=== block 1 ===
Fig. 1: block 1, sequential cells grouped by signal name
Scale bar: 50 um. Other sequential cells in the stronger grey, the rest of the logic in the fainter grey.
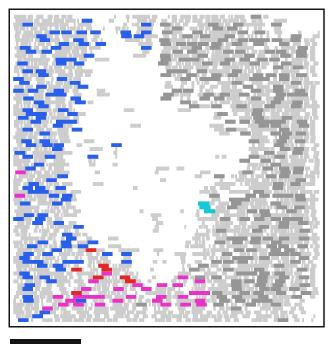

File: src/rtl/cache_axi_master_pkg.sv
// axi_pkg: shared AXI4 encodings and the FSM state type for cache_axi_master.
// No ports. Holds the burst/size/response encodings, the line beat count,
// the state enum and a small response-decode helper.
package axi_pkg;

  localparam logic [1:0] BURST_FIXED = 2'b00;
  localparam logic [1:0] BURST_INCR  = 2'b01;
  localparam logic [2:0] SIZE_8B     = 3'd3;
  localparam logic [1:0] RESP_DECERR = 2'b11;
  localparam int         LINE_BEATS  = 2;

  typedef enum logic [2:0] {
    ST_IDLE = 3'd0,
    ST_AR   = 3'd1,
    ST_R    = 3'd2,
    ST_AW   = 3'd3,
    ST_W0   = 3'd4,
    ST_W1   = 3'd5,
    ST_B    = 3'd6,
    ST_DONE = 3'd7
  } state_e;

  // Only DECERR marks a transaction as failed; OKAY, EXOKAY and SLVERR pass.
  function automatic logic is_decerr(input logic [1:0] resp);
    return (resp == RESP_DECERR);
  endfunction

endpackage

File: src/rtl/cache_axi_master_if.sv
// cache_axi_master_if: AXI4 bus bundle between the cache master and the
// SRAM responder.
// Channels: AR (address/id/len/size/burst, valid/ready), R (data/resp/id/last,
// valid/ready), AW (as AR), W (data/strb/last, valid/ready), B (resp/id,
// valid/ready).
// Modports: master (initiator side) and slave (responder side).
interface cache_axi_master_if #(
  parameter int ADDR_W = 32
);

  logic [ADDR_W-1:0] araddr;
  logic [3:0]        arid;
  logic [7:0]        arlen;
  logic [2:0]        arsize;
  logic [1:0]        arburst;
  logic              arvalid;
  logic              arready;

  logic [63:0]       rdata;
  logic [1:0]        rresp;
  logic [3:0]        rid;
  logic              rlast;
  logic              rvalid;
  logic              rready;

  logic [ADDR_W-1:0] awaddr;
  logic [3:0]        awid;
  logic [7:0]        awlen;
  logic [2:0]        awsize;
  logic [1:0]        awburst;
  logic              awvalid;
  logic              awready;

  logic [63:0]       wdata;
  logic [7:0]        wstrb;
  logic              wlast;
  logic              wvalid;
  logic              wready;

  logic [1:0]        bresp;
  logic [3:0]        bid;
  logic              bvalid;
  logic              bready;

  modport master (
    output araddr, arid, arlen, arsize, arburst, arvalid,
    input  arready,
    input  rdata, rresp, rid, rlast, rvalid,
    output rready,
    output awaddr, awid, awlen, awsize, awburst, awvalid,
    input  awready,
    output wdata, wstrb, wlast, wvalid,
    input  wready,
    input  bresp, bid, bvalid,
    output bready
  );

  modport slave (
    input  araddr, arid, arlen, arsize, arburst, arvalid,
    output arready,
    output rdata, rresp, rid, rlast, rvalid,
    input  rready,
    input  awaddr, awid, awlen, awsize, awburst, awvalid,
    output awready,
    input  wdata, wstrb, wlast, wvalid,
    output wready,
    output bresp, bid, bvalid,
    input  bready
  );

endinterface

File: src/rtl/cache_axi_master.sv
// cache_axi_master: turns one cache-side request into AXI4 traffic.
// A line request (req_line = 1) becomes a 2-beat INCR burst on a 16-byte
// aligned address; a device request becomes a 1-beat FIXED transfer at the
// unmodified address. One transaction is outstanding at a time.
// Ports:
//   clock, rst_n            clock and synchronous active-low reset
//   req_valid/req_ready     request handshake (ready only in IDLE)
//   req_write, req_line     direction and line/single select
//   req_addr, req_wdata     byte address, write data ([63:0] = beat 0)
//   req_wstrb               byte strobes for single writes
//   resp_valid              one-cycle completion pulse
//   resp_rdata, resp_err    read data and DECERR flag, held until next completion
//   axi                     AXI4 master modport
// Every AXI output comes from a flop or from the state register, so there is
// no combinational path from AXI inputs to AXI outputs.
module cache_axi_master
  import axi_pkg::*;
#(
  parameter logic [3:0] ID     = 4'd1,
  parameter int         ADDR_W = 32
) (
  input  logic              clock,
  input  logic              rst_n,
  input  logic              req_valid,
  output logic              req_ready,
  input  logic              req_write,
  input  logic              req_line,
  input  logic [ADDR_W-1:0] req_addr,
  input  logic [127:0]      req_wdata,
  input  logic [7:0]        req_wstrb,
  output logic              resp_valid,
  output logic [127:0]      resp_rdata,
  output logic              resp_err,
  cache_axi_master_if.master axi
);

  state_e            state_q, state_d;
  logic [ADDR_W-1:0] addr_q, addr_d;
  logic [7:0]        len_q, len_d;
  logic [2:0]        size_q, size_d;
  logic [1:0]        burst_q, burst_d;
  logic              line_q, line_d;
  logic [127:0]      wbuf_q, wbuf_d;
  logic [7:0]        strb_q, strb_d;
  logic [127:0]      rbuf_q, rbuf_d;
  logic              beat_q, beat_d;
  logic              err_q, err_d;
  logic [127:0]      resp_rdata_q, resp_rdata_d;
  logic              resp_err_q, resp_err_d;

  logic              r_accept_s;
  logic              b_accept_s;

  // Beats from other IDs are dropped; only our own responses advance the FSM.
  assign r_accept_s = (state_q == ST_R) && axi.rvalid && (axi.rid == ID);
  assign b_accept_s = (state_q == ST_B) && axi.bvalid && (axi.bid == ID);

  // Next-state, request capture, read-beat assembly and error tracking.
  always_comb begin
    state_d      = state_q;
    addr_d       = addr_q;
    len_d        = len_q;
    size_d       = size_q;
    burst_d      = burst_q;
    line_d       = line_q;
    wbuf_d       = wbuf_q;
    strb_d       = strb_q;
    rbuf_d       = rbuf_q;
    beat_d       = beat_q;
    err_d        = err_q;
    resp_rdata_d = resp_rdata_q;
    resp_err_d   = resp_err_q;

    case (state_q)
      ST_IDLE: begin
        if (req_valid) begin
          line_d = req_line;
          wbuf_d = req_wdata;
          strb_d = req_wstrb;
          size_d = SIZE_8B;
          rbuf_d = 128'h0;
          beat_d = 1'b0;
          err_d  = 1'b0;
          if (req_line) begin
            addr_d  = {req_addr[ADDR_W-1:4], 4'b0000};
            len_d   = 8'(LINE_BEATS - 1);
            burst_d = BURST_INCR;
          end else begin
            addr_d  = req_addr;
            len_d   = 8'd0;
            burst_d = BURST_FIXED;
          end
          if (req_write) begin
            state_d = ST_AW;
          end else begin
            state_d = ST_AR;
          end
        end else begin
          state_d = ST_IDLE;
        end
      end
      ST_AR: begin
        if (axi.arready) begin
          state_d = ST_R;
        end else begin
          state_d = ST_AR;
        end
      end
      ST_R: begin
        if (r_accept_s) begin
          if (beat_q == 1'b0) begin
            rbuf_d[63:0] = axi.rdata;
          end else begin
            rbuf_d[127:64] = axi.rdata;
          end
          beat_d = 1'b1;
          if (is_decerr(axi.rresp)) begin
            err_d = 1'b1;
          end else begin
            err_d = err_q;
          end
          // A single read completes on its only beat whatever rlast says.
          if (axi.rlast || !line_q) begin
            state_d = ST_DONE;
          end else begin
            state_d = ST_R;
          end
        end else begin
          state_d = ST_R;
        end
      end
      ST_AW: begin
        if (axi.awready) begin
          state_d = ST_W0;
        end else begin
          state_d = ST_AW;
        end
      end
      ST_W0: begin
        if (axi.wready) begin
          if (line_q) begin
            state_d = ST_W1;
          end else begin
            state_d = ST_B;
          end
        end else begin
          state_d = ST_W0;
        end
      end
      ST_W1: begin
        if (axi.wready) begin
          state_d = ST_B;
        end else begin
          state_d = ST_W1;
        end
      end
      ST_B: begin
        if (b_accept_s) begin
          if (is_decerr(axi.bresp)) begin
            err_d = 1'b1;
          end else begin
            err_d = err_q;
          end
          state_d = ST_DONE;
        end else begin
          state_d = ST_B;
        end
      end
      ST_DONE: begin
        state_d = ST_IDLE;
      end
      default: begin
        state_d = ST_IDLE;
      end
    endcase

    // Results are published on entry to DONE and then held until the next one.
    if ((state_d == ST_DONE) && (state_q != ST_DONE)) begin
      resp_rdata_d = rbuf_d;
      resp_err_d   = err_d;
    end else begin
      resp_rdata_d = resp_rdata_q;
      resp_err_d   = resp_err_q;
    end
  end

  // State and datapath registers with synchronous active-low reset.
  always_ff @(posedge clock) begin
    if (!rst_n) begin
      state_q      <= ST_IDLE;
      addr_q       <= '0;
      len_q        <= 8'd0;
      size_q       <= 3'd0;
      burst_q      <= 2'b00;
      line_q       <= 1'b0;
      wbuf_q       <= 128'h0;
      strb_q       <= 8'h00;
      rbuf_q       <= 128'h0;
      beat_q       <= 1'b0;
      err_q        <= 1'b0;
      resp_rdata_q <= 128'h0;
      resp_err_q   <= 1'b0;
    end else begin
      state_q      <= state_d;
      addr_q       <= addr_d;
      len_q        <= len_d;
      size_q       <= size_d;
      burst_q      <= burst_d;
      line_q       <= line_d;
      wbuf_q       <= wbuf_d;
      strb_q       <= strb_d;
      rbuf_q       <= rbuf_d;
      beat_q       <= beat_d;
      err_q        <= err_d;
      resp_rdata_q <= resp_rdata_d;
      resp_err_q   <= resp_err_d;
    end
  end

  assign req_ready  = (state_q == ST_IDLE);
  assign resp_valid = (state_q == ST_DONE);
  assign resp_rdata = resp_rdata_q;
  assign resp_err   = resp_err_q;

  // AR and AW share one set of captured fields; only one is ever valid.
  assign axi.araddr  = addr_q;
  assign axi.arid    = ID;
  assign axi.arlen   = len_q;
  assign axi.arsize  = size_q;
  assign axi.arburst = burst_q;
  assign axi.arvalid = (state_q == ST_AR);
  assign axi.rready  = (state_q == ST_R);

  assign axi.awaddr  = addr_q;
  assign axi.awid    = ID;
  assign axi.awlen   = len_q;
  assign axi.awsize  = size_q;
  assign axi.awburst = burst_q;
  assign axi.awvalid = (state_q == ST_AW);

  assign axi.wvalid  = (state_q == ST_W0) || (state_q == ST_W1);
  assign axi.wdata   = (state_q == ST_W1) ? wbuf_q[127:64] : wbuf_q[63:0];
  assign axi.wstrb   = (state_q == ST_W1) ? 8'hFF :
                       (state_q == ST_W0) ? (line_q ? 8'hFF : strb_q) : 8'h00;
  assign axi.wlast   = ((state_q == ST_W0) && !line_q) || (state_q == ST_W1);
  assign axi.bready  = (state_q == ST_B);

endmodule

File: src/flat_wrapper.sv
// flat-port wrapper written by rule: the top's interface ports become plain ports
module cache_axi_master_flat import axi_pkg::*;
#(
  parameter logic [3:0] ID     = 4'd1,
  parameter int         ADDR_W = 32
)
  (clock, rst_n, req_valid, req_ready, req_write, req_line, req_addr, req_wdata, req_wstrb, resp_valid, resp_rdata, resp_err, axi_araddr, axi_arid, axi_arlen, axi_arsize, axi_arburst, axi_arvalid, axi_arready, axi_rdata, axi_rresp, axi_rid, axi_rlast, axi_rvalid, axi_rready, axi_awaddr, axi_awid, axi_awlen, axi_awsize, axi_awburst, axi_awvalid, axi_awready, axi_wdata, axi_wstrb, axi_wlast, axi_wvalid, axi_wready, axi_bresp, axi_bid, axi_bvalid, axi_bready);
  cache_axi_master_if #(.ADDR_W(ADDR_W)) axi_i ();
  input  logic clock;
  input  logic rst_n;
  input  logic req_valid;
  output logic req_ready;
  input  logic req_write;
  input  logic req_line;
  input  logic [ADDR_W-1:0] req_addr;
  input  logic [127:0] req_wdata;
  input  logic [7:0] req_wstrb;
  output logic resp_valid;
  output logic [127:0] resp_rdata;
  output logic resp_err;
  output wire logic [$bits(axi_i.araddr)-1:0] axi_araddr;
  output wire logic [$bits(axi_i.arid)-1:0] axi_arid;
  output wire logic [$bits(axi_i.arlen)-1:0] axi_arlen;
  output wire logic [$bits(axi_i.arsize)-1:0] axi_arsize;
  output wire logic [$bits(axi_i.arburst)-1:0] axi_arburst;
  output wire logic [$bits(axi_i.arvalid)-1:0] axi_arvalid;
  input wire logic [$bits(axi_i.arready)-1:0] axi_arready;
  input wire logic [$bits(axi_i.rdata)-1:0] axi_rdata;
  input wire logic [$bits(axi_i.rresp)-1:0] axi_rresp;
  input wire logic [$bits(axi_i.rid)-1:0] axi_rid;
  input wire logic [$bits(axi_i.rlast)-1:0] axi_rlast;
  input wire logic [$bits(axi_i.rvalid)-1:0] axi_rvalid;
  output wire logic [$bits(axi_i.rready)-1:0] axi_rready;
  output wire logic [$bits(axi_i.awaddr)-1:0] axi_awaddr;
  output wire logic [$bits(axi_i.awid)-1:0] axi_awid;
  output wire logic [$bits(axi_i.awlen)-1:0] axi_awlen;
  output wire logic [$bits(axi_i.awsize)-1:0] axi_awsize;
  output wire logic [$bits(axi_i.awburst)-1:0] axi_awburst;
  output wire logic [$bits(axi_i.awvalid)-1:0] axi_awvalid;
  input wire logic [$bits(axi_i.awready)-1:0] axi_awready;
  output wire logic [$bits(axi_i.wdata)-1:0] axi_wdata;
  output wire logic [$bits(axi_i.wstrb)-1:0] axi_wstrb;
  output wire logic [$bits(axi_i.wlast)-1:0] axi_wlast;
  output wire logic [$bits(axi_i.wvalid)-1:0] axi_wvalid;
  input wire logic [$bits(axi_i.wready)-1:0] axi_wready;
  input wire logic [$bits(axi_i.bresp)-1:0] axi_bresp;
  input wire logic [$bits(axi_i.bid)-1:0] axi_bid;
  input wire logic [$bits(axi_i.bvalid)-1:0] axi_bvalid;
  output wire logic [$bits(axi_i.bready)-1:0] axi_bready;
  assign axi_araddr = axi_i.araddr;
  assign axi_arid = axi_i.arid;
  assign axi_arlen = axi_i.arlen;
  assign axi_arsize = axi_i.arsize;
  assign axi_arburst = axi_i.arburst;
  assign axi_arvalid = axi_i.arvalid;
  assign axi_i.arready = axi_arready;
  assign axi_i.rdata = axi_rdata;
  assign axi_i.rresp = axi_rresp;
  assign axi_i.rid = axi_rid;
  assign axi_i.rlast = axi_rlast;
  assign axi_i.rvalid = axi_rvalid;
  assign axi_rready = axi_i.rready;
  assign axi_awaddr = axi_i.awaddr;
  assign axi_awid = axi_i.awid;
  assign axi_awlen = axi_i.awlen;
  assign axi_awsize = axi_i.awsize;
  assign axi_awburst = axi_i.awburst;
  assign axi_awvalid = axi_i.awvalid;
  assign axi_i.awready = axi_awready;
  assign axi_wdata = axi_i.wdata;
  assign axi_wstrb = axi_i.wstrb;
  assign axi_wlast = axi_i.wlast;
  assign axi_wvalid = axi_i.wvalid;
  assign axi_i.wready = axi_wready;
  assign axi_i.bresp = axi_bresp;
  assign axi_i.bid = axi_bid;
  assign axi_i.bvalid = axi_bvalid;
  assign axi_bready = axi_i.bready;
  cache_axi_master #(.ID(ID), .ADDR_W(ADDR_W)) u_core (.clock(clock), .rst_n(rst_n), .req_valid(req_valid), .req_ready(req_ready), .req_write(req_write), .req_line(req_line), .req_addr(req_addr), .req_wdata(req_wdata), .req_wstrb(req_wstrb), .resp_valid(resp_valid), .resp_rdata(resp_rdata), .resp_err(resp_err), .axi(axi_i));
endmodule
File: config.mk
export PLATFORM = sky130hd
export DESIGN_NAME = cache_axi_master_flat
export DESIGN_NICKNAME = d
export VERILOG_FILES = /design/src/rtl/cache_axi_master_pkg.sv /design/src/rtl/cache_axi_master_if.sv /design/src/rtl/cache_axi_master.sv /design/src/flat_wrapper.sv
export SDC_FILE = /design/constraint.sdc
export NUM_CORES = 1
export LEC_CHECK = 0
export ABC_CLOCK_PERIOD_IN_PS = 2300
export CORE_AREA = 2 2 217 219
export DETAILED_ROUTE_END_ITERATION = 8
export DIE_AREA = 0 0 219 221
export PLACE_DENSITY = 0.77
export SYNTH_ARGS = -nofsm -noshare
export SYNTH_HDL_FRONTEND = slang
export SYNTH_SLANG_ARGS = --single-unit
File: constraint.sdc
create_clock -name clock -period 2.3 [get_ports clock]
set_input_delay 0.46 -clock clock [delete_from_list [all_inputs] [get_ports clock]]
set_output_delay 0.46 -clock clock [all_outputs]
set_load 0.005 [all_outputs]
=== block 2 ===
==> src/rtl/pipe_run_controller_if.sv <==
// Program-load handshake between the host and pipe_run_controller.
// The host (master) offers one instruction byte per cycle with valid;
// the controller (slave) accepts it on a cycle where ready is also high.
interface pipe_run_controller_if;
    logic       valid;
    logic       ready;
    logic [7:0] data;
    logic       last;

    modport master (output valid, output data, output last, input ready);
    modport slave  (input valid, input data, input last, output ready);
endinterface

==> src/rtl/pipe_run_controller.sv <==
// pipe_run_controller: load / flush / run / halt sequencer for the 8-bit
// four-stage datapath. Program bytes arrive over the ld interface and are
// written to instruction memory one cycle after acceptance. The core is held
// in reset through load and flush, released for exactly the sampled budget,
// then frozen through its clock enable so register contents can be read.
//
// Build option PIPE_RUN_CHECKSUM_EN: when defined, checksum carries the
// mod-256 sum of the bytes accepted in the current load; otherwise it is 0.
//
// state | meaning
// ------+------------------------------------------------------------
// IDLE  | after reset; core held in reset, waiting for start
// LOAD  | accepting program bytes, writing instruction memory
// FLUSH | core held in reset FLUSH_CYCLES cycles after the last write
// RUN   | core released, counting cycles up to the budget
// DONE  | core frozen (clock enable low), waiting for next start
module pipe_run_controller #(
    parameter int IMEM_DEPTH   = 64,
    parameter int ADDR_W       = 6,
    parameter int CYC_W        = 16,
    parameter int FLUSH_CYCLES = 3
) (
    input  logic                clock,
    input  logic                reset,
    input  logic                start,
    input  logic                abort,
    input  logic [CYC_W-1:0]    run_budget,
    pipe_run_controller_if.slave ld,
    output logic                imem_we,
    output logic [ADDR_W-1:0]   imem_addr,
    output logic [7:0]          imem_wdata,
    output logic                core_reset_n,
    output logic                core_clk_en,
    output logic                busy,
    output logic                done,
    output logic                err,
    output logic [ADDR_W:0]     load_count,
    output logic [CYC_W-1:0]    cycle_count,
    output logic [2:0]          state,
    output logic [7:0]          checksum
);

    typedef enum logic [2:0] {
        S_IDLE  = 3'd0,
        S_LOAD  = 3'd1,
        S_FLUSH = 3'd2,
        S_RUN   = 3'd3,
        S_DONE  = 3'd4
    } state_t;

    // Flush timer is a down-counter loaded with FLUSH_CYCLES-1 while loading.
    localparam int FL_W = (FLUSH_CYCLES > 1) ? $clog2(FLUSH_CYCLES) : 1;
    localparam logic [FL_W-1:0]   FLUSH_LOAD = FL_W'(FLUSH_CYCLES - 1);
    localparam logic [ADDR_W:0]   DEPTH_LAST = (ADDR_W + 1)'(IMEM_DEPTH - 1);

    state_t            cur_state;
    state_t            nxt_state;
    logic [CYC_W-1:0]  budget;
    logic [FL_W-1:0]   flush_cnt;
    logic              xfer;
    logic              start_ok;
    logic              budget_zero;
    logic              run_end;
    logic              in_busy;

    assign xfer        = (cur_state == S_LOAD) && ld.valid;
    assign start_ok    = start && !abort &&
                         ((cur_state == S_IDLE) || (cur_state == S_DONE));
    assign budget_zero = (run_budget == '0);
    assign run_end     = (cycle_count == (budget - 1'b1));
    assign in_busy     = (cur_state == S_LOAD) || (cur_state == S_FLUSH) ||
                         (cur_state == S_RUN);

    assign ld.ready     = (cur_state == S_LOAD);
    assign busy         = in_busy;
    assign done         = (cur_state == S_DONE);
    assign core_reset_n = (cur_state == S_RUN) || (cur_state == S_DONE);
    assign core_clk_en  = (cur_state != S_DONE);
    assign state        = cur_state;

    // State register.
    always_ff @(posedge clock or negedge reset) begin
        if (!reset) begin
            cur_state <= S_IDLE;
        end else begin
            cur_state <= nxt_state;
        end
    end

    // Next-state decode; abort dominates every other exit from a busy state.
    always_comb begin
        nxt_state = cur_state;
        case (cur_state)
            S_IDLE, S_DONE: begin
                if (start_ok && !budget_zero) nxt_state = S_LOAD;
            end
            S_LOAD: begin
                if (abort) begin
                    nxt_state = S_DONE;
                end else if (xfer && (ld.last || (load_count == DEPTH_LAST))) begin
                    nxt_state = S_FLUSH;
                end
            end
            S_FLUSH: begin
                if (abort) begin
                    nxt_state = S_DONE;
                end else if (flush_cnt == '0) begin
                    nxt_state = S_RUN;
                end
            end
            S_RUN: begin
                if (abort || run_end) nxt_state = S_DONE;
            end
            default: nxt_state = S_IDLE;
        endcase
    end

    // Memory write pipeline, counters, budget latch and sticky error.
    always_ff @(posedge clock or negedge reset) begin
        if (!reset) begin
            imem_we     <= 1'b0;
            imem_addr   <= '0;
            imem_wdata  <= '0;
            load_count  <= '0;
            cycle_count <= '0;
            budget      <= '0;
            flush_cnt   <= '0;
            err         <= 1'b0;
        end else begin
            imem_we <= xfer;
            if (xfer) begin
                imem_addr  <= load_count[ADDR_W-1:0];
                imem_wdata <= ld.data;
                load_count <= load_count + 1'b1;
            end

            if (start_ok) begin
                if (budget_zero) begin
                    err <= 1'b1;
                end else begin
                    budget      <= run_budget;
                    load_count  <= '0;
                    cycle_count <= '0;
                    err         <= 1'b0;
                end
            end

            if (abort && in_busy) err <= 1'b1;

            if (cur_state == S_LOAD) begin
                flush_cnt <= FLUSH_LOAD;
            end else if ((cur_state == S_FLUSH) && (flush_cnt != '0)) begin
                flush_cnt <= flush_cnt - 1'b1;
            end

            // The last run cycle leaves the count at budget-1; abort freezes it.
            if ((cur_state == S_RUN) && !abort && !run_end) begin
                cycle_count <= cycle_count + 1'b1;
            end
        end
    end

`ifdef PIPE_RUN_CHECKSUM_EN
    // Running mod-256 sum of accepted program bytes.
    always_ff @(posedge clock or negedge reset) begin
        if (!reset) begin
            checksum <= '0;
        end else if (start_ok && !budget_zero) begin
            checksum <= '0;
        end else if (xfer) begin
            checksum <= checksum + ld.data;
        end
    end
`else
    assign checksum = 8'h00;
`endif

endmodule

==> src/flat_wrapper.sv <==
// flat-port wrapper written by rule: the top's interface ports become plain ports
module pipe_run_controller_flat 
#(
    parameter int IMEM_DEPTH   = 64,
    parameter int ADDR_W       = 6,
    parameter int CYC_W        = 16,
    parameter int FLUSH_CYCLES = 3
)
  (clock, reset, start, abort, run_budget, imem_we, imem_addr, imem_wdata, core_reset_n, core_clk_en, busy, done, err, load_count, cycle_count, state, checksum, ld_valid, ld_data, ld_last, ld_ready);
  pipe_run_controller_if ld_i ();
  input  logic clock;
  input  logic reset;
  input  logic start;
  input  logic abort;
  input  logic [CYC_W-1:0] run_budget;
  output logic imem_we;
  output logic [ADDR_W-1:0] imem_addr;
  output logic [7:0] imem_wdata;
  output logic core_reset_n;
  output logic core_clk_en;
  output logic busy;
  output logic done;
  output logic err;
  output logic [ADDR_W:0] load_count;
  output logic [CYC_W-1:0] cycle_count;
  output logic [2:0] state;
  output logic [7:0] checksum;
  input wire logic [$bits(ld_i.valid)-1:0] ld_valid;
  input wire logic [$bits(ld_i.data)-1:0] ld_data;
  input wire logic [$bits(ld_i.last)-1:0] ld_last;
  output wire logic [$bits(ld_i.ready)-1:0] ld_ready;
  assign ld_i.valid = ld_valid;
  assign ld_i.data = ld_data;
  assign ld_i.last = ld_last;
  assign ld_ready = ld_i.ready;
  pipe_run_controller #(.IMEM_DEPTH(IMEM_DEPTH), .ADDR_W(ADDR_W), .CYC_W(CYC_W), .FLUSH_CYCLES(FLUSH_CYCLES)) u_core (.clock(clock), .reset(reset), .start(start), .abort(abort), .run_budget(run_budget), .ld(ld_i), .imem_we(imem_we), .imem_addr(imem_addr), .imem_wdata(imem_wdata), .core_reset_n(core_reset_n), .core_clk_en(core_clk_en), .busy(busy), .done(done), .err(err), .load_count(load_count), .cycle_count(cycle_count), .state(state), .checksum(checksum));
endmodule
==> config.mk <==
export PLATFORM = sky130hd
export DESIGN_NAME = pipe_run_controller_flat
export DESIGN_NICKNAME = d
export VERILOG_FILES = /design/src/rtl/pipe_run_controller_if.sv /design/src/rtl/pipe_run_controller.sv /design/src/flat_wrapper.sv
export SDC_FILE = /design/constraint.sdc
export NUM_CORES = 1
export LEC_CHECK = 0
export CORE_AREA = 8 8 97 99
export CTS_CLUSTER_DIAMETER = 100
export CTS_CLUSTER_SIZE = 8
export DETAILED_ROUTE_END_ITERATION = 10
export DIE_AREA = 0 0 105 107
export PLACE_DENSITY = 0.69
export SETUP_SLACK_MARGIN = 0.4
export SLEW_MARGIN = 20
export SYNTH_ARGS = -nofsm -noshare
export SYNTH_HDL_FRONTEND = slang
export SYNTH_SLANG_ARGS = --single-unit
export TNS_END_PERCENT = 5
==> constraint.sdc <==
create_clock -name clock -period 8.5 [get_ports clock]
set_clock_uncertainty 0.1 [all_clocks]
set_input_delay 1.7 -clock clock [delete_from_list [all_inputs] [get_ports clock]]
set_output_delay 1.7 -clock clock [all_outputs]
set_load 0.02 [all_outputs]
=== block 3 ===
==> src/rtl/seq_mem_req_sequencer.sv <==
// Single-outstanding request sequencer between a valid/ready command port
// and a simple enable/done memory port. Each accepted command is range
// checked, issued to memory for exactly one cycle, waited on with a bounded
// timeout and answered with one response on a valid/ready response port.
module seq_mem_req_sequencer #(
  parameter int WIDTH    = 32,
  parameter int SIZE     = 1,
  parameter int IDX_SIZE = 2,
  parameter int TIMEOUT  = 8
) (
  input  logic                clk,
  input  logic                reset,
  // upstream command port
  input  logic                cmd_valid,
  output logic                cmd_ready,
  input  logic                cmd_write,
  input  logic [IDX_SIZE-1:0] cmd_addr,
  input  logic [WIDTH-1:0]    cmd_data,
  // downstream response port
  output logic                rsp_valid,
  input  logic                rsp_ready,
  output logic [WIDTH-1:0]    rsp_data,
  output logic                rsp_err,
  // memory port
  output logic [IDX_SIZE-1:0] mem_addr0,
  output logic [WIDTH-1:0]    mem_in,
  output logic                mem_read_en,
  output logic                mem_write_en,
  input  logic [WIDTH-1:0]    mem_out,
  input  logic                mem_read_done,
  input  logic                mem_write_done
);

  typedef enum logic [1:0] {
    IDLE  = 2'd0,
    ISSUE = 2'd1,
    WAIT  = 2'd2,
    RESP  = 2'd3
  } state_t;

  // TIMEOUT is limited to 1..255, so an 8-bit wait counter always suffices.
  localparam logic [7:0] TIMEOUT_VAL = 8'(TIMEOUT);

  // When SIZE covers every encodable address no range check is needed;
  // otherwise compare against SIZE with one spare bit so SIZE == 2**IDX_SIZE
  // style values never truncate.
  localparam int                ADDR_SPAN    = 1 << IDX_SIZE;
  localparam bit                ALL_IN_RANGE = (SIZE >= ADDR_SPAN);
  localparam logic [IDX_SIZE:0] SIZE_CUT     = ALL_IN_RANGE ? '0 : (IDX_SIZE+1)'(SIZE);

  state_t     state;
  logic       write_reg;   // direction of the request currently in flight
  logic [7:0] wait_count;  // 1-based count of cycles spent in WAIT
  logic       addr_in_range;
  logic       done_match;

  assign addr_in_range = ALL_IN_RANGE || ({1'b0, cmd_addr} < SIZE_CUT);

  // Only the done line that matches the in-flight direction can finish WAIT.
  assign done_match = write_reg ? mem_write_done : mem_read_done;

  // Handshake flags are pure decodes of the state register.
  assign cmd_ready = (state == IDLE);
  assign rsp_valid = (state == RESP);

  // Sequencer FSM together with all of its registered outputs.
  always_ff @(posedge clk or negedge reset) begin
    if (!reset) begin
      state        <= IDLE;
      write_reg    <= 1'b0;
      wait_count   <= 8'd0;
      mem_addr0    <= '0;
      mem_in       <= '0;
      mem_read_en  <= 1'b0;
      mem_write_en <= 1'b0;
      rsp_data     <= '0;
      rsp_err      <= 1'b0;
    end else begin
      // Enables are single-cycle strobes; they are only set on the
      // IDLE->ISSUE transition, so they fall again when ISSUE ends.
      mem_read_en  <= 1'b0;
      mem_write_en <= 1'b0;

      case (state)
        IDLE: begin
          wait_count <= 8'd0;
          if (cmd_valid) begin
            // Address and data stay on the memory port until the next
            // accepted command, even for rejected addresses.
            write_reg <= cmd_write;
            mem_addr0 <= cmd_addr;
            mem_in    <= cmd_data;
            if (addr_in_range) begin
              state        <= ISSUE;
              mem_read_en  <= ~cmd_write;
              mem_write_en <= cmd_write;
            end else begin
              // Out-of-range: answer immediately, memory is never touched.
              state    <= RESP;
              rsp_err  <= 1'b1;
              rsp_data <= '0;
            end
          end
        end

        ISSUE: begin
          // The enable strobe is visible during this cycle only.
          state      <= WAIT;
          wait_count <= 8'd1;
        end

        WAIT: begin
          // A matching done on the last allowed cycle still counts as success.
          if (done_match) begin
            state    <= RESP;
            rsp_err  <= 1'b0;
            rsp_data <= write_reg ? '0 : mem_out;
          end else if (wait_count >= TIMEOUT_VAL) begin
            state    <= RESP;
            rsp_err  <= 1'b1;
            rsp_data <= '0;
          end else begin
            wait_count <= wait_count + 8'd1;
          end
        end

        RESP: begin
          // Response fields are frozen until downstream takes them; the
          // command port reopens only in the following cycle.
          if (rsp_ready) begin
            state    <= IDLE;
            rsp_err  <= 1'b0;
            rsp_data <= '0;
          end
        end

        default: begin
          state <= IDLE;
        end
      endcase
    end
  end

endmodule

==> config.mk <==
export PLATFORM = sky130hd
export DESIGN_NAME = seq_mem_req_sequencer
export DESIGN_NICKNAME = d
export VERILOG_FILES = /design/src/rtl/seq_mem_req_sequencer.sv
export SDC_FILE = /design/constraint.sdc
export NUM_CORES = 1
export LEC_CHECK = 0
export CAP_MARGIN = 15
export CORE_ASPECT_RATIO = 0.6
export CORE_MARGIN = 8
export CORE_UTILIZATION = 36
export CTS_BUF_LIST = sky130_fd_sc_hd__clkbuf_8 sky130_fd_sc_hd__clkbuf_16
export DETAILED_ROUTE_END_ITERATION = 12
export GPL_TIMING_DRIVEN = 0
export PLACE_DENSITY = 0.66
export SETUP_SLACK_MARGIN = 0.4
export SLEW_MARGIN = 20
export SYNTH_ARGS = -nofsm -noshare
export SYNTH_HDL_FRONTEND = slang
export SYNTH_SLANG_ARGS = --single-unit
==> constraint.sdc <==
create_clock -name clk -period 4.5 [get_ports clk]
set_input_delay 1.35 -clock clk [delete_from_list [all_inputs] [get_ports clk]]
set_output_delay 1.35 -clock clk [all_outputs]
set_load 0.02 [all_outputs]
=== block 4 ===
### config.mk
export PLATFORM = sky130hd
export DESIGN_NAME = pipe_mux_tree
export DESIGN_NICKNAME = d
export VERILOG_FILES = /design/src/rtl/cpu_mux_pkg.sv /design/src/rtl/pipe_mux_tree_mux4_w.sv /design/src/rtl/pipe_mux_tree.sv
export SDC_FILE = /design/constraint.sdc
export NUM_CORES = 1
export LEC_CHECK = 0
export CAP_MARGIN = 20
export CORE_AREA = 2 2 214 216
export DETAILED_ROUTE_END_ITERATION = 10
export DIE_AREA = 0 0 216 218
export MAX_ROUTING_LAYER = met4
export PLACE_DENSITY = 0.54
export SLEW_MARGIN = 10
export SYNTH_ARGS = -nofsm -noshare
export SYNTH_HDL_FRONTEND = slang
export SYNTH_SLANG_ARGS = --single-unit
### constraint.sdc
create_clock -name clk -period 1.6 [get_ports clk]
set_input_delay 0.32 -clock clk [delete_from_list [all_inputs] [get_ports clk]]
set_output_delay 0.32 -clock clk [all_outputs]
set_load 0.01 [all_outputs]
### src/rtl/cpu_mux_pkg.sv
// Elaboration-time helpers for the pipelined mux tree: base-4 log and power-of-4 test.
package cpu_mux_pkg;

  function automatic int clog4(input int n);
    int r;
    int v;
    r = 0;
    v = 1;
    while (v < n) begin
      v = v * 4;
      r = r + 1;
    end
    return r;
  endfunction

  function automatic bit is_pow4(input int n);
    int v;
    v = 1;
    while (v < n) v = v * 4;
    return (v == n);
  endfunction

endpackage

### src/rtl/pipe_mux_tree_mux4_w.sv
// Combinational WIDTH-bit 4:1 mux; sel1:sel0 = 00..11 picks i00..i11. Zero latency, no flow control.
module mux4_w #(
  parameter int WIDTH = 32
) (
  output logic [WIDTH-1:0] out,
  input  logic [WIDTH-1:0] i00,
  input  logic [WIDTH-1:0] i01,
  input  logic [WIDTH-1:0] i10,
  input  logic [WIDTH-1:0] i11,
  input  logic             sel0,
  input  logic             sel1
);

  assign out = sel1 ? (sel0 ? i11 : i10) : (sel0 ? i01 : i00);

endmodule

### src/rtl/pipe_mux_tree.sv
// Pipelined N_IN:1 word mux built from 4:1 levels, one register stage per level; latency LEVELS cycles.
// Per-stage elastic valid/ready: a stage loads when empty or when its successor loads; stalled stages hold.
module pipe_mux_tree
  import cpu_mux_pkg::*;
#(
  parameter  int WIDTH  = 32,
  parameter  int N_IN   = 16,
  localparam int LEVELS = clog4(N_IN)
) (
  input  logic                   clk,
  input  logic                   reset_n,
  input  logic [N_IN*WIDTH-1:0]  in_data,
  input  logic [2*LEVELS-1:0]    in_sel,
  input  logic                   in_valid,
  output logic                   in_ready,
  output logic [WIDTH-1:0]       out_data,
  output logic                   out_valid,
  input  logic                   out_ready
);

  if (N_IN < 4 || !is_pow4(N_IN)) begin : g_bad_n_in
    $error("pipe_mux_tree: N_IN=%0d must be a power of 4 and at least 4", N_IN);
  end

  for (genvar j = 0; j < LEVELS; j++) begin : lvl
    localparam int NI = N_IN >> (2 * j);
    localparam int NO = NI / 4;
    localparam int RS = 2 * (LEVELS - j);

    logic                  v_in;
    logic [NI*WIDTH-1:0]   d_in;
    logic [RS-1:0]         s_in;
    logic [NO*WIDTH-1:0]   d_mux;
    logic [NO*WIDTH-1:0]   d_q;
    logic                  v_q;
    logic                  nxt;
    logic                  load;

    if (j == 0) begin : g_src
      assign v_in = in_valid;
      assign d_in = in_data;
      assign s_in = in_sel;
    end else begin : g_src
      assign v_in = lvl[j-1].v_q;
      assign d_in = lvl[j-1].d_q;
      assign s_in = lvl[j-1].g_sel.s_q;
    end

    // The ready chain ripples combinationally from out_ready back to in_ready.
    if (j == LEVELS - 1) begin : g_nxt
      assign nxt = out_ready;
    end else begin : g_nxt
      assign nxt = lvl[j+1].load;
    end
    assign load = !v_q || nxt;

    for (genvar g = 0; g < NO; g++) begin : g_mux
      mux4_w #(.WIDTH(WIDTH)) u_mux4 (
        .out  (d_mux[g*WIDTH +: WIDTH]),
        .i00  (d_in[(4*g+0)*WIDTH +: WIDTH]),
        .i01  (d_in[(4*g+1)*WIDTH +: WIDTH]),
        .i10  (d_in[(4*g+2)*WIDTH +: WIDTH]),
        .i11  (d_in[(4*g+3)*WIDTH +: WIDTH]),
        .sel0 (s_in[0]),
        .sel1 (s_in[1])
      );
    end

    // Data only moves on real words; a bubble just clears valid.
    always_ff @(posedge clk or negedge reset_n) begin
      if (!reset_n) begin
        v_q <= 1'b0;
        d_q <= '0;
      end else if (load) begin
        v_q <= v_in;
        if (v_in) d_q <= d_mux;
      end
    end

    if (j < LEVELS - 1) begin : g_sel
      logic [RS-3:0] s_q;
      always_ff @(posedge clk or negedge reset_n) begin
        if (!reset_n)          s_q <= '0;
        else if (load && v_in) s_q <= s_in[RS-1:2];
      end
    end
  end

  assign in_ready  = lvl[0].load;
  assign out_valid = lvl[LEVELS-1].v_q;
  assign out_data  = lvl[LEVELS-1].d_q;

endmodule


==> screenshots <==
Sequential cells grouped by signal name.
Plate I
Scale bar: 50 um. Other sequential cells in the stronger grey, the rest of the logic in the fainter grey.
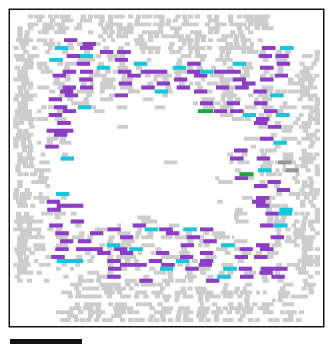
Plate II
Scale bar: 50 um. Other sequential cells in the stronger grey, the rest of the logic in the fainter grey.
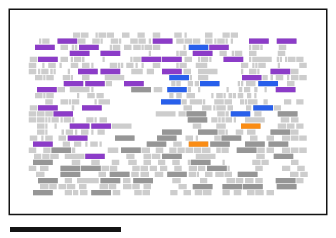
Plate III
Scale bar: 20 um. Other sequential cells in the stronger grey, the rest of the logic in the fainter grey.
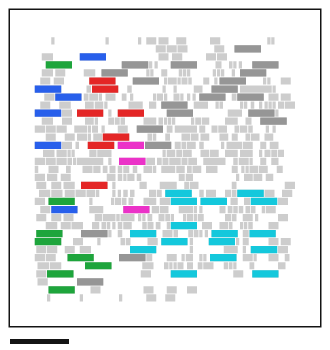
| picture | from |
|---|---|
| Plate I | block 4 |
| Plate II | block 3 |
| Plate III | block 2 |
The one with the largest die is Plate I.
The one with the most cells is Plate I.

Fig. 2: block 2, gate-type map
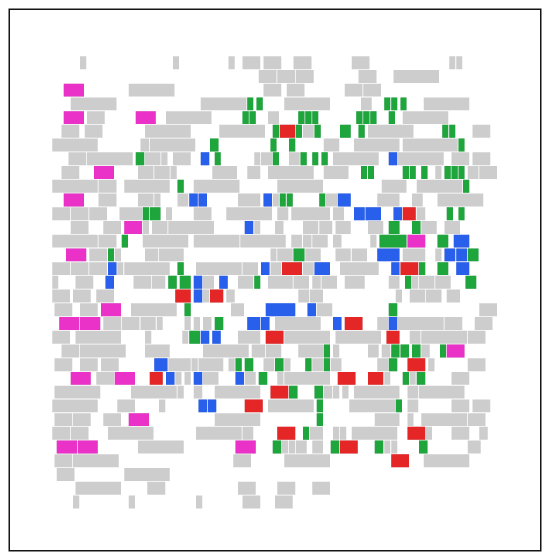
- red: AND-OR and OR-AND gates (cells 19)
- blue: inverting AOI/OAI gates (cells 37)
- green: NAND gates (cells 92)
- magenta: multiplexers (cells 18)

==> Slide: Implementation Results, block 2 <==
Key Metrics from the Run

Global route
  – Met3 GRT Util: 0.0834
  – Busiest grt layer: met2
  – Largest net degree at the start of global routing: 61
  – Met1 Usage GRT: 0.210

Final layout
  – Seq/total area: 0.335
  – Signal inverters: 11
  – # fillers: approximately 730
  – Clk cell area share: 0.0431

Clocking
  – Clock Tree Buf Depth: 2

Critical path
  – Crit path depth: 7
  – Critical-path top delay cell: clkdlybuf4s50_1

Route
  – M1 wire length: 3970 um
  – Routed WL: 9220 um
  – WL met3: between 800 and 900 um

Pwr
  – Sw Ratio: 0.411

Job
  – Stage-log warning count: 26

Status
  – Outcome: finished clean

Worst hold path
  – Worst Hold Path EP: u_core.imem_addr[1]

Final timing
  – Tcrit/Tclk final: 0.449
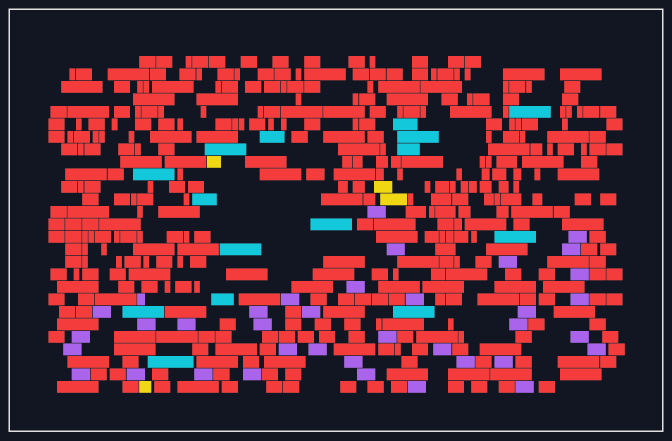
Fig. 3. Drive-strength map (block 3).
- purple: drive 2 (cells 37; share 8.5%; most used mux2_2)
- red: drive 1 or less (cells 381; share 87%; most used clkdlybuf4s50_1)
- yellow: drive 3 to 4 (cells 4; share 0.92%)
- cyan: drive 6 and up (cells 15; share 3.4%; most used clkbuf_16)
Plain + repair buffers: 155
Design Area, Final: 5320 um2
PnR worst setup slack: 1.37 ns

==> Slide: Implementation Results, block 3 <==
Key Metrics from the Run

Route
  – DRT antenna net count: 0
  – Met2 WL: 4020 um
  – DRC: 0

Global route
  – GRT overflow: 0
  – Initial antenna violation count: 0
  – GRT Resource Usage Total: 0.146

Final layout
  – Seq cells: 80
  – Signal buf overhead: 0.288
  – Area grow syn2layout: 55.4%
  – Clock Buffer Count: 11
  – Fraction of area in multi-input gates: 0.226
  – Share of post-route cells with drive strength above 1: 0.128
  – Comb_multi_in: 147
  – Cell Count, Final, Fillers Out: 567
  – Top flop regs: mem_in: 32 flops, rsp_data: 32 flops, wait_count: 8 flops

Job
  – Stage-log warning count: 31

Synthesis
  – Ao+oa area frac: 0.0387
  – Mux share: 0.215
  – Top cell area share: 0.585
  – Simple-gate portion of the synthesized area: 0.0746
  – Syn avg cell area: roughly 12 um2
  – Commonest flop: dfrtp_1
  – Mapped Area: 3420 um2

Die
  – Die Ht: 91.5 um
  – Fp util: 0.371
  – Tap cells: approximately 130
  – Chip Width: 142 um

Critical path
  – CP endpoint kind: output pin
  – Startpoint types: register
  – R2R Path Start: state[0]
  – Crit path depth: 3

Pwr
  – Pwr Density: 684 nW/um2
  – Top power group: combinational cells

Final timing
  – WHS: just under 0.5 ns
  – Slew margin rel.: 0.523
  – Final tally of max-slew violations: 0

Status
  – Outcome: finished clean
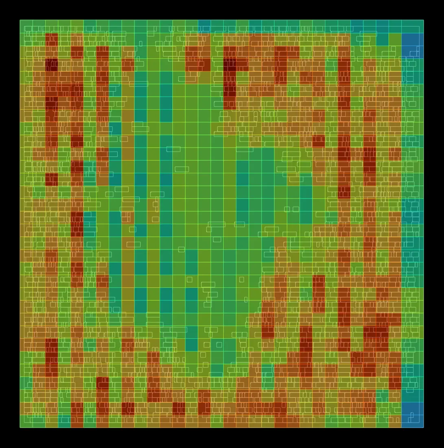
Fig. 4. Routing congestion map (block 1).
met3 GRT Util: 0.0682
global routing usage on met2: 0.390

About Fig. 1:
- magenta: u_core.axi.araddr (sequential cells 32)
- cyan: u_core.state_q (sequential cells 3)
- blue: u_core.wbuf_q (sequential cells 128; where a vertical strip on the left)
- red: u_core.strb_q (sequential cells 8)

==> Slide: Implementation Results, block 1 <==
Key Metrics from the Run

Die
  – Tap cells: 607

Synthesis
  – Async SR Flop Fraction: 0
  – Xor/xnor share: 0
  – Ao+oa area frac: 0.115
  – Commonest flop: dfxtp_1
  – Simple-gate portion of the synthesized area: 0.182
  – Syn avg cell area: 9.56 um2
  – Top cell area share: 0.484
  – Top cells by area: dfxtp_1 48%, nand2_1 8.5%, mux2_4 8.4%, a21boi_0 7.1%, and2_1 4.6%
  – Mux share: 0.143
  – YS chip area: about 18000 um2

Route
  – DR iter-0 viols: 1104
  – First-pass DRT Iterations: 5
  – Highest metal used: met4
  – Routed WL: 57400 um

Clocking
  – TritonCTS Buffers: ~46
  – Worst-path clk slew: 0.06 ns

Final layout
  – Reg area: 8650 um2
  – Multi-input combinational cell area: about 8300 um2
  – Area grow syn2layout: 47.1%
  – Clock Buffer Count: about 68
  – Signal buf overhead: 0.268

Global route
  – GRT Resource Usage Total: 0.226
  – Initial antenna violation count: 0
  – Busiest grt layer: met2

Status
  – Failing checks: negative setup slack
  – Outcome: complete, but fails checks

Pwr
  – Clock Power Share: 0.411
  – VDD IR-drop max: ~0.00063 V
  – Top power group: registers
  – Comb pwr: ~2.7 mW
  – Power share of the sequential group: 0.442

Final timing
  – Final Hold Vio Count: 0
  – Unrepaired setup endpoints after global routing: true
  – Final Skew: ~0.012 ns
  – Final setup viols: between 70 and 80
  – PnR worst setup slack: -0.244 ns
  – Final tally of max-slew violations: 0

Critical path
  – R2r setup slk: -0.05 ns
Fig. 5: block 4, routed metal, one colour a layer
Only two layers are drawn.
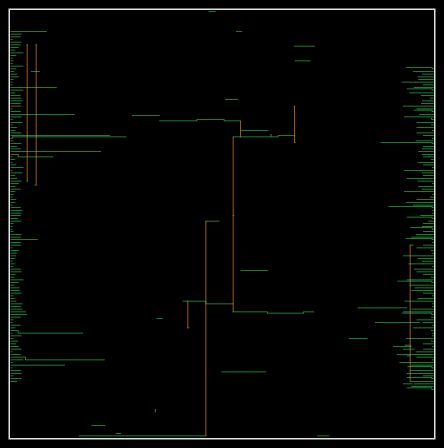
- orange: met4 (wire length 449 um)
- green: met3 (wire length 2170 um)
Routed WL: 37700 um
Vias: 7907
mean routed wirelength per cell: 21.2 um
GRT Resource Usage Total: 0.164

Fig. 6: block 4, gate-type map
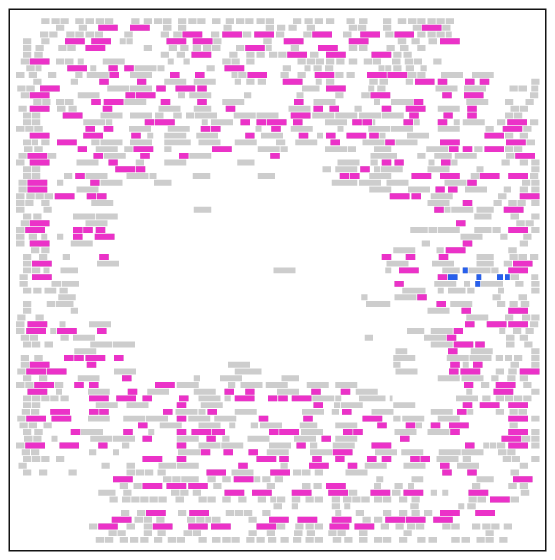
- magenta: multiplexers (cells 322; where spread over the die)
- blue: NAND gates (cells 6; where middle right)
fraction of area in multi-input gates: 0.312
most numerous logic cell after layout: clkdlybuf4s50_1
Cell Count, Final, Fillers Out: 1774

==> Slide: Implementation Results, block 4 <==
Key Metrics from the Run

Status
  – Outcome: complete, but fails checks
  – Failing checks: negative setup slack

Placement
  – Dpl hpwl: between 30000 and 40000 um

Final timing
  – Highest clock rate: 621 MHz
  – Tcrit/Tclk final: 1.01
  – Final setup TNS: -0.0398 ns
  – PnR worst setup slack: -0.0101 ns
  – Final Hold Vio Count: 0
  – WHS: 0.426 ns
  – Final setup viols: 6

Die
  – IO Count: 554
  – Die Ht: 218 um

Pwr
  – Clock network power: 4.44 mW
  – Clock Power Share: 0.287
  – Leakage Power: 6.72 nW
  – Sw Ratio: 0.263
  – Gate power share: 0.343
  – Comb pwr: 5.30 mW

Final layout
  – Reg area: 4110 um2
  – Plain + repair buffers: 650
  – Top Layout Cells: 516 x clkdlybuf4s50_1, 162 x dfrtp_1, 161 x mux2_2
  – Comb_multi_in: 328
  – Signal inverters: 0
  – Seq/total area: 0.234

Global route
  – Number of global-route vias before repair: between 9000 and 10000
  – Busiest grt layer: met2
  – Met1 Usage GRT: 0.202

Synthesis
  – #FFs+latches synth: 164
  – Count of library flops with an enable pin: 0
  – Mux share: 0.547
  – Synth Seq Share: 0.414
  – Syn avg cell area: roughly 18 um2
  – YS warnings: 0

Clocking
  – CTS resizes: 36
  – Clock Tree Buf Depth: 2
  – H-tree lvl count: 4

Route
  – Met2 WL: 19200 um
  – M1 wire length: 15800 um

Critical path
  – R2R Path Start: lvl[0].g_sel.s_q[0]
  – Crit-path cells: buf_12 > mux4_2 > mux2_2

Job
  – Stage-log warning count: 28

=== block 5 ===
===== config.mk =====
export PLATFORM = sky130hd
export DESIGN_NAME = risc_ctrl_fsm_flat
export DESIGN_NICKNAME = d
export VERILOG_FILES = /design/src/rtl/risc_ctrl_fsm_if.sv /design/src/rtl/risc_ctrl_fsm.sv /design/src/flat_wrapper.sv
export SDC_FILE = /design/constraint.sdc
export NUM_CORES = 1
export LEC_CHECK = 0
export ABC_CLOCK_PERIOD_IN_PS = 4500
export CAP_MARGIN = 15
export CELL_PAD_IN_SITES_DETAIL_PLACEMENT = 0
export CELL_PAD_IN_SITES_GLOBAL_PLACEMENT = 1
export CORE_MARGIN = 2
export CORE_UTILIZATION = 35
export CTS_BUF_LIST = sky130_fd_sc_hd__clkbuf_16
export DETAILED_ROUTE_END_ITERATION = 6
export DONT_BUFFER_PORTS = 1
export GPL_TIMING_DRIVEN = 1
export PLACE_DENSITY = 0.75
export SETUP_SLACK_MARGIN = 0.15
export SYNTH_ARGS = -nofsm -noshare
export SYNTH_HDL_FRONTEND = slang
export SYNTH_SLANG_ARGS = --single-unit

===== constraint.sdc =====
create_clock -name clk -period 4.5 [get_ports clk]
set_clock_uncertainty 0.05 [all_clocks]
set_input_delay 0.9 -clock clk [delete_from_list [all_inputs] [get_ports clk]]
set_output_delay 0.9 -clock clk [all_outputs]
set_load 0.01 [all_outputs]

===== src/rtl/risc_ctrl_fsm_if.sv =====
// Memory handshake bundle between the control FSM (master) and instruction/data memory (slave).
// The FSM drives request, command and address source; memory answers with mem_ready.
interface risc_ctrl_fsm_if;
    logic       mem_req;
    logic [1:0] mem_cmd;
    logic       addr_sel;
    logic       mem_ready;

    modport master (
        output mem_req,
        output mem_cmd,
        output addr_sel,
        input  mem_ready
    );

    modport slave (
        input  mem_req,
        input  mem_cmd,
        input  addr_sel,
        output mem_ready
    );
endinterface


===== src/rtl/risc_ctrl_fsm.sv =====
// Control FSM for the Simple RISC Machine: fetch, PC update, decode, execute, writeback,
// plus LDR/STR memory handshake, HALT, illegal-opcode trap and memory-wait timeout.
module risc_ctrl_fsm #(
    parameter int unsigned TIMEOUT = 16,
    parameter int unsigned CNT_W   = 8
) (
    input  logic                  clk,
    input  logic                  reset,
    input  logic [2:0]            opcode,
    input  logic [1:0]            op,
    risc_ctrl_fsm_if.master       mem,
    output logic                  loada,
    output logic                  loadb,
    output logic                  loadc,
    output logic                  loads,
    output logic                  asel,
    output logic                  bsel,
    output logic [1:0]            vsel,
    output logic [2:0]            nsel,
    output logic                  write,
    output logic                  load_ir,
    output logic                  load_pc,
    output logic                  reset_pc,
    output logic                  load_addr,
    output logic                  halted,
    output logic                  err,
    output logic [1:0]            err_code
);

    typedef enum logic [4:0] {
        StResetPc,
        StFetch,
        StLoadIr,
        StUpdatePc,
        StDecode,
        StMovImm,
        StMovrB,
        StMovrC,
        StGetA,
        StGetB,
        StAlu,
        StAluCmp,
        StWbRd,
        StLdaA,
        StLdaC,
        StLdaLd,
        StMemRd,
        StLdrWb,
        StStrB,
        StStrC,
        StMemWr,
        StHalt,
        StError
    } state_e;

    localparam logic [CNT_W-1:0] LastWait = CNT_W'(TIMEOUT - 1);

    state_e           state_q, state_d;
    logic [CNT_W-1:0] wait_cnt_q, wait_cnt_d;
    logic [1:0]       err_code_q, err_code_d;
    logic             in_wait;
    logic             timed_out;

    assign in_wait   = (state_q == StFetch) || (state_q == StMemRd) || (state_q == StMemWr);
    // mem_ready takes priority: a timeout only fires on a cycle where memory is still busy.
    assign timed_out = (TIMEOUT != 0) && in_wait && !mem.mem_ready && (wait_cnt_q == LastWait);

    always_ff @(posedge clk or posedge reset) begin
        if (reset) begin
            state_q    <= StResetPc;
            wait_cnt_q <= '0;
            err_code_q <= 2'b00;
        end else begin
            state_q    <= state_d;
            wait_cnt_q <= wait_cnt_d;
            err_code_q <= err_code_d;
        end
    end

    always_comb begin
        state_d    = state_q;
        err_code_d = err_code_q;
        case (state_q)
            StResetPc:  state_d = StFetch;
            StFetch: begin
                if (mem.mem_ready) begin
                    state_d = StLoadIr;
                end else if (timed_out) begin
                    state_d    = StError;
                    err_code_d = 2'b10;
                end
            end
            StLoadIr:   state_d = StUpdatePc;
            StUpdatePc: state_d = StDecode;
            StDecode: begin
                if (opcode == 3'b110 && op == 2'b10) begin
                    state_d = StMovImm;
                end else if (opcode == 3'b110 && op == 2'b00) begin
                    state_d = StMovrB;
                end else if (opcode == 3'b101) begin
                    state_d = StGetA;
                end else if ((opcode == 3'b011 || opcode == 3'b100) && op == 2'b00) begin
                    state_d = StLdaA;
                end else if (opcode == 3'b111) begin
                    state_d = StHalt;
                end else begin
                    state_d    = StError;
                    err_code_d = 2'b01;
                end
            end
            StMovImm:   state_d = StFetch;
            StMovrB:    state_d = StMovrC;
            StMovrC:    state_d = StWbRd;
            StGetA:     state_d = StGetB;
            // CMP gets its own ALU state so the status load stays a pure state decode.
            StGetB:     state_d = (op == 2'b01) ? StAluCmp : StAlu;
            StAlu:      state_d = StWbRd;
            StAluCmp:   state_d = StFetch;
            StWbRd:     state_d = StFetch;
            StLdaA:     state_d = StLdaC;
            StLdaC:     state_d = StLdaLd;
            StLdaLd:    state_d = (opcode == 3'b011) ? StMemRd : StStrB;
            StMemRd: begin
                if (mem.mem_ready) begin
                    state_d = StLdrWb;
                end else if (timed_out) begin
                    state_d    = StError;
                    err_code_d = 2'b10;
                end
            end
            StLdrWb:    state_d = StFetch;
            StStrB:     state_d = StStrC;
            StStrC:     state_d = StMemWr;
            StMemWr: begin
                if (mem.mem_ready) begin
                    state_d = StFetch;
                end else if (timed_out) begin
                    state_d    = StError;
                    err_code_d = 2'b10;
                end
            end
            StHalt:     state_d = StHalt;
            StError:    state_d = StError;
            default:    state_d = StResetPc;
        endcase
    end

    // Staying in a wait state means memory was not ready; any other transition is a fresh entry.
    assign wait_cnt_d = (in_wait && state_d == state_q) ? wait_cnt_q + CNT_W'(1) : '0;

    always_comb begin
        loada         = 1'b0;
        loadb         = 1'b0;
        loadc         = 1'b0;
        loads         = 1'b0;
        asel          = 1'b0;
        bsel          = 1'b0;
        vsel          = 2'b00;
        nsel          = 3'b000;
        write         = 1'b0;
        load_ir       = 1'b0;
        load_pc       = 1'b0;
        reset_pc      = 1'b0;
        load_addr     = 1'b0;
        halted        = 1'b0;
        err           = 1'b0;
        mem.mem_req   = 1'b0;
        mem.mem_cmd   = 2'b00;
        mem.addr_sel  = 1'b0;
        case (state_q)
            StResetPc: begin
                reset_pc = 1'b1;
                load_pc  = 1'b1;
            end
            StFetch: begin
                mem.mem_req  = 1'b1;
                mem.mem_cmd  = 2'b01;
                mem.addr_sel = 1'b1;
            end
            StLoadIr: begin
                load_ir      = 1'b1;
                mem.addr_sel = 1'b1;
                mem.mem_cmd  = 2'b01;
            end
            StUpdatePc: load_pc = 1'b1;
            StMovImm: begin
                nsel  = 3'b100;
                vsel  = 2'b10;
                write = 1'b1;
            end
            StMovrB, StGetB: begin
                nsel  = 3'b001;
                loadb = 1'b1;
            end
            StMovrC, StStrC: begin
                asel  = 1'b1;
                loadc = 1'b1;
            end
            StGetA, StLdaA: begin
                nsel  = 3'b100;
                loada = 1'b1;
            end
            StAlu:    loadc = 1'b1;
            StAluCmp: loads = 1'b1;
            StWbRd: begin
                nsel  = 3'b010;
                vsel  = 2'b00;
                write = 1'b1;
            end
            StLdaC: begin
                bsel  = 1'b1;
                loadc = 1'b1;
            end
            StLdaLd: load_addr = 1'b1;
            StMemRd: begin
                mem.mem_req = 1'b1;
                mem.mem_cmd = 2'b01;
            end
            StLdrWb: begin
                nsel        = 3'b010;
                vsel        = 2'b01;
                mem.mem_cmd = 2'b01;
                write       = 1'b1;
            end
            StStrB: begin
                nsel  = 3'b010;
                loadb = 1'b1;
            end
            StMemWr: begin
                mem.mem_req = 1'b1;
                mem.mem_cmd = 2'b10;
            end
            StHalt:  halted = 1'b1;
            StError: err    = 1'b1;
            default: ;
        endcase
    end

    assign err_code = err_code_q;

endmodule


===== src/flat_wrapper.sv =====
// flat-port wrapper written by rule: the top's interface ports become plain ports
module risc_ctrl_fsm_flat 
#(
    parameter int unsigned TIMEOUT = 16,
    parameter int unsigned CNT_W   = 8
)
  (clk, reset, opcode, op, loada, loadb, loadc, loads, asel, bsel, vsel, nsel, write, load_ir, load_pc, reset_pc, load_addr, halted, err, err_code, mem_mem_req, mem_mem_cmd, mem_addr_sel, mem_mem_ready);
  risc_ctrl_fsm_if mem_i ();
  input  logic clk;
  input  logic reset;
  input  logic [2:0] opcode;
  input  logic [1:0] op;
  output logic loada;
  output logic loadb;
  output logic loadc;
  output logic loads;
  output logic asel;
  output logic bsel;
  output logic [1:0] vsel;
  output logic [2:0] nsel;
  output logic write;
  output logic load_ir;
  output logic load_pc;
  output logic reset_pc;
  output logic load_addr;
  output logic halted;
  output logic err;
  output logic [1:0] err_code;
  output wire logic [$bits(mem_i.mem_req)-1:0] mem_mem_req;
  output wire logic [$bits(mem_i.mem_cmd)-1:0] mem_mem_cmd;
  output wire logic [$bits(mem_i.addr_sel)-1:0] mem_addr_sel;
  input wire logic [$bits(mem_i.mem_ready)-1:0] mem_mem_ready;
  assign mem_mem_req = mem_i.mem_req;
  assign mem_mem_cmd = mem_i.mem_cmd;
  assign mem_addr_sel = mem_i.addr_sel;
  assign mem_i.mem_ready = mem_mem_ready;
  risc_ctrl_fsm #(.TIMEOUT(TIMEOUT), .CNT_W(CNT_W)) u_core (.clk(clk), .reset(reset), .opcode(opcode), .op(op), .mem(mem_i), .loada(loada), .loadb(loadb), .loadc(loadc), .loads(loads), .asel(asel), .bsel(bsel), .vsel(vsel), .nsel(nsel), .write(write), .load_ir(load_ir), .load_pc(load_pc), .reset_pc(reset_pc), .load_addr(load_addr), .halted(halted), .err(err), .err_code(err_code));
endmodule

=== block 6 ===
## src/rtl/etapa_busqueda.sv

```systemverilog
// Instruction-fetch stage: owns the program counter, drives the instruction
// memory word address and registers the returned word into IF/ID. Honours
// stall requests, branch/jump redirects and freezes on a fetched HLT word.
module etapa_busqueda #(
  parameter int          ANCHO_PC  = 10,
  parameter logic [31:0] INSTR_NOP = 32'h00000020,
  parameter logic [31:0] INSTR_HLT = 32'h00000000
) (
  input  logic                clk,
  input  logic                reset_n,
  output logic [ANCHO_PC-1:0] direccion,
  input  logic [31:0]         instruccion,
  input  logic                stall,
  input  logic                salto_tomado,
  input  logic [ANCHO_PC-1:0] dir_salto,
  output logic [31:0]         instr_id,
  output logic [ANCHO_PC-1:0] pc_id,
  output logic [ANCHO_PC-1:0] pc_mas1_id,
  output logic                valido_id,
  output logic                detenido
);

  localparam logic [ANCHO_PC-1:0] UNO = {{(ANCHO_PC-1){1'b0}}, 1'b1};

  // Address of the word currently presented on instruccion.
  logic [ANCHO_PC-1:0] pc_q;
  logic [ANCHO_PC-1:0] pc_inc;

  // IF/ID pipeline register and halt flag.
  logic [31:0]         instr_id_q,   instr_id_d;
  logic [ANCHO_PC-1:0] pc_id_q,      pc_id_d;
  logic [ANCHO_PC-1:0] pc_mas1_id_q, pc_mas1_id_d;
  logic                valido_id_q,  valido_id_d;
  logic                detenido_q,   detenido_d;

  logic es_hlt;

  // Sequential successor wraps naturally at 2^ANCHO_PC.
  assign pc_inc = pc_q + UNO;
  assign es_hlt = (instruccion == INSTR_HLT);

  // Next-PC selection; the memory samples this same value on the edge, so
  // pc and instruccion stay aligned.
  always_comb begin
    // NOTE: every branch assigns direccion, and the default below guarantees
    // it, so no latch can be inferred even if a branch is edited later.
    direccion = pc_inc;
    if (!reset_n) begin
      direccion = '0;
    end else if (salto_tomado) begin
      direccion = dir_salto;
    end else if (stall) begin
      direccion = pc_q;
    end else if (detenido_q || es_hlt) begin
      direccion = pc_q;
    end
  end

  // IF/ID next state: redirect flushes, stall holds, halt inserts bubbles.
  always_comb begin
    instr_id_d   = instr_id_q;
    pc_id_d      = pc_id_q;
    pc_mas1_id_d = pc_mas1_id_q;
    valido_id_d  = valido_id_q;
    detenido_d   = detenido_q;
    if (salto_tomado) begin
      // A wrong-path HLT in this cycle is discarded along with the flush.
      instr_id_d  = INSTR_NOP;
      valido_id_d = 1'b0;
      detenido_d  = 1'b0;
    end else if (stall) begin
      // Hold everything; defaults already carry the current values.
    end else if (detenido_q) begin
      instr_id_d  = INSTR_NOP;
      valido_id_d = 1'b0;
    end else begin
      instr_id_d   = instruccion;
      pc_id_d      = pc_q;
      pc_mas1_id_d = pc_inc;
      valido_id_d  = 1'b1;
      detenido_d   = es_hlt;
    end
  end

  // State registers with synchronous active-low reset.
  always_ff @(posedge clk) begin
    // NOTE: non-blocking assignments so every register samples pre-edge values.
    if (!reset_n) begin
      pc_q         <= '0;
      instr_id_q   <= INSTR_NOP;
      pc_id_q      <= '0;
      pc_mas1_id_q <= UNO;
      valido_id_q  <= 1'b0;
      detenido_q   <= 1'b0;
    end else begin
      pc_q         <= direccion;
      instr_id_q   <= instr_id_d;
      pc_id_q      <= pc_id_d;
      pc_mas1_id_q <= pc_mas1_id_d;
      valido_id_q  <= valido_id_d;
      detenido_q   <= detenido_d;
    end
  end

  assign instr_id   = instr_id_q;
  assign pc_id      = pc_id_q;
  assign pc_mas1_id = pc_mas1_id_q;
  assign valido_id  = valido_id_q;
  assign detenido   = detenido_q;

endmodule

```

## config.mk

```make
export PLATFORM = sky130hd
export DESIGN_NAME = etapa_busqueda
export DESIGN_NICKNAME = d
export VERILOG_FILES = /design/src/rtl/etapa_busqueda.sv
export SDC_FILE = /design/constraint.sdc
export NUM_CORES = 1
export LEC_CHECK = 0
export ABC_AREA = 1
export CELL_PAD_IN_SITES_DETAIL_PLACEMENT = 0
export CELL_PAD_IN_SITES_GLOBAL_PLACEMENT = 2
export CORE_MARGIN = 2
export CORE_UTILIZATION = 23
export DETAILED_ROUTE_END_ITERATION = 16
export HOLD_SLACK_MARGIN = 0.1
export PLACE_DENSITY_LB_ADDON = 0.1
export SYNTH_ARGS = -nofsm -noshare
export SYNTH_HDL_FRONTEND = slang
export SYNTH_SLANG_ARGS = --single-unit
```

## constraint.sdc

```tcl
create_clock -name clk -period 1.9 [get_ports clk]
set_clock_uncertainty 0.2 [all_clocks]
set_input_delay 0.38 -clock clk [delete_from_list [all_inputs] [get_ports clk]]
set_output_delay 0.38 -clock clk [all_outputs]
set_load 0.01 [all_outputs]
```

=== block 7 ===
### config.mk
export PLATFORM = sky130hd
export DESIGN_NAME = bitwise_arbiter
export DESIGN_NICKNAME = d
export VERILOG_FILES = /design/src/rtl/bitwise_arbiter.sv
export SDC_FILE = /design/constraint.sdc
export NUM_CORES = 1
export LEC_CHECK = 0
export CAP_MARGIN = 10
export CORE_UTILIZATION = 39
export CTS_BUF_LIST = sky130_fd_sc_hd__clkbuf_16
export DETAILED_ROUTE_END_ITERATION = 8
export PLACE_DENSITY = 0.74
export SYNTH_ARGS = -nofsm -noshare
export SYNTH_HDL_FRONTEND = slang
export SYNTH_SLANG_ARGS = --single-unit
### constraint.sdc
create_clock -name clk -period 2.8 [get_ports clk]
set_input_delay 0.28 -clock clk [delete_from_list [all_inputs] [get_ports clk]]
set_output_delay 0.28 -clock clk [all_outputs]
set_load 0.005 [all_outputs]
### src/rtl/bitwise_arbiter.sv
// Shares one WIDTH-bit bitwise logic unit (NOT/AND/OR/XOR) between two requesters.
// A round-robin arbiter accepts one request at a time and holds the tagged result until the consumer accepts it.
module bitwise_arbiter #(
    parameter int WIDTH = 16
) (
    input  logic             clk,
    input  logic             reset,

    input  logic             req0_valid,
    input  logic [1:0]       req0_op,
    input  logic [WIDTH-1:0] req0_a,
    input  logic [WIDTH-1:0] req0_b,
    output logic             req0_ready,

    input  logic             req1_valid,
    input  logic [1:0]       req1_op,
    input  logic [WIDTH-1:0] req1_a,
    input  logic [WIDTH-1:0] req1_b,
    output logic             req1_ready,

    output logic             rsp_valid,
    output logic             rsp_id,
    output logic [WIDTH-1:0] rsp_data,
    input  logic             rsp_ready,

    output logic             busy,
    output logic             dbg_state_o
);

    // Handshakes: a transfer happens on any rising edge where valid & ready are both high.
    // Requesters may raise or drop valid freely; ready never depends on ready of the other side.

    typedef enum logic {
        IDLE = 1'b0,
        RESP = 1'b1
    } state_t;

    localparam logic [1:0] OP_NOT = 2'b00;
    localparam logic [1:0] OP_AND = 2'b01;
    localparam logic [1:0] OP_OR  = 2'b10;
    localparam logic [1:0] OP_XOR = 2'b11;

    state_t           state_q, state_d;
    logic             last_grant_q, last_grant_d;
    logic             rsp_id_q, rsp_id_d;
    logic [WIDTH-1:0] rsp_data_q, rsp_data_d;

    logic             grant0, grant1;
    logic             accept;
    logic [1:0]       sel_op;
    logic [WIDTH-1:0] sel_a, sel_b;
    logic [WIDTH-1:0] alu_result;

    function automatic logic [WIDTH-1:0] logic_op(input logic [1:0]       op,
                                                  input logic [WIDTH-1:0] a,
                                                  input logic [WIDTH-1:0] b);
        logic [WIDTH-1:0] r;
        r = '0;
        case (op)
            OP_NOT:  r = ~a;
            OP_AND:  r = a & b;
            OP_OR:   r = a | b;
            OP_XOR:  r = a ^ b;
            default: r = '0;
        endcase
        return r;
    endfunction

    // Round robin: on a tie the requester that was not granted last wins.
    always_comb begin
        grant0 = 1'b0;
        grant1 = 1'b0;
        if (state_q == IDLE) begin
            grant0 = req0_valid && (!req1_valid || last_grant_q);
            grant1 = req1_valid && (!req0_valid || !last_grant_q);
        end
    end

    assign accept = grant0 || grant1;

    always_comb begin
        sel_op = req0_op;
        sel_a  = req0_a;
        sel_b  = req0_b;
        if (grant1) begin
            sel_op = req1_op;
            sel_a  = req1_a;
            sel_b  = req1_b;
        end
    end

    assign alu_result = logic_op(sel_op, sel_a, sel_b);

    // State register
    always_ff @(posedge clk) begin
        if (reset) begin
            state_q      <= IDLE;
            last_grant_q <= 1'b1;
            rsp_id_q     <= 1'b0;
            rsp_data_q   <= '0;
        end else begin
            state_q      <= state_d;
            last_grant_q <= last_grant_d;
            rsp_id_q     <= rsp_id_d;
            rsp_data_q   <= rsp_data_d;
        end
    end

    // Next-state logic
    always_comb begin
        state_d      = state_q;
        last_grant_d = last_grant_q;
        rsp_id_d     = rsp_id_q;
        rsp_data_d   = rsp_data_q;
        case (state_q)
            IDLE: begin
                if (accept) begin
                    state_d      = RESP;
                    last_grant_d = grant1;
                    rsp_id_d     = grant1;
                    rsp_data_d   = alu_result;
                end
            end
            RESP: begin
                if (rsp_ready) begin
                    state_d = IDLE;
                end
            end
            default: state_d = IDLE;
        endcase
    end

    // Output logic
    always_comb begin
        req0_ready  = grant0;
        req1_ready  = grant1;
        rsp_valid   = (state_q == RESP);
        busy        = (state_q == RESP);
        rsp_id      = rsp_id_q;
        rsp_data    = rsp_data_q;
        dbg_state_o = state_q;
    end

endmodule

=== block 8 ===
File: src/rtl/step_sequencer.sv
// step_sequencer: plays a 16-step note/gate pattern into one voice, one step per step_period ticks.
// Latency: outputs are registered; a sample_clock rise takes effect two clk edges later.
// Backpressure: none; pattern writes are accepted every cycle and playback is paced only by ticks.
module step_sequencer #(
   parameter int STEPS     = 16,
   parameter int NOTE_BITS = 8
) (
   input  logic                 clk,
   input  logic                 rst,
   input  logic                 sample_clock,
   input  logic                 run,
   input  logic [15:0]          step_period,
   input  logic [15:0]          gate_length,
   input  logic [3:0]           last_step,
   input  logic                 wr_en,
   input  logic [3:0]           wr_addr,
   input  logic [NOTE_BITS-1:0] wr_note,
   input  logic                 wr_active,
   output logic [NOTE_BITS-1:0] note,
   output logic                 gate,
   output logic [3:0]           step,
   output logic                 step_strobe
);

   typedef enum logic {IDLE, PLAY} state_t;

   state_t               state_q, state_d;
   logic                 sc_prev_q, sc_prev_d;
   logic                 tick_q, tick_d;
   logic [15:0]          tick_count_q, tick_count_d;
   logic [NOTE_BITS-1:0] note_q, note_d;
   logic                 gate_q, gate_d;
   logic [3:0]           step_q, step_d;
   logic                 strobe_q, strobe_d;
   logic [NOTE_BITS-1:0] mem_note_q [STEPS];
   logic [NOTE_BITS-1:0] mem_note_d [STEPS];
   logic                 mem_act_q  [STEPS];
   logic                 mem_act_d  [STEPS];

   logic                 load;
   logic [3:0]           load_idx;
   logic [15:0]          period_m1;

   // Rising-edge detect of sample_clock; the tick is registered once more before use.
   always_comb begin
      sc_prev_d = sample_clock;
      tick_d    = sample_clock & ~sc_prev_q;
   end

   // Pattern memory write port; a load on the same edge still sees the old entry.
   always_comb begin
      mem_note_d = mem_note_q;
      mem_act_d  = mem_act_q;
      if (wr_en) begin
         mem_note_d[wr_addr] = wr_note;
         mem_act_d[wr_addr]  = wr_active;
      end
   end

   // Play FSM: start on a tick with run, advance on ticks, drop to idle as soon as run falls.
   always_comb begin
      state_d      = state_q;
      tick_count_d = tick_count_q;
      note_d       = note_q;
      gate_d       = gate_q;
      step_d       = step_q;
      strobe_d     = 1'b0;
      load         = 1'b0;
      load_idx     = 4'd0;
      // A zero period behaves as one tick per step.
      period_m1    = (step_period == 16'd0) ? 16'd0 : step_period - 16'd1;

      case (state_q)
         IDLE: begin
            gate_d       = 1'b0;
            step_d       = 4'd0;
            tick_count_d = 16'd0;
            if (tick_q && run) begin
               load     = 1'b1;
               load_idx = 4'd0;
               state_d  = PLAY;
            end
         end
         PLAY: begin
            if (!run) begin
               state_d      = IDLE;
               gate_d       = 1'b0;
               step_d       = 4'd0;
               tick_count_d = 16'd0;
            end else if (tick_q) begin
               // >= comparisons keep a shrunken period or length from running past the end.
               if (tick_count_q >= period_m1) begin
                  load     = 1'b1;
                  load_idx = (step_q >= last_step) ? 4'd0 : step_q + 4'd1;
               end else begin
                  tick_count_d = tick_count_q + 16'd1;
                  if (tick_count_q + 16'd1 >= gate_length) begin
                     gate_d = 1'b0;
                  end
               end
            end
         end
         default: state_d = IDLE;
      endcase

      if (load) begin
         step_d       = load_idx;
         note_d       = mem_note_q[load_idx];
         gate_d       = mem_act_q[load_idx] && (gate_length != 16'd0);
         tick_count_d = 16'd0;
         strobe_d     = 1'b1;
      end
   end

   // State, output and memory registers with asynchronous clear.
   always_ff @(posedge clk or posedge rst) begin
      if (rst) begin
         state_q      <= IDLE;
         sc_prev_q    <= 1'b1;
         tick_q       <= 1'b0;
         tick_count_q <= 16'd0;
         note_q       <= '0;
         gate_q       <= 1'b0;
         step_q       <= 4'd0;
         strobe_q     <= 1'b0;
         for (int i = 0; i < STEPS; i++) begin
            mem_note_q[i] <= '0;
            mem_act_q[i]  <= 1'b0;
         end
      end else begin
         state_q      <= state_d;
         sc_prev_q    <= sc_prev_d;
         tick_q       <= tick_d;
         tick_count_q <= tick_count_d;
         note_q       <= note_d;
         gate_q       <= gate_d;
         step_q       <= step_d;
         strobe_q     <= strobe_d;
         mem_note_q   <= mem_note_d;
         mem_act_q    <= mem_act_d;
      end
   end

   assign note        = note_q;
   assign gate        = gate_q;
   assign step        = step_q;
   assign step_strobe = strobe_q;

endmodule

File: config.mk
export PLATFORM = sky130hd
export DESIGN_NAME = step_sequencer
export DESIGN_NICKNAME = d
export VERILOG_FILES = /design/src/rtl/step_sequencer.sv
export SDC_FILE = /design/constraint.sdc
export NUM_CORES = 1
export LEC_CHECK = 0
export CAP_MARGIN = 20
export CORE_MARGIN = 4
export CORE_UTILIZATION = 30
export CTS_BUF_LIST = sky130_fd_sc_hd__clkbuf_2 sky130_fd_sc_hd__clkbuf_4 sky130_fd_sc_hd__clkbuf_8
export DETAILED_ROUTE_END_ITERATION = 7
export DONT_BUFFER_PORTS = 1
export PLACE_DENSITY = 0.4
export SLEW_MARGIN = 15
export SYNTH_ARGS = -nofsm -noshare
export SYNTH_HDL_FRONTEND = slang
export SYNTH_SLANG_ARGS = --single-unit
File: constraint.sdc
create_clock -name clk -period 8.6 [get_ports clk]
set_input_delay 2.15 -clock clk [delete_from_list [all_inputs] [get_ports clk]]
set_output_delay 2.15 -clock clk [all_outputs]
set_load 0.01 [all_outputs]
=== block 9 ===
## config.mk

```make
export PLATFORM = sky130hd
export DESIGN_NAME = regfile_writeback_queue
export DESIGN_NICKNAME = d
export VERILOG_FILES = /design/src/rtl/regfile_writeback_queue.sv
export SDC_FILE = /design/constraint.sdc
export NUM_CORES = 1
export LEC_CHECK = 0
export CORE_MARGIN = 8
export CORE_UTILIZATION = 35
export DETAILED_ROUTE_END_ITERATION = 6
export GPL_TIMING_DRIVEN = 0
export PLACE_DENSITY = 0.62
export SETUP_SLACK_MARGIN = 0.3
export SYNTH_ARGS = -nofsm -noshare
export SYNTH_HDL_FRONTEND = slang
export SYNTH_SLANG_ARGS = --single-unit
```

## constraint.sdc

```tcl
create_clock -name clk -period 4.1 [get_ports clk]
set_input_delay 0.41 -clock clk [delete_from_list [all_inputs] [get_ports clk]]
set_output_delay 0.41 -clock clk [all_outputs]
set_load 0.01 [all_outputs]
```

## src/rtl/regfile_writeback_queue.sv

```systemverilog
// regfile_writeback_queue
//
// Drives the RegisterFile write port. Writeback requests from the datapath
// are accepted over a valid/ready handshake into a small FIFO, and the FIFO
// drains one entry per cycle into a registered output stage that feeds the
// RegisterFile. Values that are queued or sitting in the output stage, but
// not yet committed, are forwarded onto both operand read paths.
//
// Ports:
//   clk, reset          rising-edge clock, synchronous active-high reset
//   wb_valid/wb_ready   writeback request handshake
//   wb_addr, wb_data    destination register and value
//   rf_stall            RegisterFile write port unavailable; hold the queue
//   rf_write_register   RegisterFile write_register
//   rf_write_data       RegisterFile write_data
//   rf_write_enable     RegisterFile write_enable
//   read_register1/2    operand addresses
//   rf_data1/2          RegisterFile read data
//   data1/2             forwarded operands
//   count               queued entries, excluding the output stage
module regfile_writeback_queue #(
    parameter int ADDR_W = 2,
    parameter int DATA_W = 32,
    parameter int DEPTH  = 4
) (
    input  logic                       clk,
    input  logic                       reset,
    input  logic                       wb_valid,
    output logic                       wb_ready,
    input  logic [ADDR_W-1:0]          wb_addr,
    input  logic [DATA_W-1:0]          wb_data,
    input  logic                       rf_stall,
    output logic [ADDR_W-1:0]          rf_write_register,
    output logic [DATA_W-1:0]          rf_write_data,
    output logic                       rf_write_enable,
    input  logic [ADDR_W-1:0]          read_register1,
    input  logic [ADDR_W-1:0]          read_register2,
    input  logic [DATA_W-1:0]          rf_data1,
    input  logic [DATA_W-1:0]          rf_data2,
    output logic [DATA_W-1:0]          data1,
    output logic [DATA_W-1:0]          data2,
    output logic [$clog2(DEPTH+1)-1:0] count
);

    localparam int PTR_W = $clog2(DEPTH);
    localparam int CNT_W = $clog2(DEPTH + 1);
    localparam logic [CNT_W-1:0] FULL = CNT_W'(DEPTH);

    logic [ADDR_W-1:0] mem_addr [DEPTH];
    logic [DATA_W-1:0] mem_data [DEPTH];
    logic [PTR_W-1:0]  head;
    logic [PTR_W-1:0]  tail;
    logic              enq;
    logic              deq;

    // Ready depends only on the registered count: a full queue refuses a
    // request even when a drain happens on the same edge.
    assign wb_ready = (count != FULL);
    assign enq      = wb_valid && wb_ready;
    // Drain uses the pre-edge count, so an entry enqueued into an empty
    // queue is never drained on the same edge (no cut-through).
    assign deq      = (count != '0) && !rf_stall;

    always_ff @(posedge clk) begin
        if (reset) begin
            head              <= '0;
            tail              <= '0;
            count             <= '0;
            rf_write_enable   <= 1'b0;
            rf_write_register <= '0;
            rf_write_data     <= '0;
        end else begin
            if (enq) begin
                tail <= tail + 1'b1;
            end
            if (deq) begin
                head              <= head + 1'b1;
                rf_write_register <= mem_addr[head];
                rf_write_data     <= mem_data[head];
                rf_write_enable   <= 1'b1;
            end else begin
                rf_write_enable   <= 1'b0;
            end
            case ({enq, deq})
                2'b10:   count <= count + 1'b1;
                2'b01:   count <= count - 1'b1;
                default: count <= count;
            endcase
        end
    end

    // Storage needs no reset: entries outside the count window are never
    // read or forwarded.
    always_ff @(posedge clk) begin
        if (enq && !reset) begin
            mem_addr[tail] <= wb_addr;
            mem_data[tail] <= wb_data;
        end
    end

    // Forwarding. Lowest priority first: RegisterFile data, then the output
    // stage, then FIFO entries walked oldest-to-youngest from head so the
    // youngest match (nearest tail) wins, wrapping through the modulo index.
    logic [PTR_W-1:0] idx;

    always_comb begin
        idx   = '0;
        data1 = rf_data1;
        data2 = rf_data2;
        if (rf_write_enable && (rf_write_register == read_register1)) begin
            data1 = rf_write_data;
        end
        if (rf_write_enable && (rf_write_register == read_register2)) begin
            data2 = rf_write_data;
        end
        for (int unsigned i = 0; i < DEPTH; i++) begin
            idx = head + PTR_W'(i);
            if (CNT_W'(i) < count) begin
                if (mem_addr[idx] == read_register1) begin
                    data1 = mem_data[idx];
                end
                if (mem_addr[idx] == read_register2) begin
                    data2 = mem_data[idx];
                end
            end
        end
    end

endmodule

```

Fig. 7: block 8, gate-type map
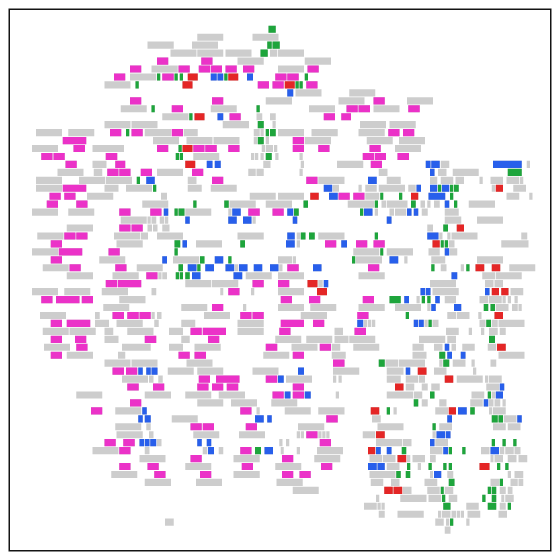
- blue: inverting AOI/OAI gates (cells 100)
- green: NAND gates (cells 110)
- magenta: multiplexers (cells 157)
- red: AND-OR and OR-AND gates (cells 31)
fraction of area in multi-input gates: 0.457
most numerous logic cell after layout: dfrtp_1

Fig. 8: block 8, routed metal, one colour a layer
Only two layers are drawn.
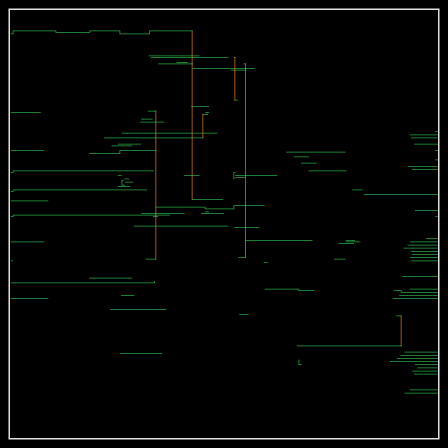
- green: met3 (wire length 1530 um)
- orange: met4 (wire length 262 um)
Vias: 6557
Routed WL: 27200 um

==> Slide: Implementation Results, block 8 <==
Key Metrics from the Run

Synthesis
  – Commonest flop: dfrtp_1
  – Mapped Area: between 9000 and 10000 um2
  – Top cell area share: 0.470
  – Top logic family: multiplexers

Pwr
  – Top power group: registers
  – Cell-internal power: around 1.4 mW
  – Final total power: 2.01 mW
  – Power share of the sequential group: 0.548
  – Comb pwr: 0.302 mW

Die
  – IO Count: a little under 70

Status
  – Outcome: finished clean

Critical path
  – Startpoint types: primary input

Clocking
  – TritonCTS Buffers: 17

Placement
  – Port bufs: 0

Worst hold path
  – Min-delay src: mem_note_q[15]

Final layout
  – Signal buf overhead: 0.0118
Fig. 9: block 7, drive-strength map
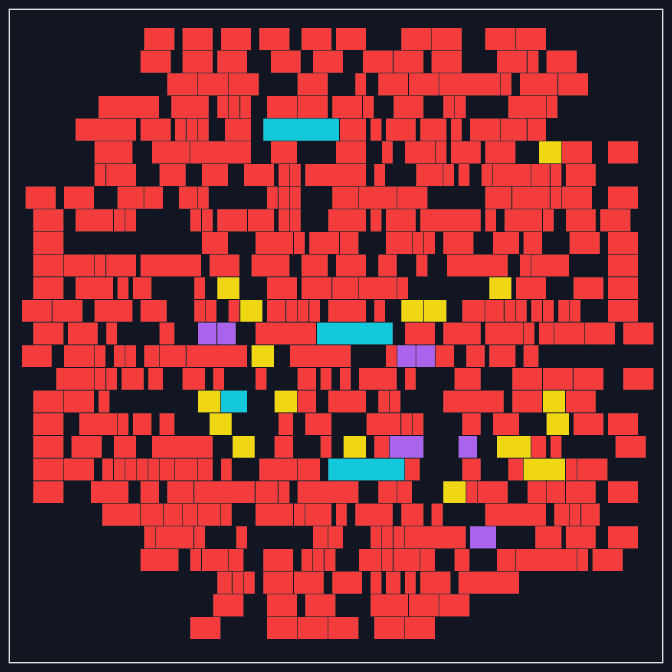
- purple: drive 2 (cells 7; share 1.8%; most used or2_2)
- cyan: drive 6 and up (cells 4; share 1.0%; most used clkbuf_16)
- red: drive 1 or less (cells 372; share 93%; most used clkdlybuf4s50_1)
- yellow: drive 3 to 4 (cells 17; share 4.3%; most used buf_4)
Design Area, Final: 3390 um2
area grow syn2layout: 49.2%

Fig. 10: block 7, gate-type map
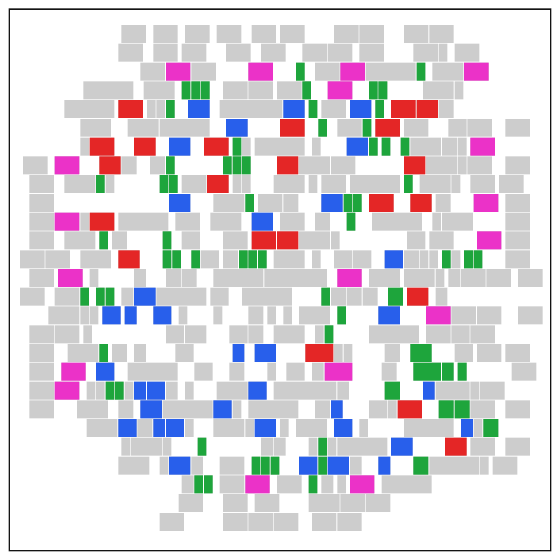
- red: AND-OR and OR-AND gates (cells 22)
- blue: inverting AOI/OAI gates (cells 36)
- magenta: multiplexers (cells 18; where spread over the die)
- green: NAND gates (cells 68; where spread over the die)
fraction of area in multi-input gates: 0.482
most numerous logic cell after layout: clkdlybuf4s50_1

==> Slide: Implementation Results, block 7 <==
Key Metrics from the Run

Status
  – Outcome: finished clean

Global route
  – First-pass GRT wire length: 11500 um
  – GRT overflow: 0
  – Met1 Usage GRT: 0.287
  – GRT Resource Usage Total: 0.236

Synthesis
  – Commonest flop: dfxtp_1
  – Top cell area share: 0.176
  – Adder share: 0.176
  – Simple-gate portion of the synthesized area: 0.251
  – #FFs+latches synth: 19
  – Xor/xnor share: 0
  – Top logic family: simple AND/OR/NAND/NOR gates
  – YS warnings: 0

Route
  – Routed WL: 6890 um
  – Vias: roughly 2600
  – DRC: 0
  – Via/cell ratio: about 5.4

Final layout
  – Multi-input combinational cell area: 1630 um2
  – Clock Buffer Count: 3
  – # nets final: ~510
  – Reg area: 380 um2
  – Comb_multi_in: 229
  – # fillers: ~540
  – Seq cells: 19
  – Clk cell area share: 0.0233

Final timing
  – Final setup viols: 0
  – WHS: roughly 0.47 ns
  – Final tally of max-slew violations: 0

Clocking
  – Worst-skew pair later-pin latency: between 0.2 and 0.3 ns
  – Worst-path clk slew: 0.06 ns
  – Clock tree root buffer cell: clkbuf_16
  – TritonCTS Buffers: 3
  – Clock Tree Buf Depth: 2

Critical path
  – CP top delay family: buffers and inverters
  – RR Endpoint: rsp_data[7]
  – Critical-path top delay cell: clkdlybuf4s50_1
  – Startpoint types: primary input

Pwr
  – Clock network power: 0.312 mW
  – Psw: 0.385 mW
  – Leakage Power: 1.68 nW
  – Sw Ratio: 0.326

Die
  – Standard-cell rows: 27
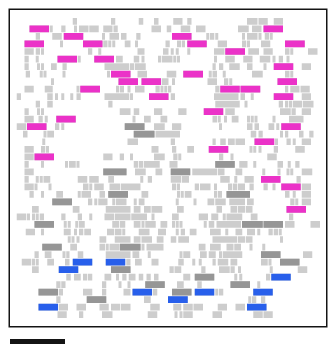
Fig. 11. Sequential cells grouped by signal name (block 6).
Scale bar: 20 um. Other sequential cells in the stronger grey, the rest of the logic in the fainter grey.
- blue: pc_id (sequential cells 10)
- magenta: instr_id (sequential cells 32)
- not coloured: 22

==> Slide: Implementation Results, block 6 <==
Key Metrics from the Run

Synthesis
  – Commonest cells in the netlist: 121 x nand2_1, 64 x dfxtp_1, 43 x a21oi_1
  – #FFs+latches synth: 64
  – Syn avg cell area: 7.17 um2
  – Mapped Area: 2800 um2

Final layout
  – Share of post-route cells with drive strength above 1: 0.355
  – # nets final: between 600 and 700
  – Signal inverters: 36
  – Reg area: 1290 um2
  – Fin util: 0.418
  – Fraction of area in multi-input gates: 0.302
  – Signal buf overhead: 0.325

Route
  – DRT antenna net count: 0
  – Highest metal used: met4
  – DRC: 0

Clocking
  – Clock Tree Buf Depth: 2
  – Worst-skew pair later-pin latency: 0.32 ns
  – CTS resizes: 229
  – CTS tree: done
  – Worst-path clk slew: about 0.050 ns

Die
  – Chip Width: 114 um
  – Tap cells: 147
  – Fp util: 0.234

Pwr
  – Power share of the sequential group: 0.408
  – Psw: 0.931 mW
  – Cell-internal power: 2.62 mW

Worst hold path
  – Min-delay src: instruccion[7]
  – Worst Hold Path EP: instr_id[7]

Critical path
  – Worst-path fanout max: 3
  – R2R Path Start: pc_q[1]
  – CP Data Arrival Time: between 2 and 2.5 ns
  – CP required: 1.95 ns

Global route
  – Met3 GRT Util: 0.0307
  – Global routing usage on met2: 0.231
  – Number of global-route vias before repair: about 3000

Placement
  – Dpl cell area: 4420 um2
  – Placed Instances: 688

Final timing
  – Final setup viols: 11
  – Final Hold Vio Count: 0
  – Worst Tran Pin Value: a little under 0.4 ns
  – PnR worst setup slack: -0.391 ns

Job
  – Stage-log warning count: 28
  – Max_cap viols: 0

Status
  – Outcome: complete, but fails checks
  – Failing checks: negative setup slack
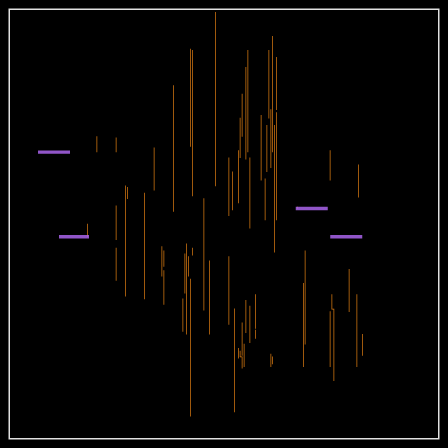
Fig. 12. Routed metal, one colour a layer (block 9).
Only two layers are drawn.
- orange: met4 (wire length 1730 um)
- purple: met5 (wire length 54.3 um)

==> Slide: Implementation Results, block 9 <==
Key Metrics from the Run

Die
  – IO Count: 209
  – Tap cells: 461
  – Fp util: 0.356

Synthesis
  – Xor/xnor share: 0.0179
  – Synth Seq Share: 0.393
  – Mapped Area: roughly 13000 um2
  – Cell with the most instances after synthesis: edfxtp_1

Pwr
  – Sw Ratio: 0.440
  – Psw: roughly 4.4 mW

Final layout
  – Signal inverters: 38
  – Antenna diodes: 2
  – Share of post-route cells with drive strength above 1: 0.295
  – Seq cells: 180
  – Fin util: 0.460
  – Seq/total area: 0.303
  – # fillers: 3278

Critical path
  – CP top delay family: buffers and inverters
  – Critical Path Max Stage Delay: 0.61 ns
  – CP Class: reg -> out
  – RR Endpoint: count[2]
  – Worst Setup EP: data2[17]

Route
  – DRT antenna net count: 0
  – DR iter-0 viols: 1278
  – Mean routed wirelength per cell: 27.6 um

Clocking
  – TritonCTS Buffers: 17
  – CTS tree: done

Final timing
  – Final setup TNS: 0 ns
  – Highest clock rate: roughly 260 MHz
  – Final Hold Vio Count: 0

Status
  – Outcome: finished clean

Global route
  – GRT overflow: 0
  – Met1 Usage GRT: 0.291

Placement
  – Dpl hpwl: 34800 um
Fig. 13: block 5, routed metal, one colour a layer
Only two layers are drawn.
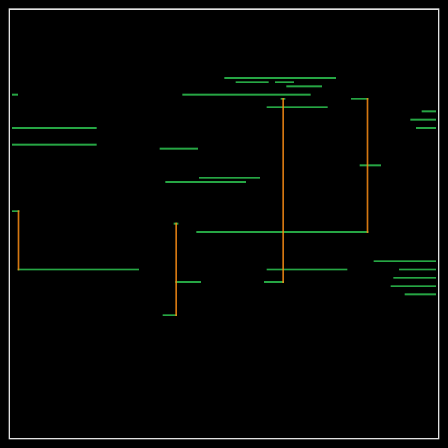
- green: met3 (wire length 238 um)
- orange: met4 (wire length 76.2 um)
Routed WL: 3980 um
mean routed wirelength per cell: 17.2 um
Vias: 1425
GRT Resource Usage Total: 0.164

Fig. 14: block 5, sequential cells grouped by signal name
Scale bar: 20 um. Other cells in grey.
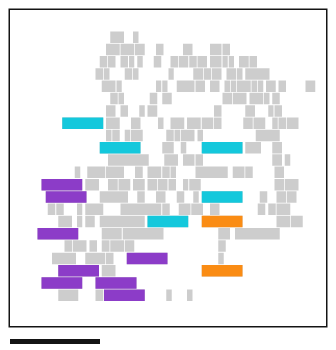
- orange: u_core.err_code (sequential cells 2)
- purple: u_core.wait_cnt_q (sequential cells 8; where lower left)
- cyan: u_core.state_q (sequential cells 5; where centre)

==> Slide: Implementation Results, block 5 <==
Key Metrics from the Run

Synthesis
  – Xor/xnor share: 0.0576
  – Commonest flop: dfrtp_1
  – Top cells by area: dfrtp_1 25%, a21oi_1 4.3%, nand2_1 3.9%, nor2_1 3.7%, nor3_1 3.6%
  – Syn Nets: roughly 200
  – # Cells Yosys: approximately 190
  – Adder share: 0.00822

Final timing
  – Worst Tran Pin Value: around 0.86 ns
  – Highest clock rate: ~320 MHz
  – Final setup viols: 0
  – WHS: around 0.46 ns

Final layout
  – Top Layout Cells: 16 x nand2_1, 15 x nor2_1, 15 x dfrtp_1
  – Clock Buffer Count: 3
  – Plain + repair buffers: 0
  – Design Area, Final: 1600 um2
  – Most numerous logic cell after layout: nand2_1
  – Area grow syn2layout: 4.93%
  – Biggest register: u_core.wait_cnt_q
  – # fillers: 418

Pwr
  – Final total power: 1.12 mW
  – Pwr Density: 700 nW/um2
  – Cell-internal power: ~0.52 mW

Global route
  – Met3 GRT Util: 0.0332
  – Number of global-route vias before repair: 1380
  – Largest net degree at the start of global routing: 29
  – Initial antenna violation count: 0

Critical path
  – CP top delay family: flip-flops
  – RR Endpoint: u_core.wait_cnt_q[3]
  – CP required: 3.55 ns

Route
  – DRT antenna net count: 0
  – DRC: 0
  – Via/cell ratio: just over 6
  – First-pass DRT Iterations: 4
  – WL met3: between 200 and 250 um

Die
  – Die ar.: 4890 um2
  – Tap cells: 50

Status
  – Outcome: finished clean

Clocking
  – Post-CTS Repair Setup Buffers: 0
  – CTS Sinks: 15

==> layout pictures side by side <==
Routing congestion map.
image #1
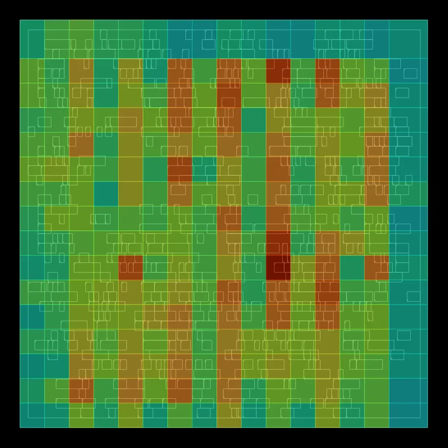
image #2
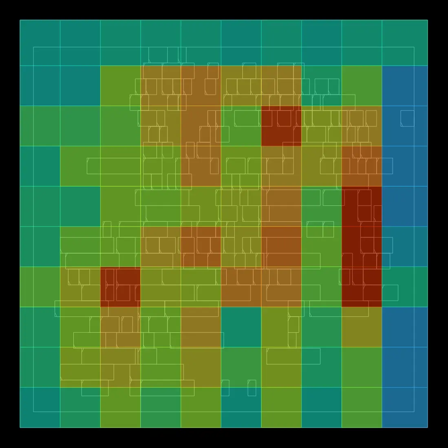
image #3
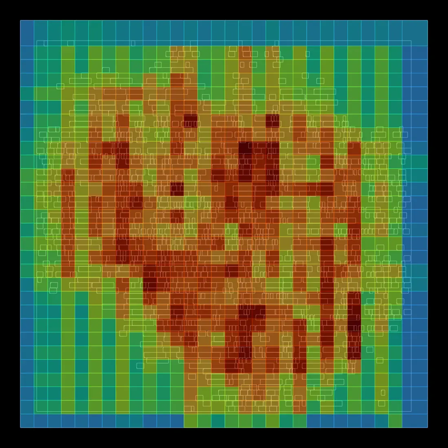
image #4
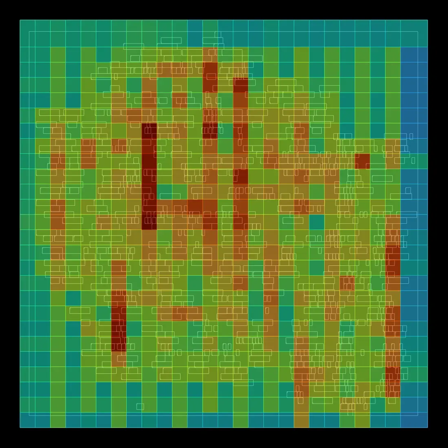
image #5
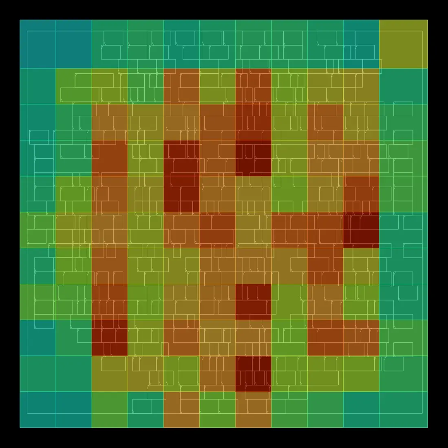
image #4 -> block 8
image #3 -> block 9
image #1 -> block 6
image #2 -> block 5
image #5 -> block 7
Of these, highest utilization: image #5


=== block 10 ===
Fig. 15: block 10, gate-type map
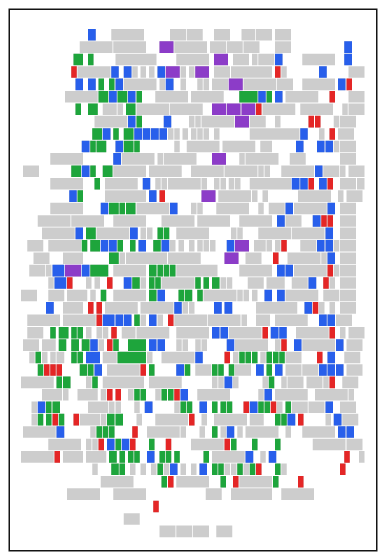

`src/rtl/ahb_spi_master_pkg.sv`:
```
// Shared register map, STATUS bit positions and shift-engine state encoding
// for the AHB-Lite SPI master.
package ahb_spi_master_pkg;

   localparam logic [1:0] OFF_TX = 2'd0;
   localparam logic [1:0] OFF_ST = 2'd1;
   localparam logic [1:0] OFF_RX = 2'd2;

   localparam int ST_BUSY = 0;
   localparam int ST_DONE = 1;
   localparam int ST_OVR  = 2;

   typedef enum logic [1:0] {
      S_IDLE  = 2'd0,
      S_LEAD  = 2'd1,
      S_SHIFT = 2'd2,
      S_TRAIL = 2'd3
   } spi_state_e;

   // Data-phase context captured from the AHB address phase
   typedef struct packed {
      logic       valid;
      logic       write;
      logic [1:0] addr;
   } ahb_dp_t;

endpackage

```
`src/rtl/spi_shift_engine.sv`:
```
// One MSB-first SPI frame per start pulse: LEAD, DATA_W clocked bits, TRAIL.
// All serial outputs are registered; every phase lasts CLK_DIV cycles.
module spi_shift_engine
   import ahb_spi_master_pkg::*;
#(
   parameter int DATA_W  = 16,
   parameter int CLK_DIV = 8
) (
   input  logic              clk,
   input  logic              rst_n,
   input  logic              start,
   input  logic [DATA_W-1:0] tx_data,
   input  logic              miso,
   output logic              sclk,
   output logic              ss,
   output logic              mosi,
   output logic              busy,
   output logic              done_pulse,
   output logic [DATA_W-1:0] rx_data
);

   localparam int CNT_W = (CLK_DIV > 1) ? $clog2(CLK_DIV) : 1;
   localparam int BIT_W = (DATA_W > 1) ? $clog2(DATA_W) : 1;

   spi_state_e        state_q, state_d;
   logic [CNT_W-1:0]  cnt_q, cnt_d;
   logic [BIT_W-1:0]  bit_q, bit_d;
   logic [DATA_W-1:0] tx_q, tx_d;
   logic [DATA_W-1:0] rx_q, rx_d;
   logic              sclk_q, sclk_d;
   logic              ss_q, ss_d;
   logic              mosi_q, mosi_d;
   logic              tick;

   assign tick = (cnt_q == CNT_W'(CLK_DIV - 1));

   always_ff @(posedge clk) begin
      if (!rst_n) begin
         state_q <= S_IDLE;
         cnt_q   <= '0;
         bit_q   <= '0;
         tx_q    <= '0;
         rx_q    <= '0;
         sclk_q  <= 1'b1;
         ss_q    <= 1'b1;
         mosi_q  <= 1'b1;
      end else begin
         state_q <= state_d;
         cnt_q   <= cnt_d;
         bit_q   <= bit_d;
         tx_q    <= tx_d;
         rx_q    <= rx_d;
         sclk_q  <= sclk_d;
         ss_q    <= ss_d;
         mosi_q  <= mosi_d;
      end
   end

   always_comb begin
      state_d = state_q;
      cnt_d   = cnt_q;
      bit_d   = bit_q;
      tx_d    = tx_q;
      rx_d    = rx_q;
      sclk_d  = sclk_q;
      ss_d    = ss_q;
      mosi_d  = mosi_q;
      if (state_q != S_IDLE)
         cnt_d = tick ? '0 : cnt_q + 1'b1;
      unique case (state_q)
         S_IDLE: if (start) begin
            state_d = S_LEAD;
            cnt_d   = '0;
            bit_d   = '0;
            tx_d    = tx_data;
            rx_d    = '0;
            ss_d    = 1'b0;
            sclk_d  = 1'b1;
            mosi_d  = tx_data[DATA_W-1];
         end
         S_LEAD: if (tick) begin
            state_d = S_SHIFT;
            sclk_d  = 1'b0;
            mosi_d  = tx_q[DATA_W-1];
            tx_d    = tx_q << 1;
         end
         // Low half ends with a rising edge (sample MISO); high half ends with
         // the next falling edge (present next bit) or the move to TRAIL.
         S_SHIFT: if (tick) begin
            if (!sclk_q) begin
               sclk_d = 1'b1;
               rx_d   = (rx_q << 1) | DATA_W'(miso);
            end else if (bit_q == BIT_W'(DATA_W - 1)) begin
               state_d = S_TRAIL;
            end else begin
               bit_d  = bit_q + 1'b1;
               sclk_d = 1'b0;
               mosi_d = tx_q[DATA_W-1];
               tx_d   = tx_q << 1;
            end
         end
         S_TRAIL: if (tick) begin
            state_d = S_IDLE;
            ss_d    = 1'b1;
            mosi_d  = 1'b1;
         end
         default: state_d = S_IDLE;
      endcase
   end

   assign sclk       = sclk_q;
   assign ss         = ss_q;
   assign mosi       = mosi_q;
   assign busy       = (state_q != S_IDLE);
   assign done_pulse = (state_q == S_TRAIL) && tick;
   assign rx_data    = rx_q;

endmodule

```
`src/rtl/ahb_spi_master.sv`:
```
// AHB-Lite slave wrapping the SPI shift engine: TXDATA/STATUS/RXDATA registers,
// sticky done/overrun flags and a level IRQ mirroring done.
module ahb_spi_master
   import ahb_spi_master_pkg::*;
#(
   parameter int DATA_W  = 16,
   parameter int CLK_DIV = 8
) (
   input  logic        HCLK,
   input  logic        HRESETn,
   input  logic        HSEL,
   input  logic        HREADY,
   input  logic [31:0] HADDR,
   input  logic [1:0]  HTRANS,
   input  logic        HWRITE,
   input  logic [2:0]  HSIZE,
   input  logic [31:0] HWDATA,
   output logic [31:0] HRDATA,
   output logic        HREADYOUT,
   input  logic        spi_miso_i,
   output logic        spi_sclk_o,
   output logic        spi_ss_o,
   output logic        spi_mosi_o,
   output logic        spi_irq_o
);

   ahb_dp_t           dp_q;
   logic [31:0]       tx_reg;
   logic [DATA_W-1:0] rx_reg;
   logic              done_q, ovr_q;
   logic              busy, done_pulse, start, tx_wr, st_wr;
   logic [DATA_W-1:0] rx_data;
   logic              unused_ok;

   assign unused_ok = ^{HSIZE, HADDR[31:4], HADDR[1:0], HTRANS[0]};

   always_ff @(posedge HCLK) begin
      if (!HRESETn)
         dp_q <= '0;
      else if (HREADY) begin
         dp_q.valid <= HSEL & HTRANS[1];
         dp_q.write <= HWRITE;
         dp_q.addr  <= HADDR[3:2];
      end
   end

   assign tx_wr = dp_q.valid & dp_q.write & (dp_q.addr == OFF_TX);
   assign st_wr = dp_q.valid & dp_q.write & (dp_q.addr == OFF_ST);
   // A write that lands while busy (including the busy-fall cycle) only updates TXDATA
   assign start = tx_wr & ~busy;

   always_ff @(posedge HCLK) begin
      if (!HRESETn) begin
         tx_reg <= '0;
         rx_reg <= '0;
         done_q <= 1'b0;
         ovr_q  <= 1'b0;
      end else begin
         if (tx_wr)      tx_reg <= HWDATA;
         if (done_pulse) rx_reg <= rx_data;
         if (done_pulse)
            done_q <= 1'b1;
         else if (start || (st_wr && HWDATA[ST_DONE]))
            done_q <= 1'b0;
         if (tx_wr && busy)
            ovr_q <= 1'b1;
         else if (st_wr && HWDATA[ST_OVR])
            ovr_q <= 1'b0;
      end
   end

   always_comb begin
      HRDATA = '0;
      unique case (dp_q.addr)
         OFF_TX:  HRDATA = tx_reg;
         OFF_ST:  HRDATA = 32'({ovr_q, done_q, busy});
         OFF_RX:  HRDATA = 32'(rx_reg);
         default: HRDATA = '0;
      endcase
   end

   assign HREADYOUT = 1'b1;
   assign spi_irq_o = done_q;

   spi_shift_engine #(
      .DATA_W (DATA_W),
      .CLK_DIV(CLK_DIV)
   ) u_engine (
      .clk       (HCLK),
      .rst_n     (HRESETn),
      .start     (start),
      .tx_data   (HWDATA[DATA_W-1:0]),
      .miso      (spi_miso_i),
      .sclk      (spi_sclk_o),
      .ss        (spi_ss_o),
      .mosi      (spi_mosi_o),
      .busy      (busy),
      .done_pulse(done_pulse),
      .rx_data   (rx_data)
   );

endmodule

```
`config.mk`:
```
export PLATFORM = sky130hd
export DESIGN_NAME = ahb_spi_master
export DESIGN_NICKNAME = d
export VERILOG_FILES = /design/src/rtl/ahb_spi_master_pkg.sv /design/src/rtl/spi_shift_engine.sv /design/src/rtl/ahb_spi_master.sv
export SDC_FILE = /design/constraint.sdc
export NUM_CORES = 1
export LEC_CHECK = 0
export ABC_AREA = 1
export ABC_CLOCK_PERIOD_IN_PS = 3750
export CAP_MARGIN = 20
export CORE_ASPECT_RATIO = 1.5
export CORE_MARGIN = 2
export CORE_UTILIZATION = 50
export DETAILED_ROUTE_END_ITERATION = 10
export PLACE_DENSITY = 0.82
export SLEW_MARGIN = 20
export SYNTH_ARGS = -nofsm -noshare
export SYNTH_HDL_FRONTEND = slang
export SYNTH_SLANG_ARGS = --single-unit
```
`constraint.sdc`:
```
create_clock -name HCLK -period 3.75 [get_ports HCLK]
set_input_delay 0.375 -clock HCLK [delete_from_list [all_inputs] [get_ports HCLK]]
set_output_delay 0.375 -clock HCLK [all_outputs]
set_load 0.05 [all_outputs]
```
=== block 11 ===
File: config.mk
export PLATFORM = sky130hd
export DESIGN_NAME = spi_frame_scheduler_flat
export DESIGN_NICKNAME = d
export VERILOG_FILES = /design/src/rtl/spi_frame_scheduler_pkg.sv /design/src/rtl/spi_frame_scheduler_if.sv /design/src/rtl/spi_frame_scheduler_rr_arbiter.sv /design/src/rtl/spi_frame_scheduler.sv /design/src/flat_wrapper.sv
export SDC_FILE = /design/constraint.sdc
export NUM_CORES = 1
export LEC_CHECK = 0
export ABC_AREA = 0
export CAP_MARGIN = 20
export CELL_PAD_IN_SITES_DETAIL_PLACEMENT = 1
export CELL_PAD_IN_SITES_GLOBAL_PLACEMENT = 1
export CORE_MARGIN = 8
export CORE_UTILIZATION = 39
export CTS_CLUSTER_SIZE = 25
export DETAILED_ROUTE_END_ITERATION = 8
export MAX_ROUTING_LAYER = met4
export PLACE_DENSITY_LB_ADDON = 0.1
export SLEW_MARGIN = 20
export SYNTH_ARGS = -nofsm -noshare
export SYNTH_HDL_FRONTEND = slang
export SYNTH_SLANG_ARGS = --single-unit
File: constraint.sdc
create_clock -name clk -period 2.3 [get_ports clk]
set_clock_uncertainty 0.1 [all_clocks]
set_input_delay 0.345 -clock clk [delete_from_list [all_inputs] [get_ports clk]]
set_output_delay 0.345 -clock clk [all_outputs]
set_load 0.01 [all_outputs]
File: src/rtl/spi_frame_scheduler_pkg.sv
// Shared types and widths for the SPI frame scheduler: FSM state encoding and byte/word sizes.
package spi_sched_pkg;

   localparam int BYTE_W = 8;
   localparam int WORD_W = 16;

   typedef enum logic [2:0] {
      IDLE,
      SETUP,
      SEND_HI,
      SEND_LO,
      HOLD,
      GAP
   } sched_state_e;

endpackage

File: src/rtl/spi_frame_scheduler_if.sv
// Requester-side and byte-core-side signals of the SPI frame scheduler, bundled in one interface.
interface spi_frame_scheduler_if
   import spi_sched_pkg::*;
#(
   parameter int NUM_REQ = 2
);

   logic [NUM_REQ-1:0]        i_req;
   logic [NUM_REQ*WORD_W-1:0] i_data;
   logic [NUM_REQ-1:0]        o_ack;
   logic [NUM_REQ-1:0]        o_done;
   logic                      o_tx_start;
   logic [BYTE_W-1:0]         o_tx_byte;
   logic                      i_tx_done;
   logic [BYTE_W-1:0]         i_rx_byte;
   logic                      o_ss;
   logic [WORD_W-1:0]         o_rx_data;
   logic                      o_rx_valid;
   logic                      o_busy;

   modport master (
      input  i_req, i_data, i_tx_done, i_rx_byte,
      output o_ack, o_done, o_tx_start, o_tx_byte, o_ss, o_rx_data, o_rx_valid, o_busy
   );

   modport slave (
      output i_req, i_data, i_tx_done, i_rx_byte,
      input  o_ack, o_done, o_tx_start, o_tx_byte, o_ss, o_rx_data, o_rx_valid, o_busy
   );

endinterface

File: src/rtl/spi_frame_scheduler_rr_arbiter.sv
// Combinational round-robin arbiter: picks the first requester at or after ptr, wrapping at NUM_REQ-1.
module rr_arbiter #(
   parameter  int NUM_REQ = 2,
   localparam int IDX_W   = (NUM_REQ > 1) ? $clog2(NUM_REQ) : 1
) (
   input  logic [NUM_REQ-1:0] req,
   input  logic [IDX_W-1:0]   ptr,
   input  logic               en,
   output logic [NUM_REQ-1:0] grant,
   output logic [IDX_W-1:0]   grant_idx
);

   logic [IDX_W:0] pos;
   logic           found;

   // One spare bit on pos lets ptr+i exceed NUM_REQ-1 before the wrap subtract.
   always_comb begin
      grant     = '0;
      grant_idx = '0;
      found     = 1'b0;
      pos       = '0;
      for (int i = 0; i < NUM_REQ; i++) begin
         pos = {1'b0, ptr} + (IDX_W+1)'(i);
         if (pos >= (IDX_W+1)'(NUM_REQ)) begin
            pos = pos - (IDX_W+1)'(NUM_REQ);
         end
         if (en && !found && req[pos[IDX_W-1:0]]) begin
            found                   = 1'b1;
            grant[pos[IDX_W-1:0]]   = 1'b1;
            grant_idx               = pos[IDX_W-1:0];
         end
      end
   end

endmodule

File: src/rtl/spi_frame_scheduler.sv
// Round-robin scheduler framing each requester's 16-bit word as two bytes on a shared SPI byte core,
// with a minimum slave-select-high gap between frames.
module spi_frame_scheduler
   import spi_sched_pkg::*;
#(
   parameter int NUM_REQ    = 2,
   parameter int GAP_CYCLES = 4
) (
   input logic                   clk,
   input logic                   reset_n,
   spi_frame_scheduler_if.master bus
);

   localparam int IDX_W = (NUM_REQ > 1) ? $clog2(NUM_REQ) : 1;
   localparam int GAP_W = (GAP_CYCLES > 1) ? $clog2(GAP_CYCLES) : 1;

   sched_state_e      state_q, state_d;
   logic [IDX_W-1:0]  ptr_q, ptr_d;
   logic [IDX_W-1:0]  gnt_q, gnt_d;
   logic [WORD_W-1:0] word_q, word_d;
   logic [BYTE_W-1:0] rx_hi_q, rx_hi_d;
   logic [BYTE_W-1:0] rx_lo_q, rx_lo_d;
   logic [GAP_W-1:0]  gap_q, gap_d;
   logic [NUM_REQ-1:0] ack_q, ack_d;
   logic [NUM_REQ-1:0] done_q, done_d;
   logic              tx_start_q, tx_start_d;
   logic [BYTE_W-1:0] tx_byte_q, tx_byte_d;
   logic              ss_q, ss_d;
   logic [WORD_W-1:0] rx_data_q, rx_data_d;
   logic              rx_valid_q, rx_valid_d;
   logic              busy_q, busy_d;

   logic [NUM_REQ-1:0] grant;
   logic [IDX_W-1:0]   grant_idx;

   rr_arbiter #(.NUM_REQ(NUM_REQ)) u_arbiter (
      .req       (bus.i_req),
      .ptr       (ptr_q),
      .en        (state_q == IDLE),
      .grant     (grant),
      .grant_idx (grant_idx)
   );

   // Next-state and next-output logic; every output is a flop fed from here.
   // ptr holds the index where the next search starts, i.e. last grant + 1.
   always_comb begin
      state_d    = state_q;
      ptr_d      = ptr_q;
      gnt_d      = gnt_q;
      word_d     = word_q;
      rx_hi_d    = rx_hi_q;
      rx_lo_d    = rx_lo_q;
      gap_d      = gap_q;
      ack_d      = '0;
      done_d     = '0;
      tx_start_d = 1'b0;
      tx_byte_d  = tx_byte_q;
      ss_d       = ss_q;
      rx_data_d  = rx_data_q;
      rx_valid_d = 1'b0;
      case (state_q)
         IDLE: begin
            if (|grant) begin
               ack_d = grant;
               gnt_d = grant_idx;
               for (int k = 0; k < NUM_REQ; k++) begin
                  if (grant[k]) begin
                     word_d = bus.i_data[k*WORD_W +: WORD_W];
                  end
               end
               ptr_d   = (grant_idx == IDX_W'(NUM_REQ-1)) ? '0 : grant_idx + 1'b1;
               ss_d    = 1'b0;
               state_d = SETUP;
            end
         end
         SETUP: begin
            tx_start_d = 1'b1;
            tx_byte_d  = word_q[WORD_W-1:BYTE_W];
            state_d    = SEND_HI;
         end
         SEND_HI: begin
            if (bus.i_tx_done) begin
               rx_hi_d    = bus.i_rx_byte;
               tx_start_d = 1'b1;
               tx_byte_d  = word_q[BYTE_W-1:0];
               state_d    = SEND_LO;
            end
         end
         SEND_LO: begin
            if (bus.i_tx_done) begin
               rx_lo_d = bus.i_rx_byte;
               state_d = HOLD;
            end
         end
         HOLD: begin
            rx_data_d     = {rx_hi_q, rx_lo_q};
            rx_valid_d    = 1'b1;
            done_d[gnt_q] = 1'b1;
            ss_d          = 1'b1;
            gap_d         = GAP_W'(GAP_CYCLES-1);
            state_d       = GAP;
         end
         GAP: begin
            if (gap_q == '0) begin
               state_d = IDLE;
            end else begin
               gap_d = gap_q - 1'b1;
            end
         end
         default: state_d = IDLE;
      endcase
      busy_d = (state_d != IDLE);
   end

   // State and output registers; reset forces slave select high immediately.
   always_ff @(posedge clk or negedge reset_n) begin
      if (!reset_n) begin
         state_q    <= IDLE;
         ptr_q      <= '0;
         gnt_q      <= '0;
         word_q     <= '0;
         rx_hi_q    <= '0;
         rx_lo_q    <= '0;
         gap_q      <= '0;
         ack_q      <= '0;
         done_q     <= '0;
         tx_start_q <= 1'b0;
         tx_byte_q  <= '0;
         ss_q       <= 1'b1;
         rx_data_q  <= '0;
         rx_valid_q <= 1'b0;
         busy_q     <= 1'b0;
      end else begin
         state_q    <= state_d;
         ptr_q      <= ptr_d;
         gnt_q      <= gnt_d;
         word_q     <= word_d;
         rx_hi_q    <= rx_hi_d;
         rx_lo_q    <= rx_lo_d;
         gap_q      <= gap_d;
         ack_q      <= ack_d;
         done_q     <= done_d;
         tx_start_q <= tx_start_d;
         tx_byte_q  <= tx_byte_d;
         ss_q       <= ss_d;
         rx_data_q  <= rx_data_d;
         rx_valid_q <= rx_valid_d;
         busy_q     <= busy_d;
      end
   end

   assign bus.o_ack      = ack_q;
   assign bus.o_done     = done_q;
   assign bus.o_tx_start = tx_start_q;
   assign bus.o_tx_byte  = tx_byte_q;
   assign bus.o_ss       = ss_q;
   assign bus.o_rx_data  = rx_data_q;
   assign bus.o_rx_valid = rx_valid_q;
   assign bus.o_busy     = busy_q;

endmodule

File: src/flat_wrapper.sv
// flat-port wrapper written by rule: the top's interface ports become plain ports
module spi_frame_scheduler_flat import spi_sched_pkg::*;
#(
   parameter int NUM_REQ    = 2,
   parameter int GAP_CYCLES = 4
)
  (clk, reset_n, bus_i_req, bus_i_data, bus_i_tx_done, bus_i_rx_byte, bus_o_ack, bus_o_done, bus_o_tx_start, bus_o_tx_byte, bus_o_ss, bus_o_rx_data, bus_o_rx_valid, bus_o_busy);
  spi_frame_scheduler_if #(.NUM_REQ(NUM_REQ)) bus_i ();
  input logic clk;
  input logic reset_n;
  input wire logic [$bits(bus_i.i_req)-1:0] bus_i_req;
  input wire logic [$bits(bus_i.i_data)-1:0] bus_i_data;
  input wire logic [$bits(bus_i.i_tx_done)-1:0] bus_i_tx_done;
  input wire logic [$bits(bus_i.i_rx_byte)-1:0] bus_i_rx_byte;
  output wire logic [$bits(bus_i.o_ack)-1:0] bus_o_ack;
  output wire logic [$bits(bus_i.o_done)-1:0] bus_o_done;
  output wire logic [$bits(bus_i.o_tx_start)-1:0] bus_o_tx_start;
  output wire logic [$bits(bus_i.o_tx_byte)-1:0] bus_o_tx_byte;
  output wire logic [$bits(bus_i.o_ss)-1:0] bus_o_ss;
  output wire logic [$bits(bus_i.o_rx_data)-1:0] bus_o_rx_data;
  output wire logic [$bits(bus_i.o_rx_valid)-1:0] bus_o_rx_valid;
  output wire logic [$bits(bus_i.o_busy)-1:0] bus_o_busy;
  assign bus_i.i_req = bus_i_req;
  assign bus_i.i_data = bus_i_data;
  assign bus_i.i_tx_done = bus_i_tx_done;
  assign bus_i.i_rx_byte = bus_i_rx_byte;
  assign bus_o_ack = bus_i.o_ack;
  assign bus_o_done = bus_i.o_done;
  assign bus_o_tx_start = bus_i.o_tx_start;
  assign bus_o_tx_byte = bus_i.o_tx_byte;
  assign bus_o_ss = bus_i.o_ss;
  assign bus_o_rx_data = bus_i.o_rx_data;
  assign bus_o_rx_valid = bus_i.o_rx_valid;
  assign bus_o_busy = bus_i.o_busy;
  spi_frame_scheduler #(.NUM_REQ(NUM_REQ), .GAP_CYCLES(GAP_CYCLES)) u_core (.clk(clk), .reset_n(reset_n), .bus(bus_i));
endmodule
Fig. 16: block 10, routing congestion map
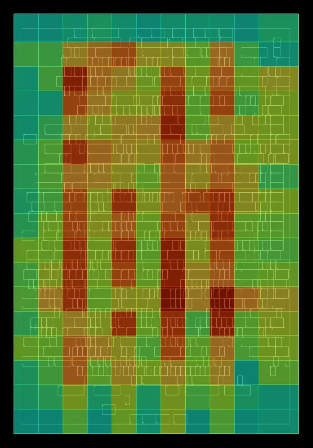
global routing usage on met2: 0.376
fin util: 0.641
GRT Resource Usage Total: 0.223
met3 GRT Util: 0.0557

## Picture notes: Fig. 15
- blue: inverting AOI/OAI gates (cells 118; where spread over the die)
- purple: AND-OR and OR-AND gates (cells 14; where top centre)
- green: NAND gates (cells 135)
- red: inverters (cells 58; where spread over the die)
Cell Count, Final, Fillers Out: 777
fraction of area in multi-input gates: 0.371
most numerous logic cell after layout: nor2_1

==> Slide: Implementation Results, block 10 <==
Key Metrics from the Run

Status
  – Outcome: finished clean

Synthesis
  – Count of library flops with an enable pin: 0
  – Adder share: 0.0259
  – #FFs+latches synth: 98
  – Synth Seq Share: 0.451
  – Synth area leader: dfxtp_1
  – Commonest cells in the netlist: 140 x nor2_1, 98 x dfxtp_1, 98 x nand2_1

Critical path
  – CP Class: reg -> out
  – R2R Path Start: u_engine.state_q[0]
  – WP buf/inv: 2
  – Crit path depth: 4
  – CP required: 3.38 ns

Pwr
  – Seq. pwr: 1.17 mW
  – Cell-internal power: 1.90 mW

Global route
  – Initial antenna violation count: 0
  – First-pass GRT wire length: 16600 um

Route
  – DR iter-0 viols: roughly 260
  – First-pass DRT Iterations: 5

Final layout
  – Biggest Area Class: logic gates
  – Clock Buffer Count: 9
  – Seq/total area: 0.364
  – Reg area: between 1500 and 2000 um2

Placement
  – Placed Instances: 761

Clocking
  – Worst-skew pair later-pin latency: between 0.3 and 0.4 ns
  – CTS Sinks: 98
  – Clock tree root buffer cell: clkbuf_16

Final timing
  – Final setup viols: 0
  – Tcrit/Tclk final: 0.750
  – Final setup TNS: 0 ns
Fig. 17: block 11, routing congestion map
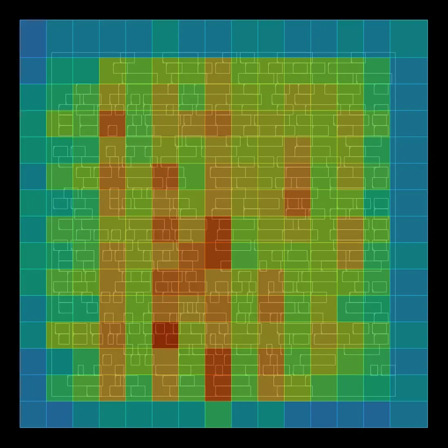
mean routed wirelength per cell: 16.7 um
fin util: 0.531

==> Slide: Implementation Results, block 11 <==
Key Metrics from the Run

Synthesis
  – Synth Seq Share: 0.558
  – Synth area leader: dfrtp_1
  – YS warnings: 0
  – Syn Nets: around 290
  – Top cell area share: 0.549
  – Commonest cells in the netlist: 70 x dfrtp_1, 46 x mux2_2, 17 x a21oi_1, 17 x a31oi_1, 16 x nand4_1

Clocking
  – CTS resizes: 0
  – Worst-path clk slew: 0.08 ns
  – CTS Sinks: just over 70
  – Post-CTS Repair Setup Buffers: 0
  – Clock tree root buffer cell: clkbuf_8

Final layout
  – Top Layout Cells: 75 x clkdlybuf4s50_1, 70 x dfrtp_1, 46 x mux2_2
  – Share of post-route cells with drive strength above 1: 0.276
  – Clk cell area share: 0.0518
  – Fraction of area in multi-input gates: 0.297
  – Signal buf overhead: 0.201
  – Cell Count, Final, Fillers Out: 435

Die
  – Fp util: 0.396
  – Die ar.: about 11000 um2
  – Die Ht: approximately 110 um
  – Core area: between 8000 and 9000 um2

Global route
  – Met1 Usage GRT: 0.175
  – Met3 GRT Util: 0.0339

Critical path
  – Critical-path top delay cell: dfrtp_1
  – R2R Path Start: u_core.state_q[0]
  – RR Endpoint: u_core.word_q[0]

Placement
  – Dpl cell area: 4050 um2
  – Worst slack at placement: approximately 0.11 ns

Pwr
  – Clock Power Share: 0.190
  – Cell-internal power: about 3.8 mW
  – VDD IR-drop max: 0.000523 V
  – Power share of the sequential group: 0.394

Route
  – Vias: 2216
  – Routed WL: between 7000 and 8000 um

Worst hold path
  – Hold Crit Class: in -> async

Status
  – Outcome: finished clean

==> screenshots <==
Sequential cells grouped by signal name.
Scale bar: 20 um. Other sequential cells in the stronger grey, the rest of the logic in the fainter grey.
shot_01.png
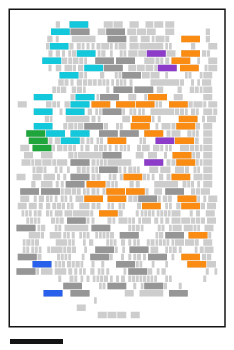
shot_02.png
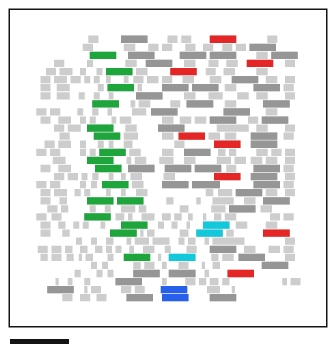
Of these, most sequential cells: shot_01.png
Of these, most cells: shot_01.png
| picture | from |
|---|---|
| shot_02.png | block 11 |
| shot_01.png | block 10 |

Key to shot_01.png:
- green: u_engine.cnt_q (sequential cells 3)
- purple: dp_q (sequential cells 4)
- orange: tx_reg (sequential cells 32)
- blue: u_engine.state_q (sequential cells 2)
- cyan: u_engine.rx_data (sequential cells 16)



==> gallery <==
Drive-strength map.
(a)
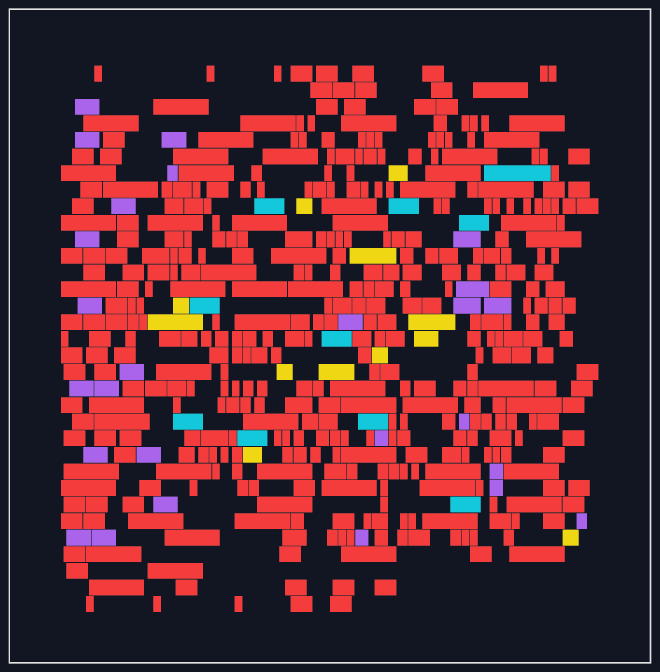
(b)
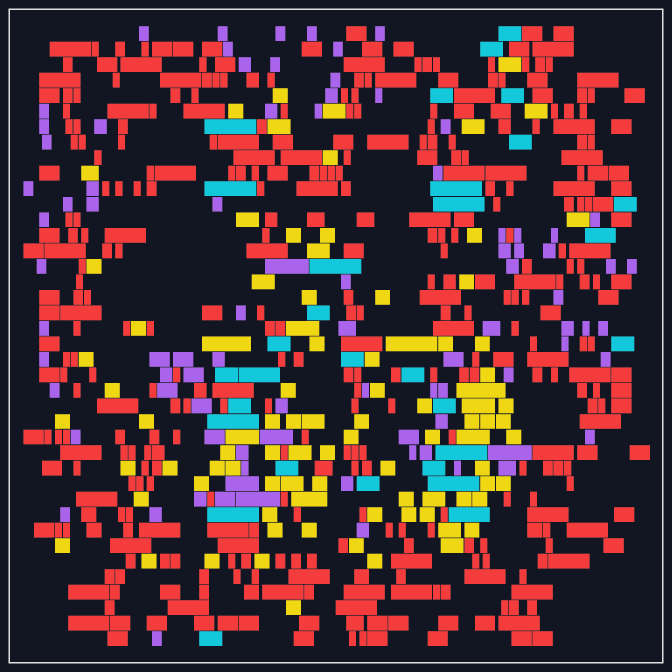
(c)
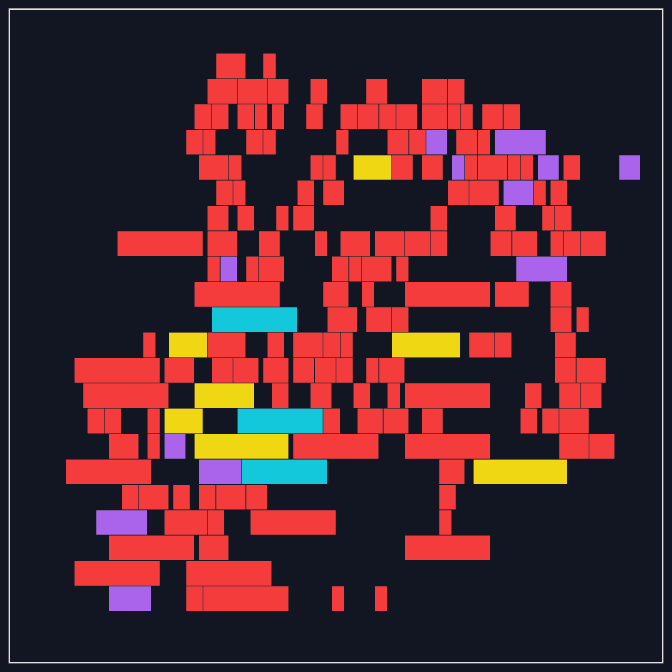
(d)
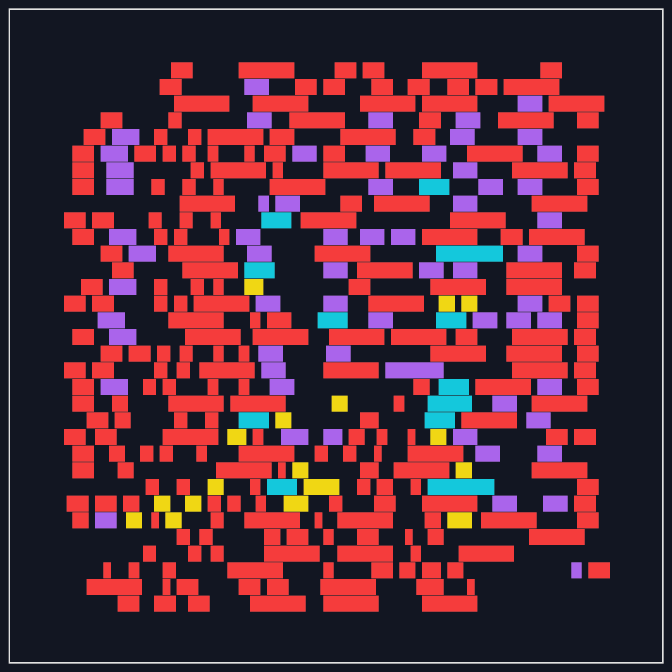
(c) is block 5.
(b) is block 6.
(a) is block 2.
(d) is block 11.
Of these, fewest cells: (c)


==> layout pictures side by side <==
M4 wires.
picture 1
Scale bar: 20 um.
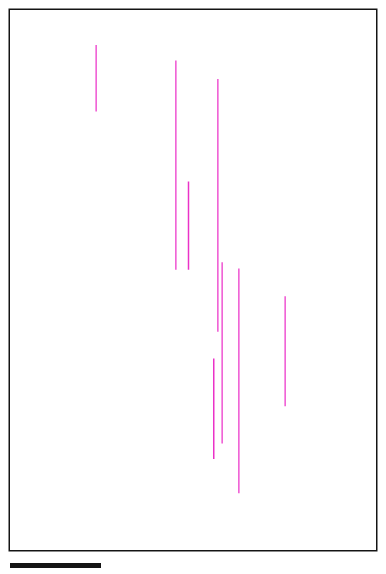
picture 2
Scale bar: 50 um.
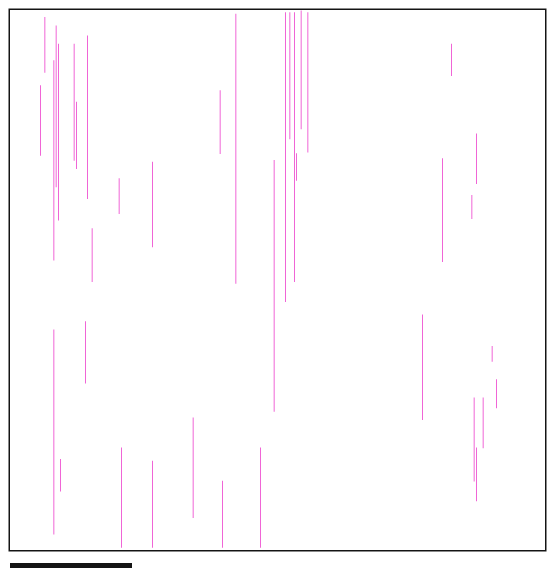
picture 3
Scale bar: 50 um.
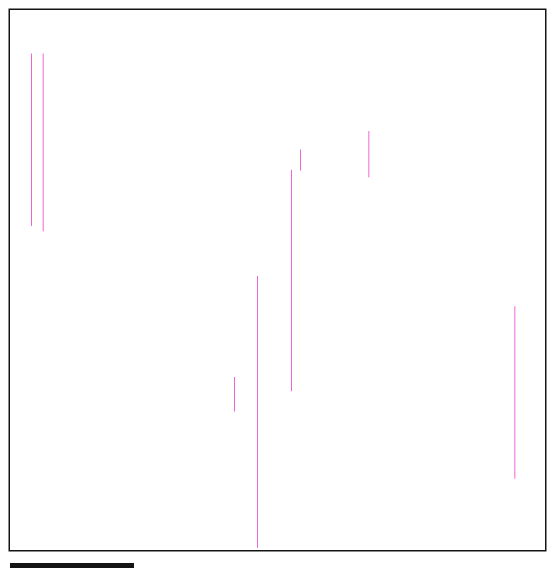
picture 4
Scale bar: 50 um.
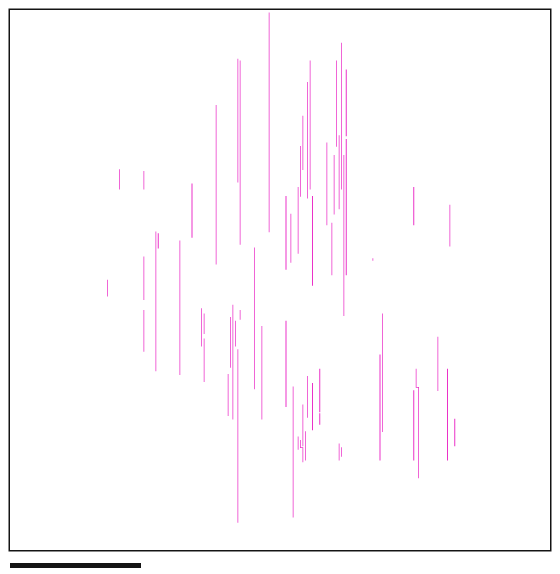
Of these, smallest die: picture 1
Block 10 is picture 1.
Block 9 is picture 4.
Block 1 is picture 2.
Block 4 is picture 3.

Key to picture 4:
- longest straight run: 83.6 um
- main direction: vertical
- nets with wire on the layer: 51
- wire length on this layer: 1730 um
- share of all routed wire: 3.5%

No activity file was given, so power comes from the tool's default toggle rates.
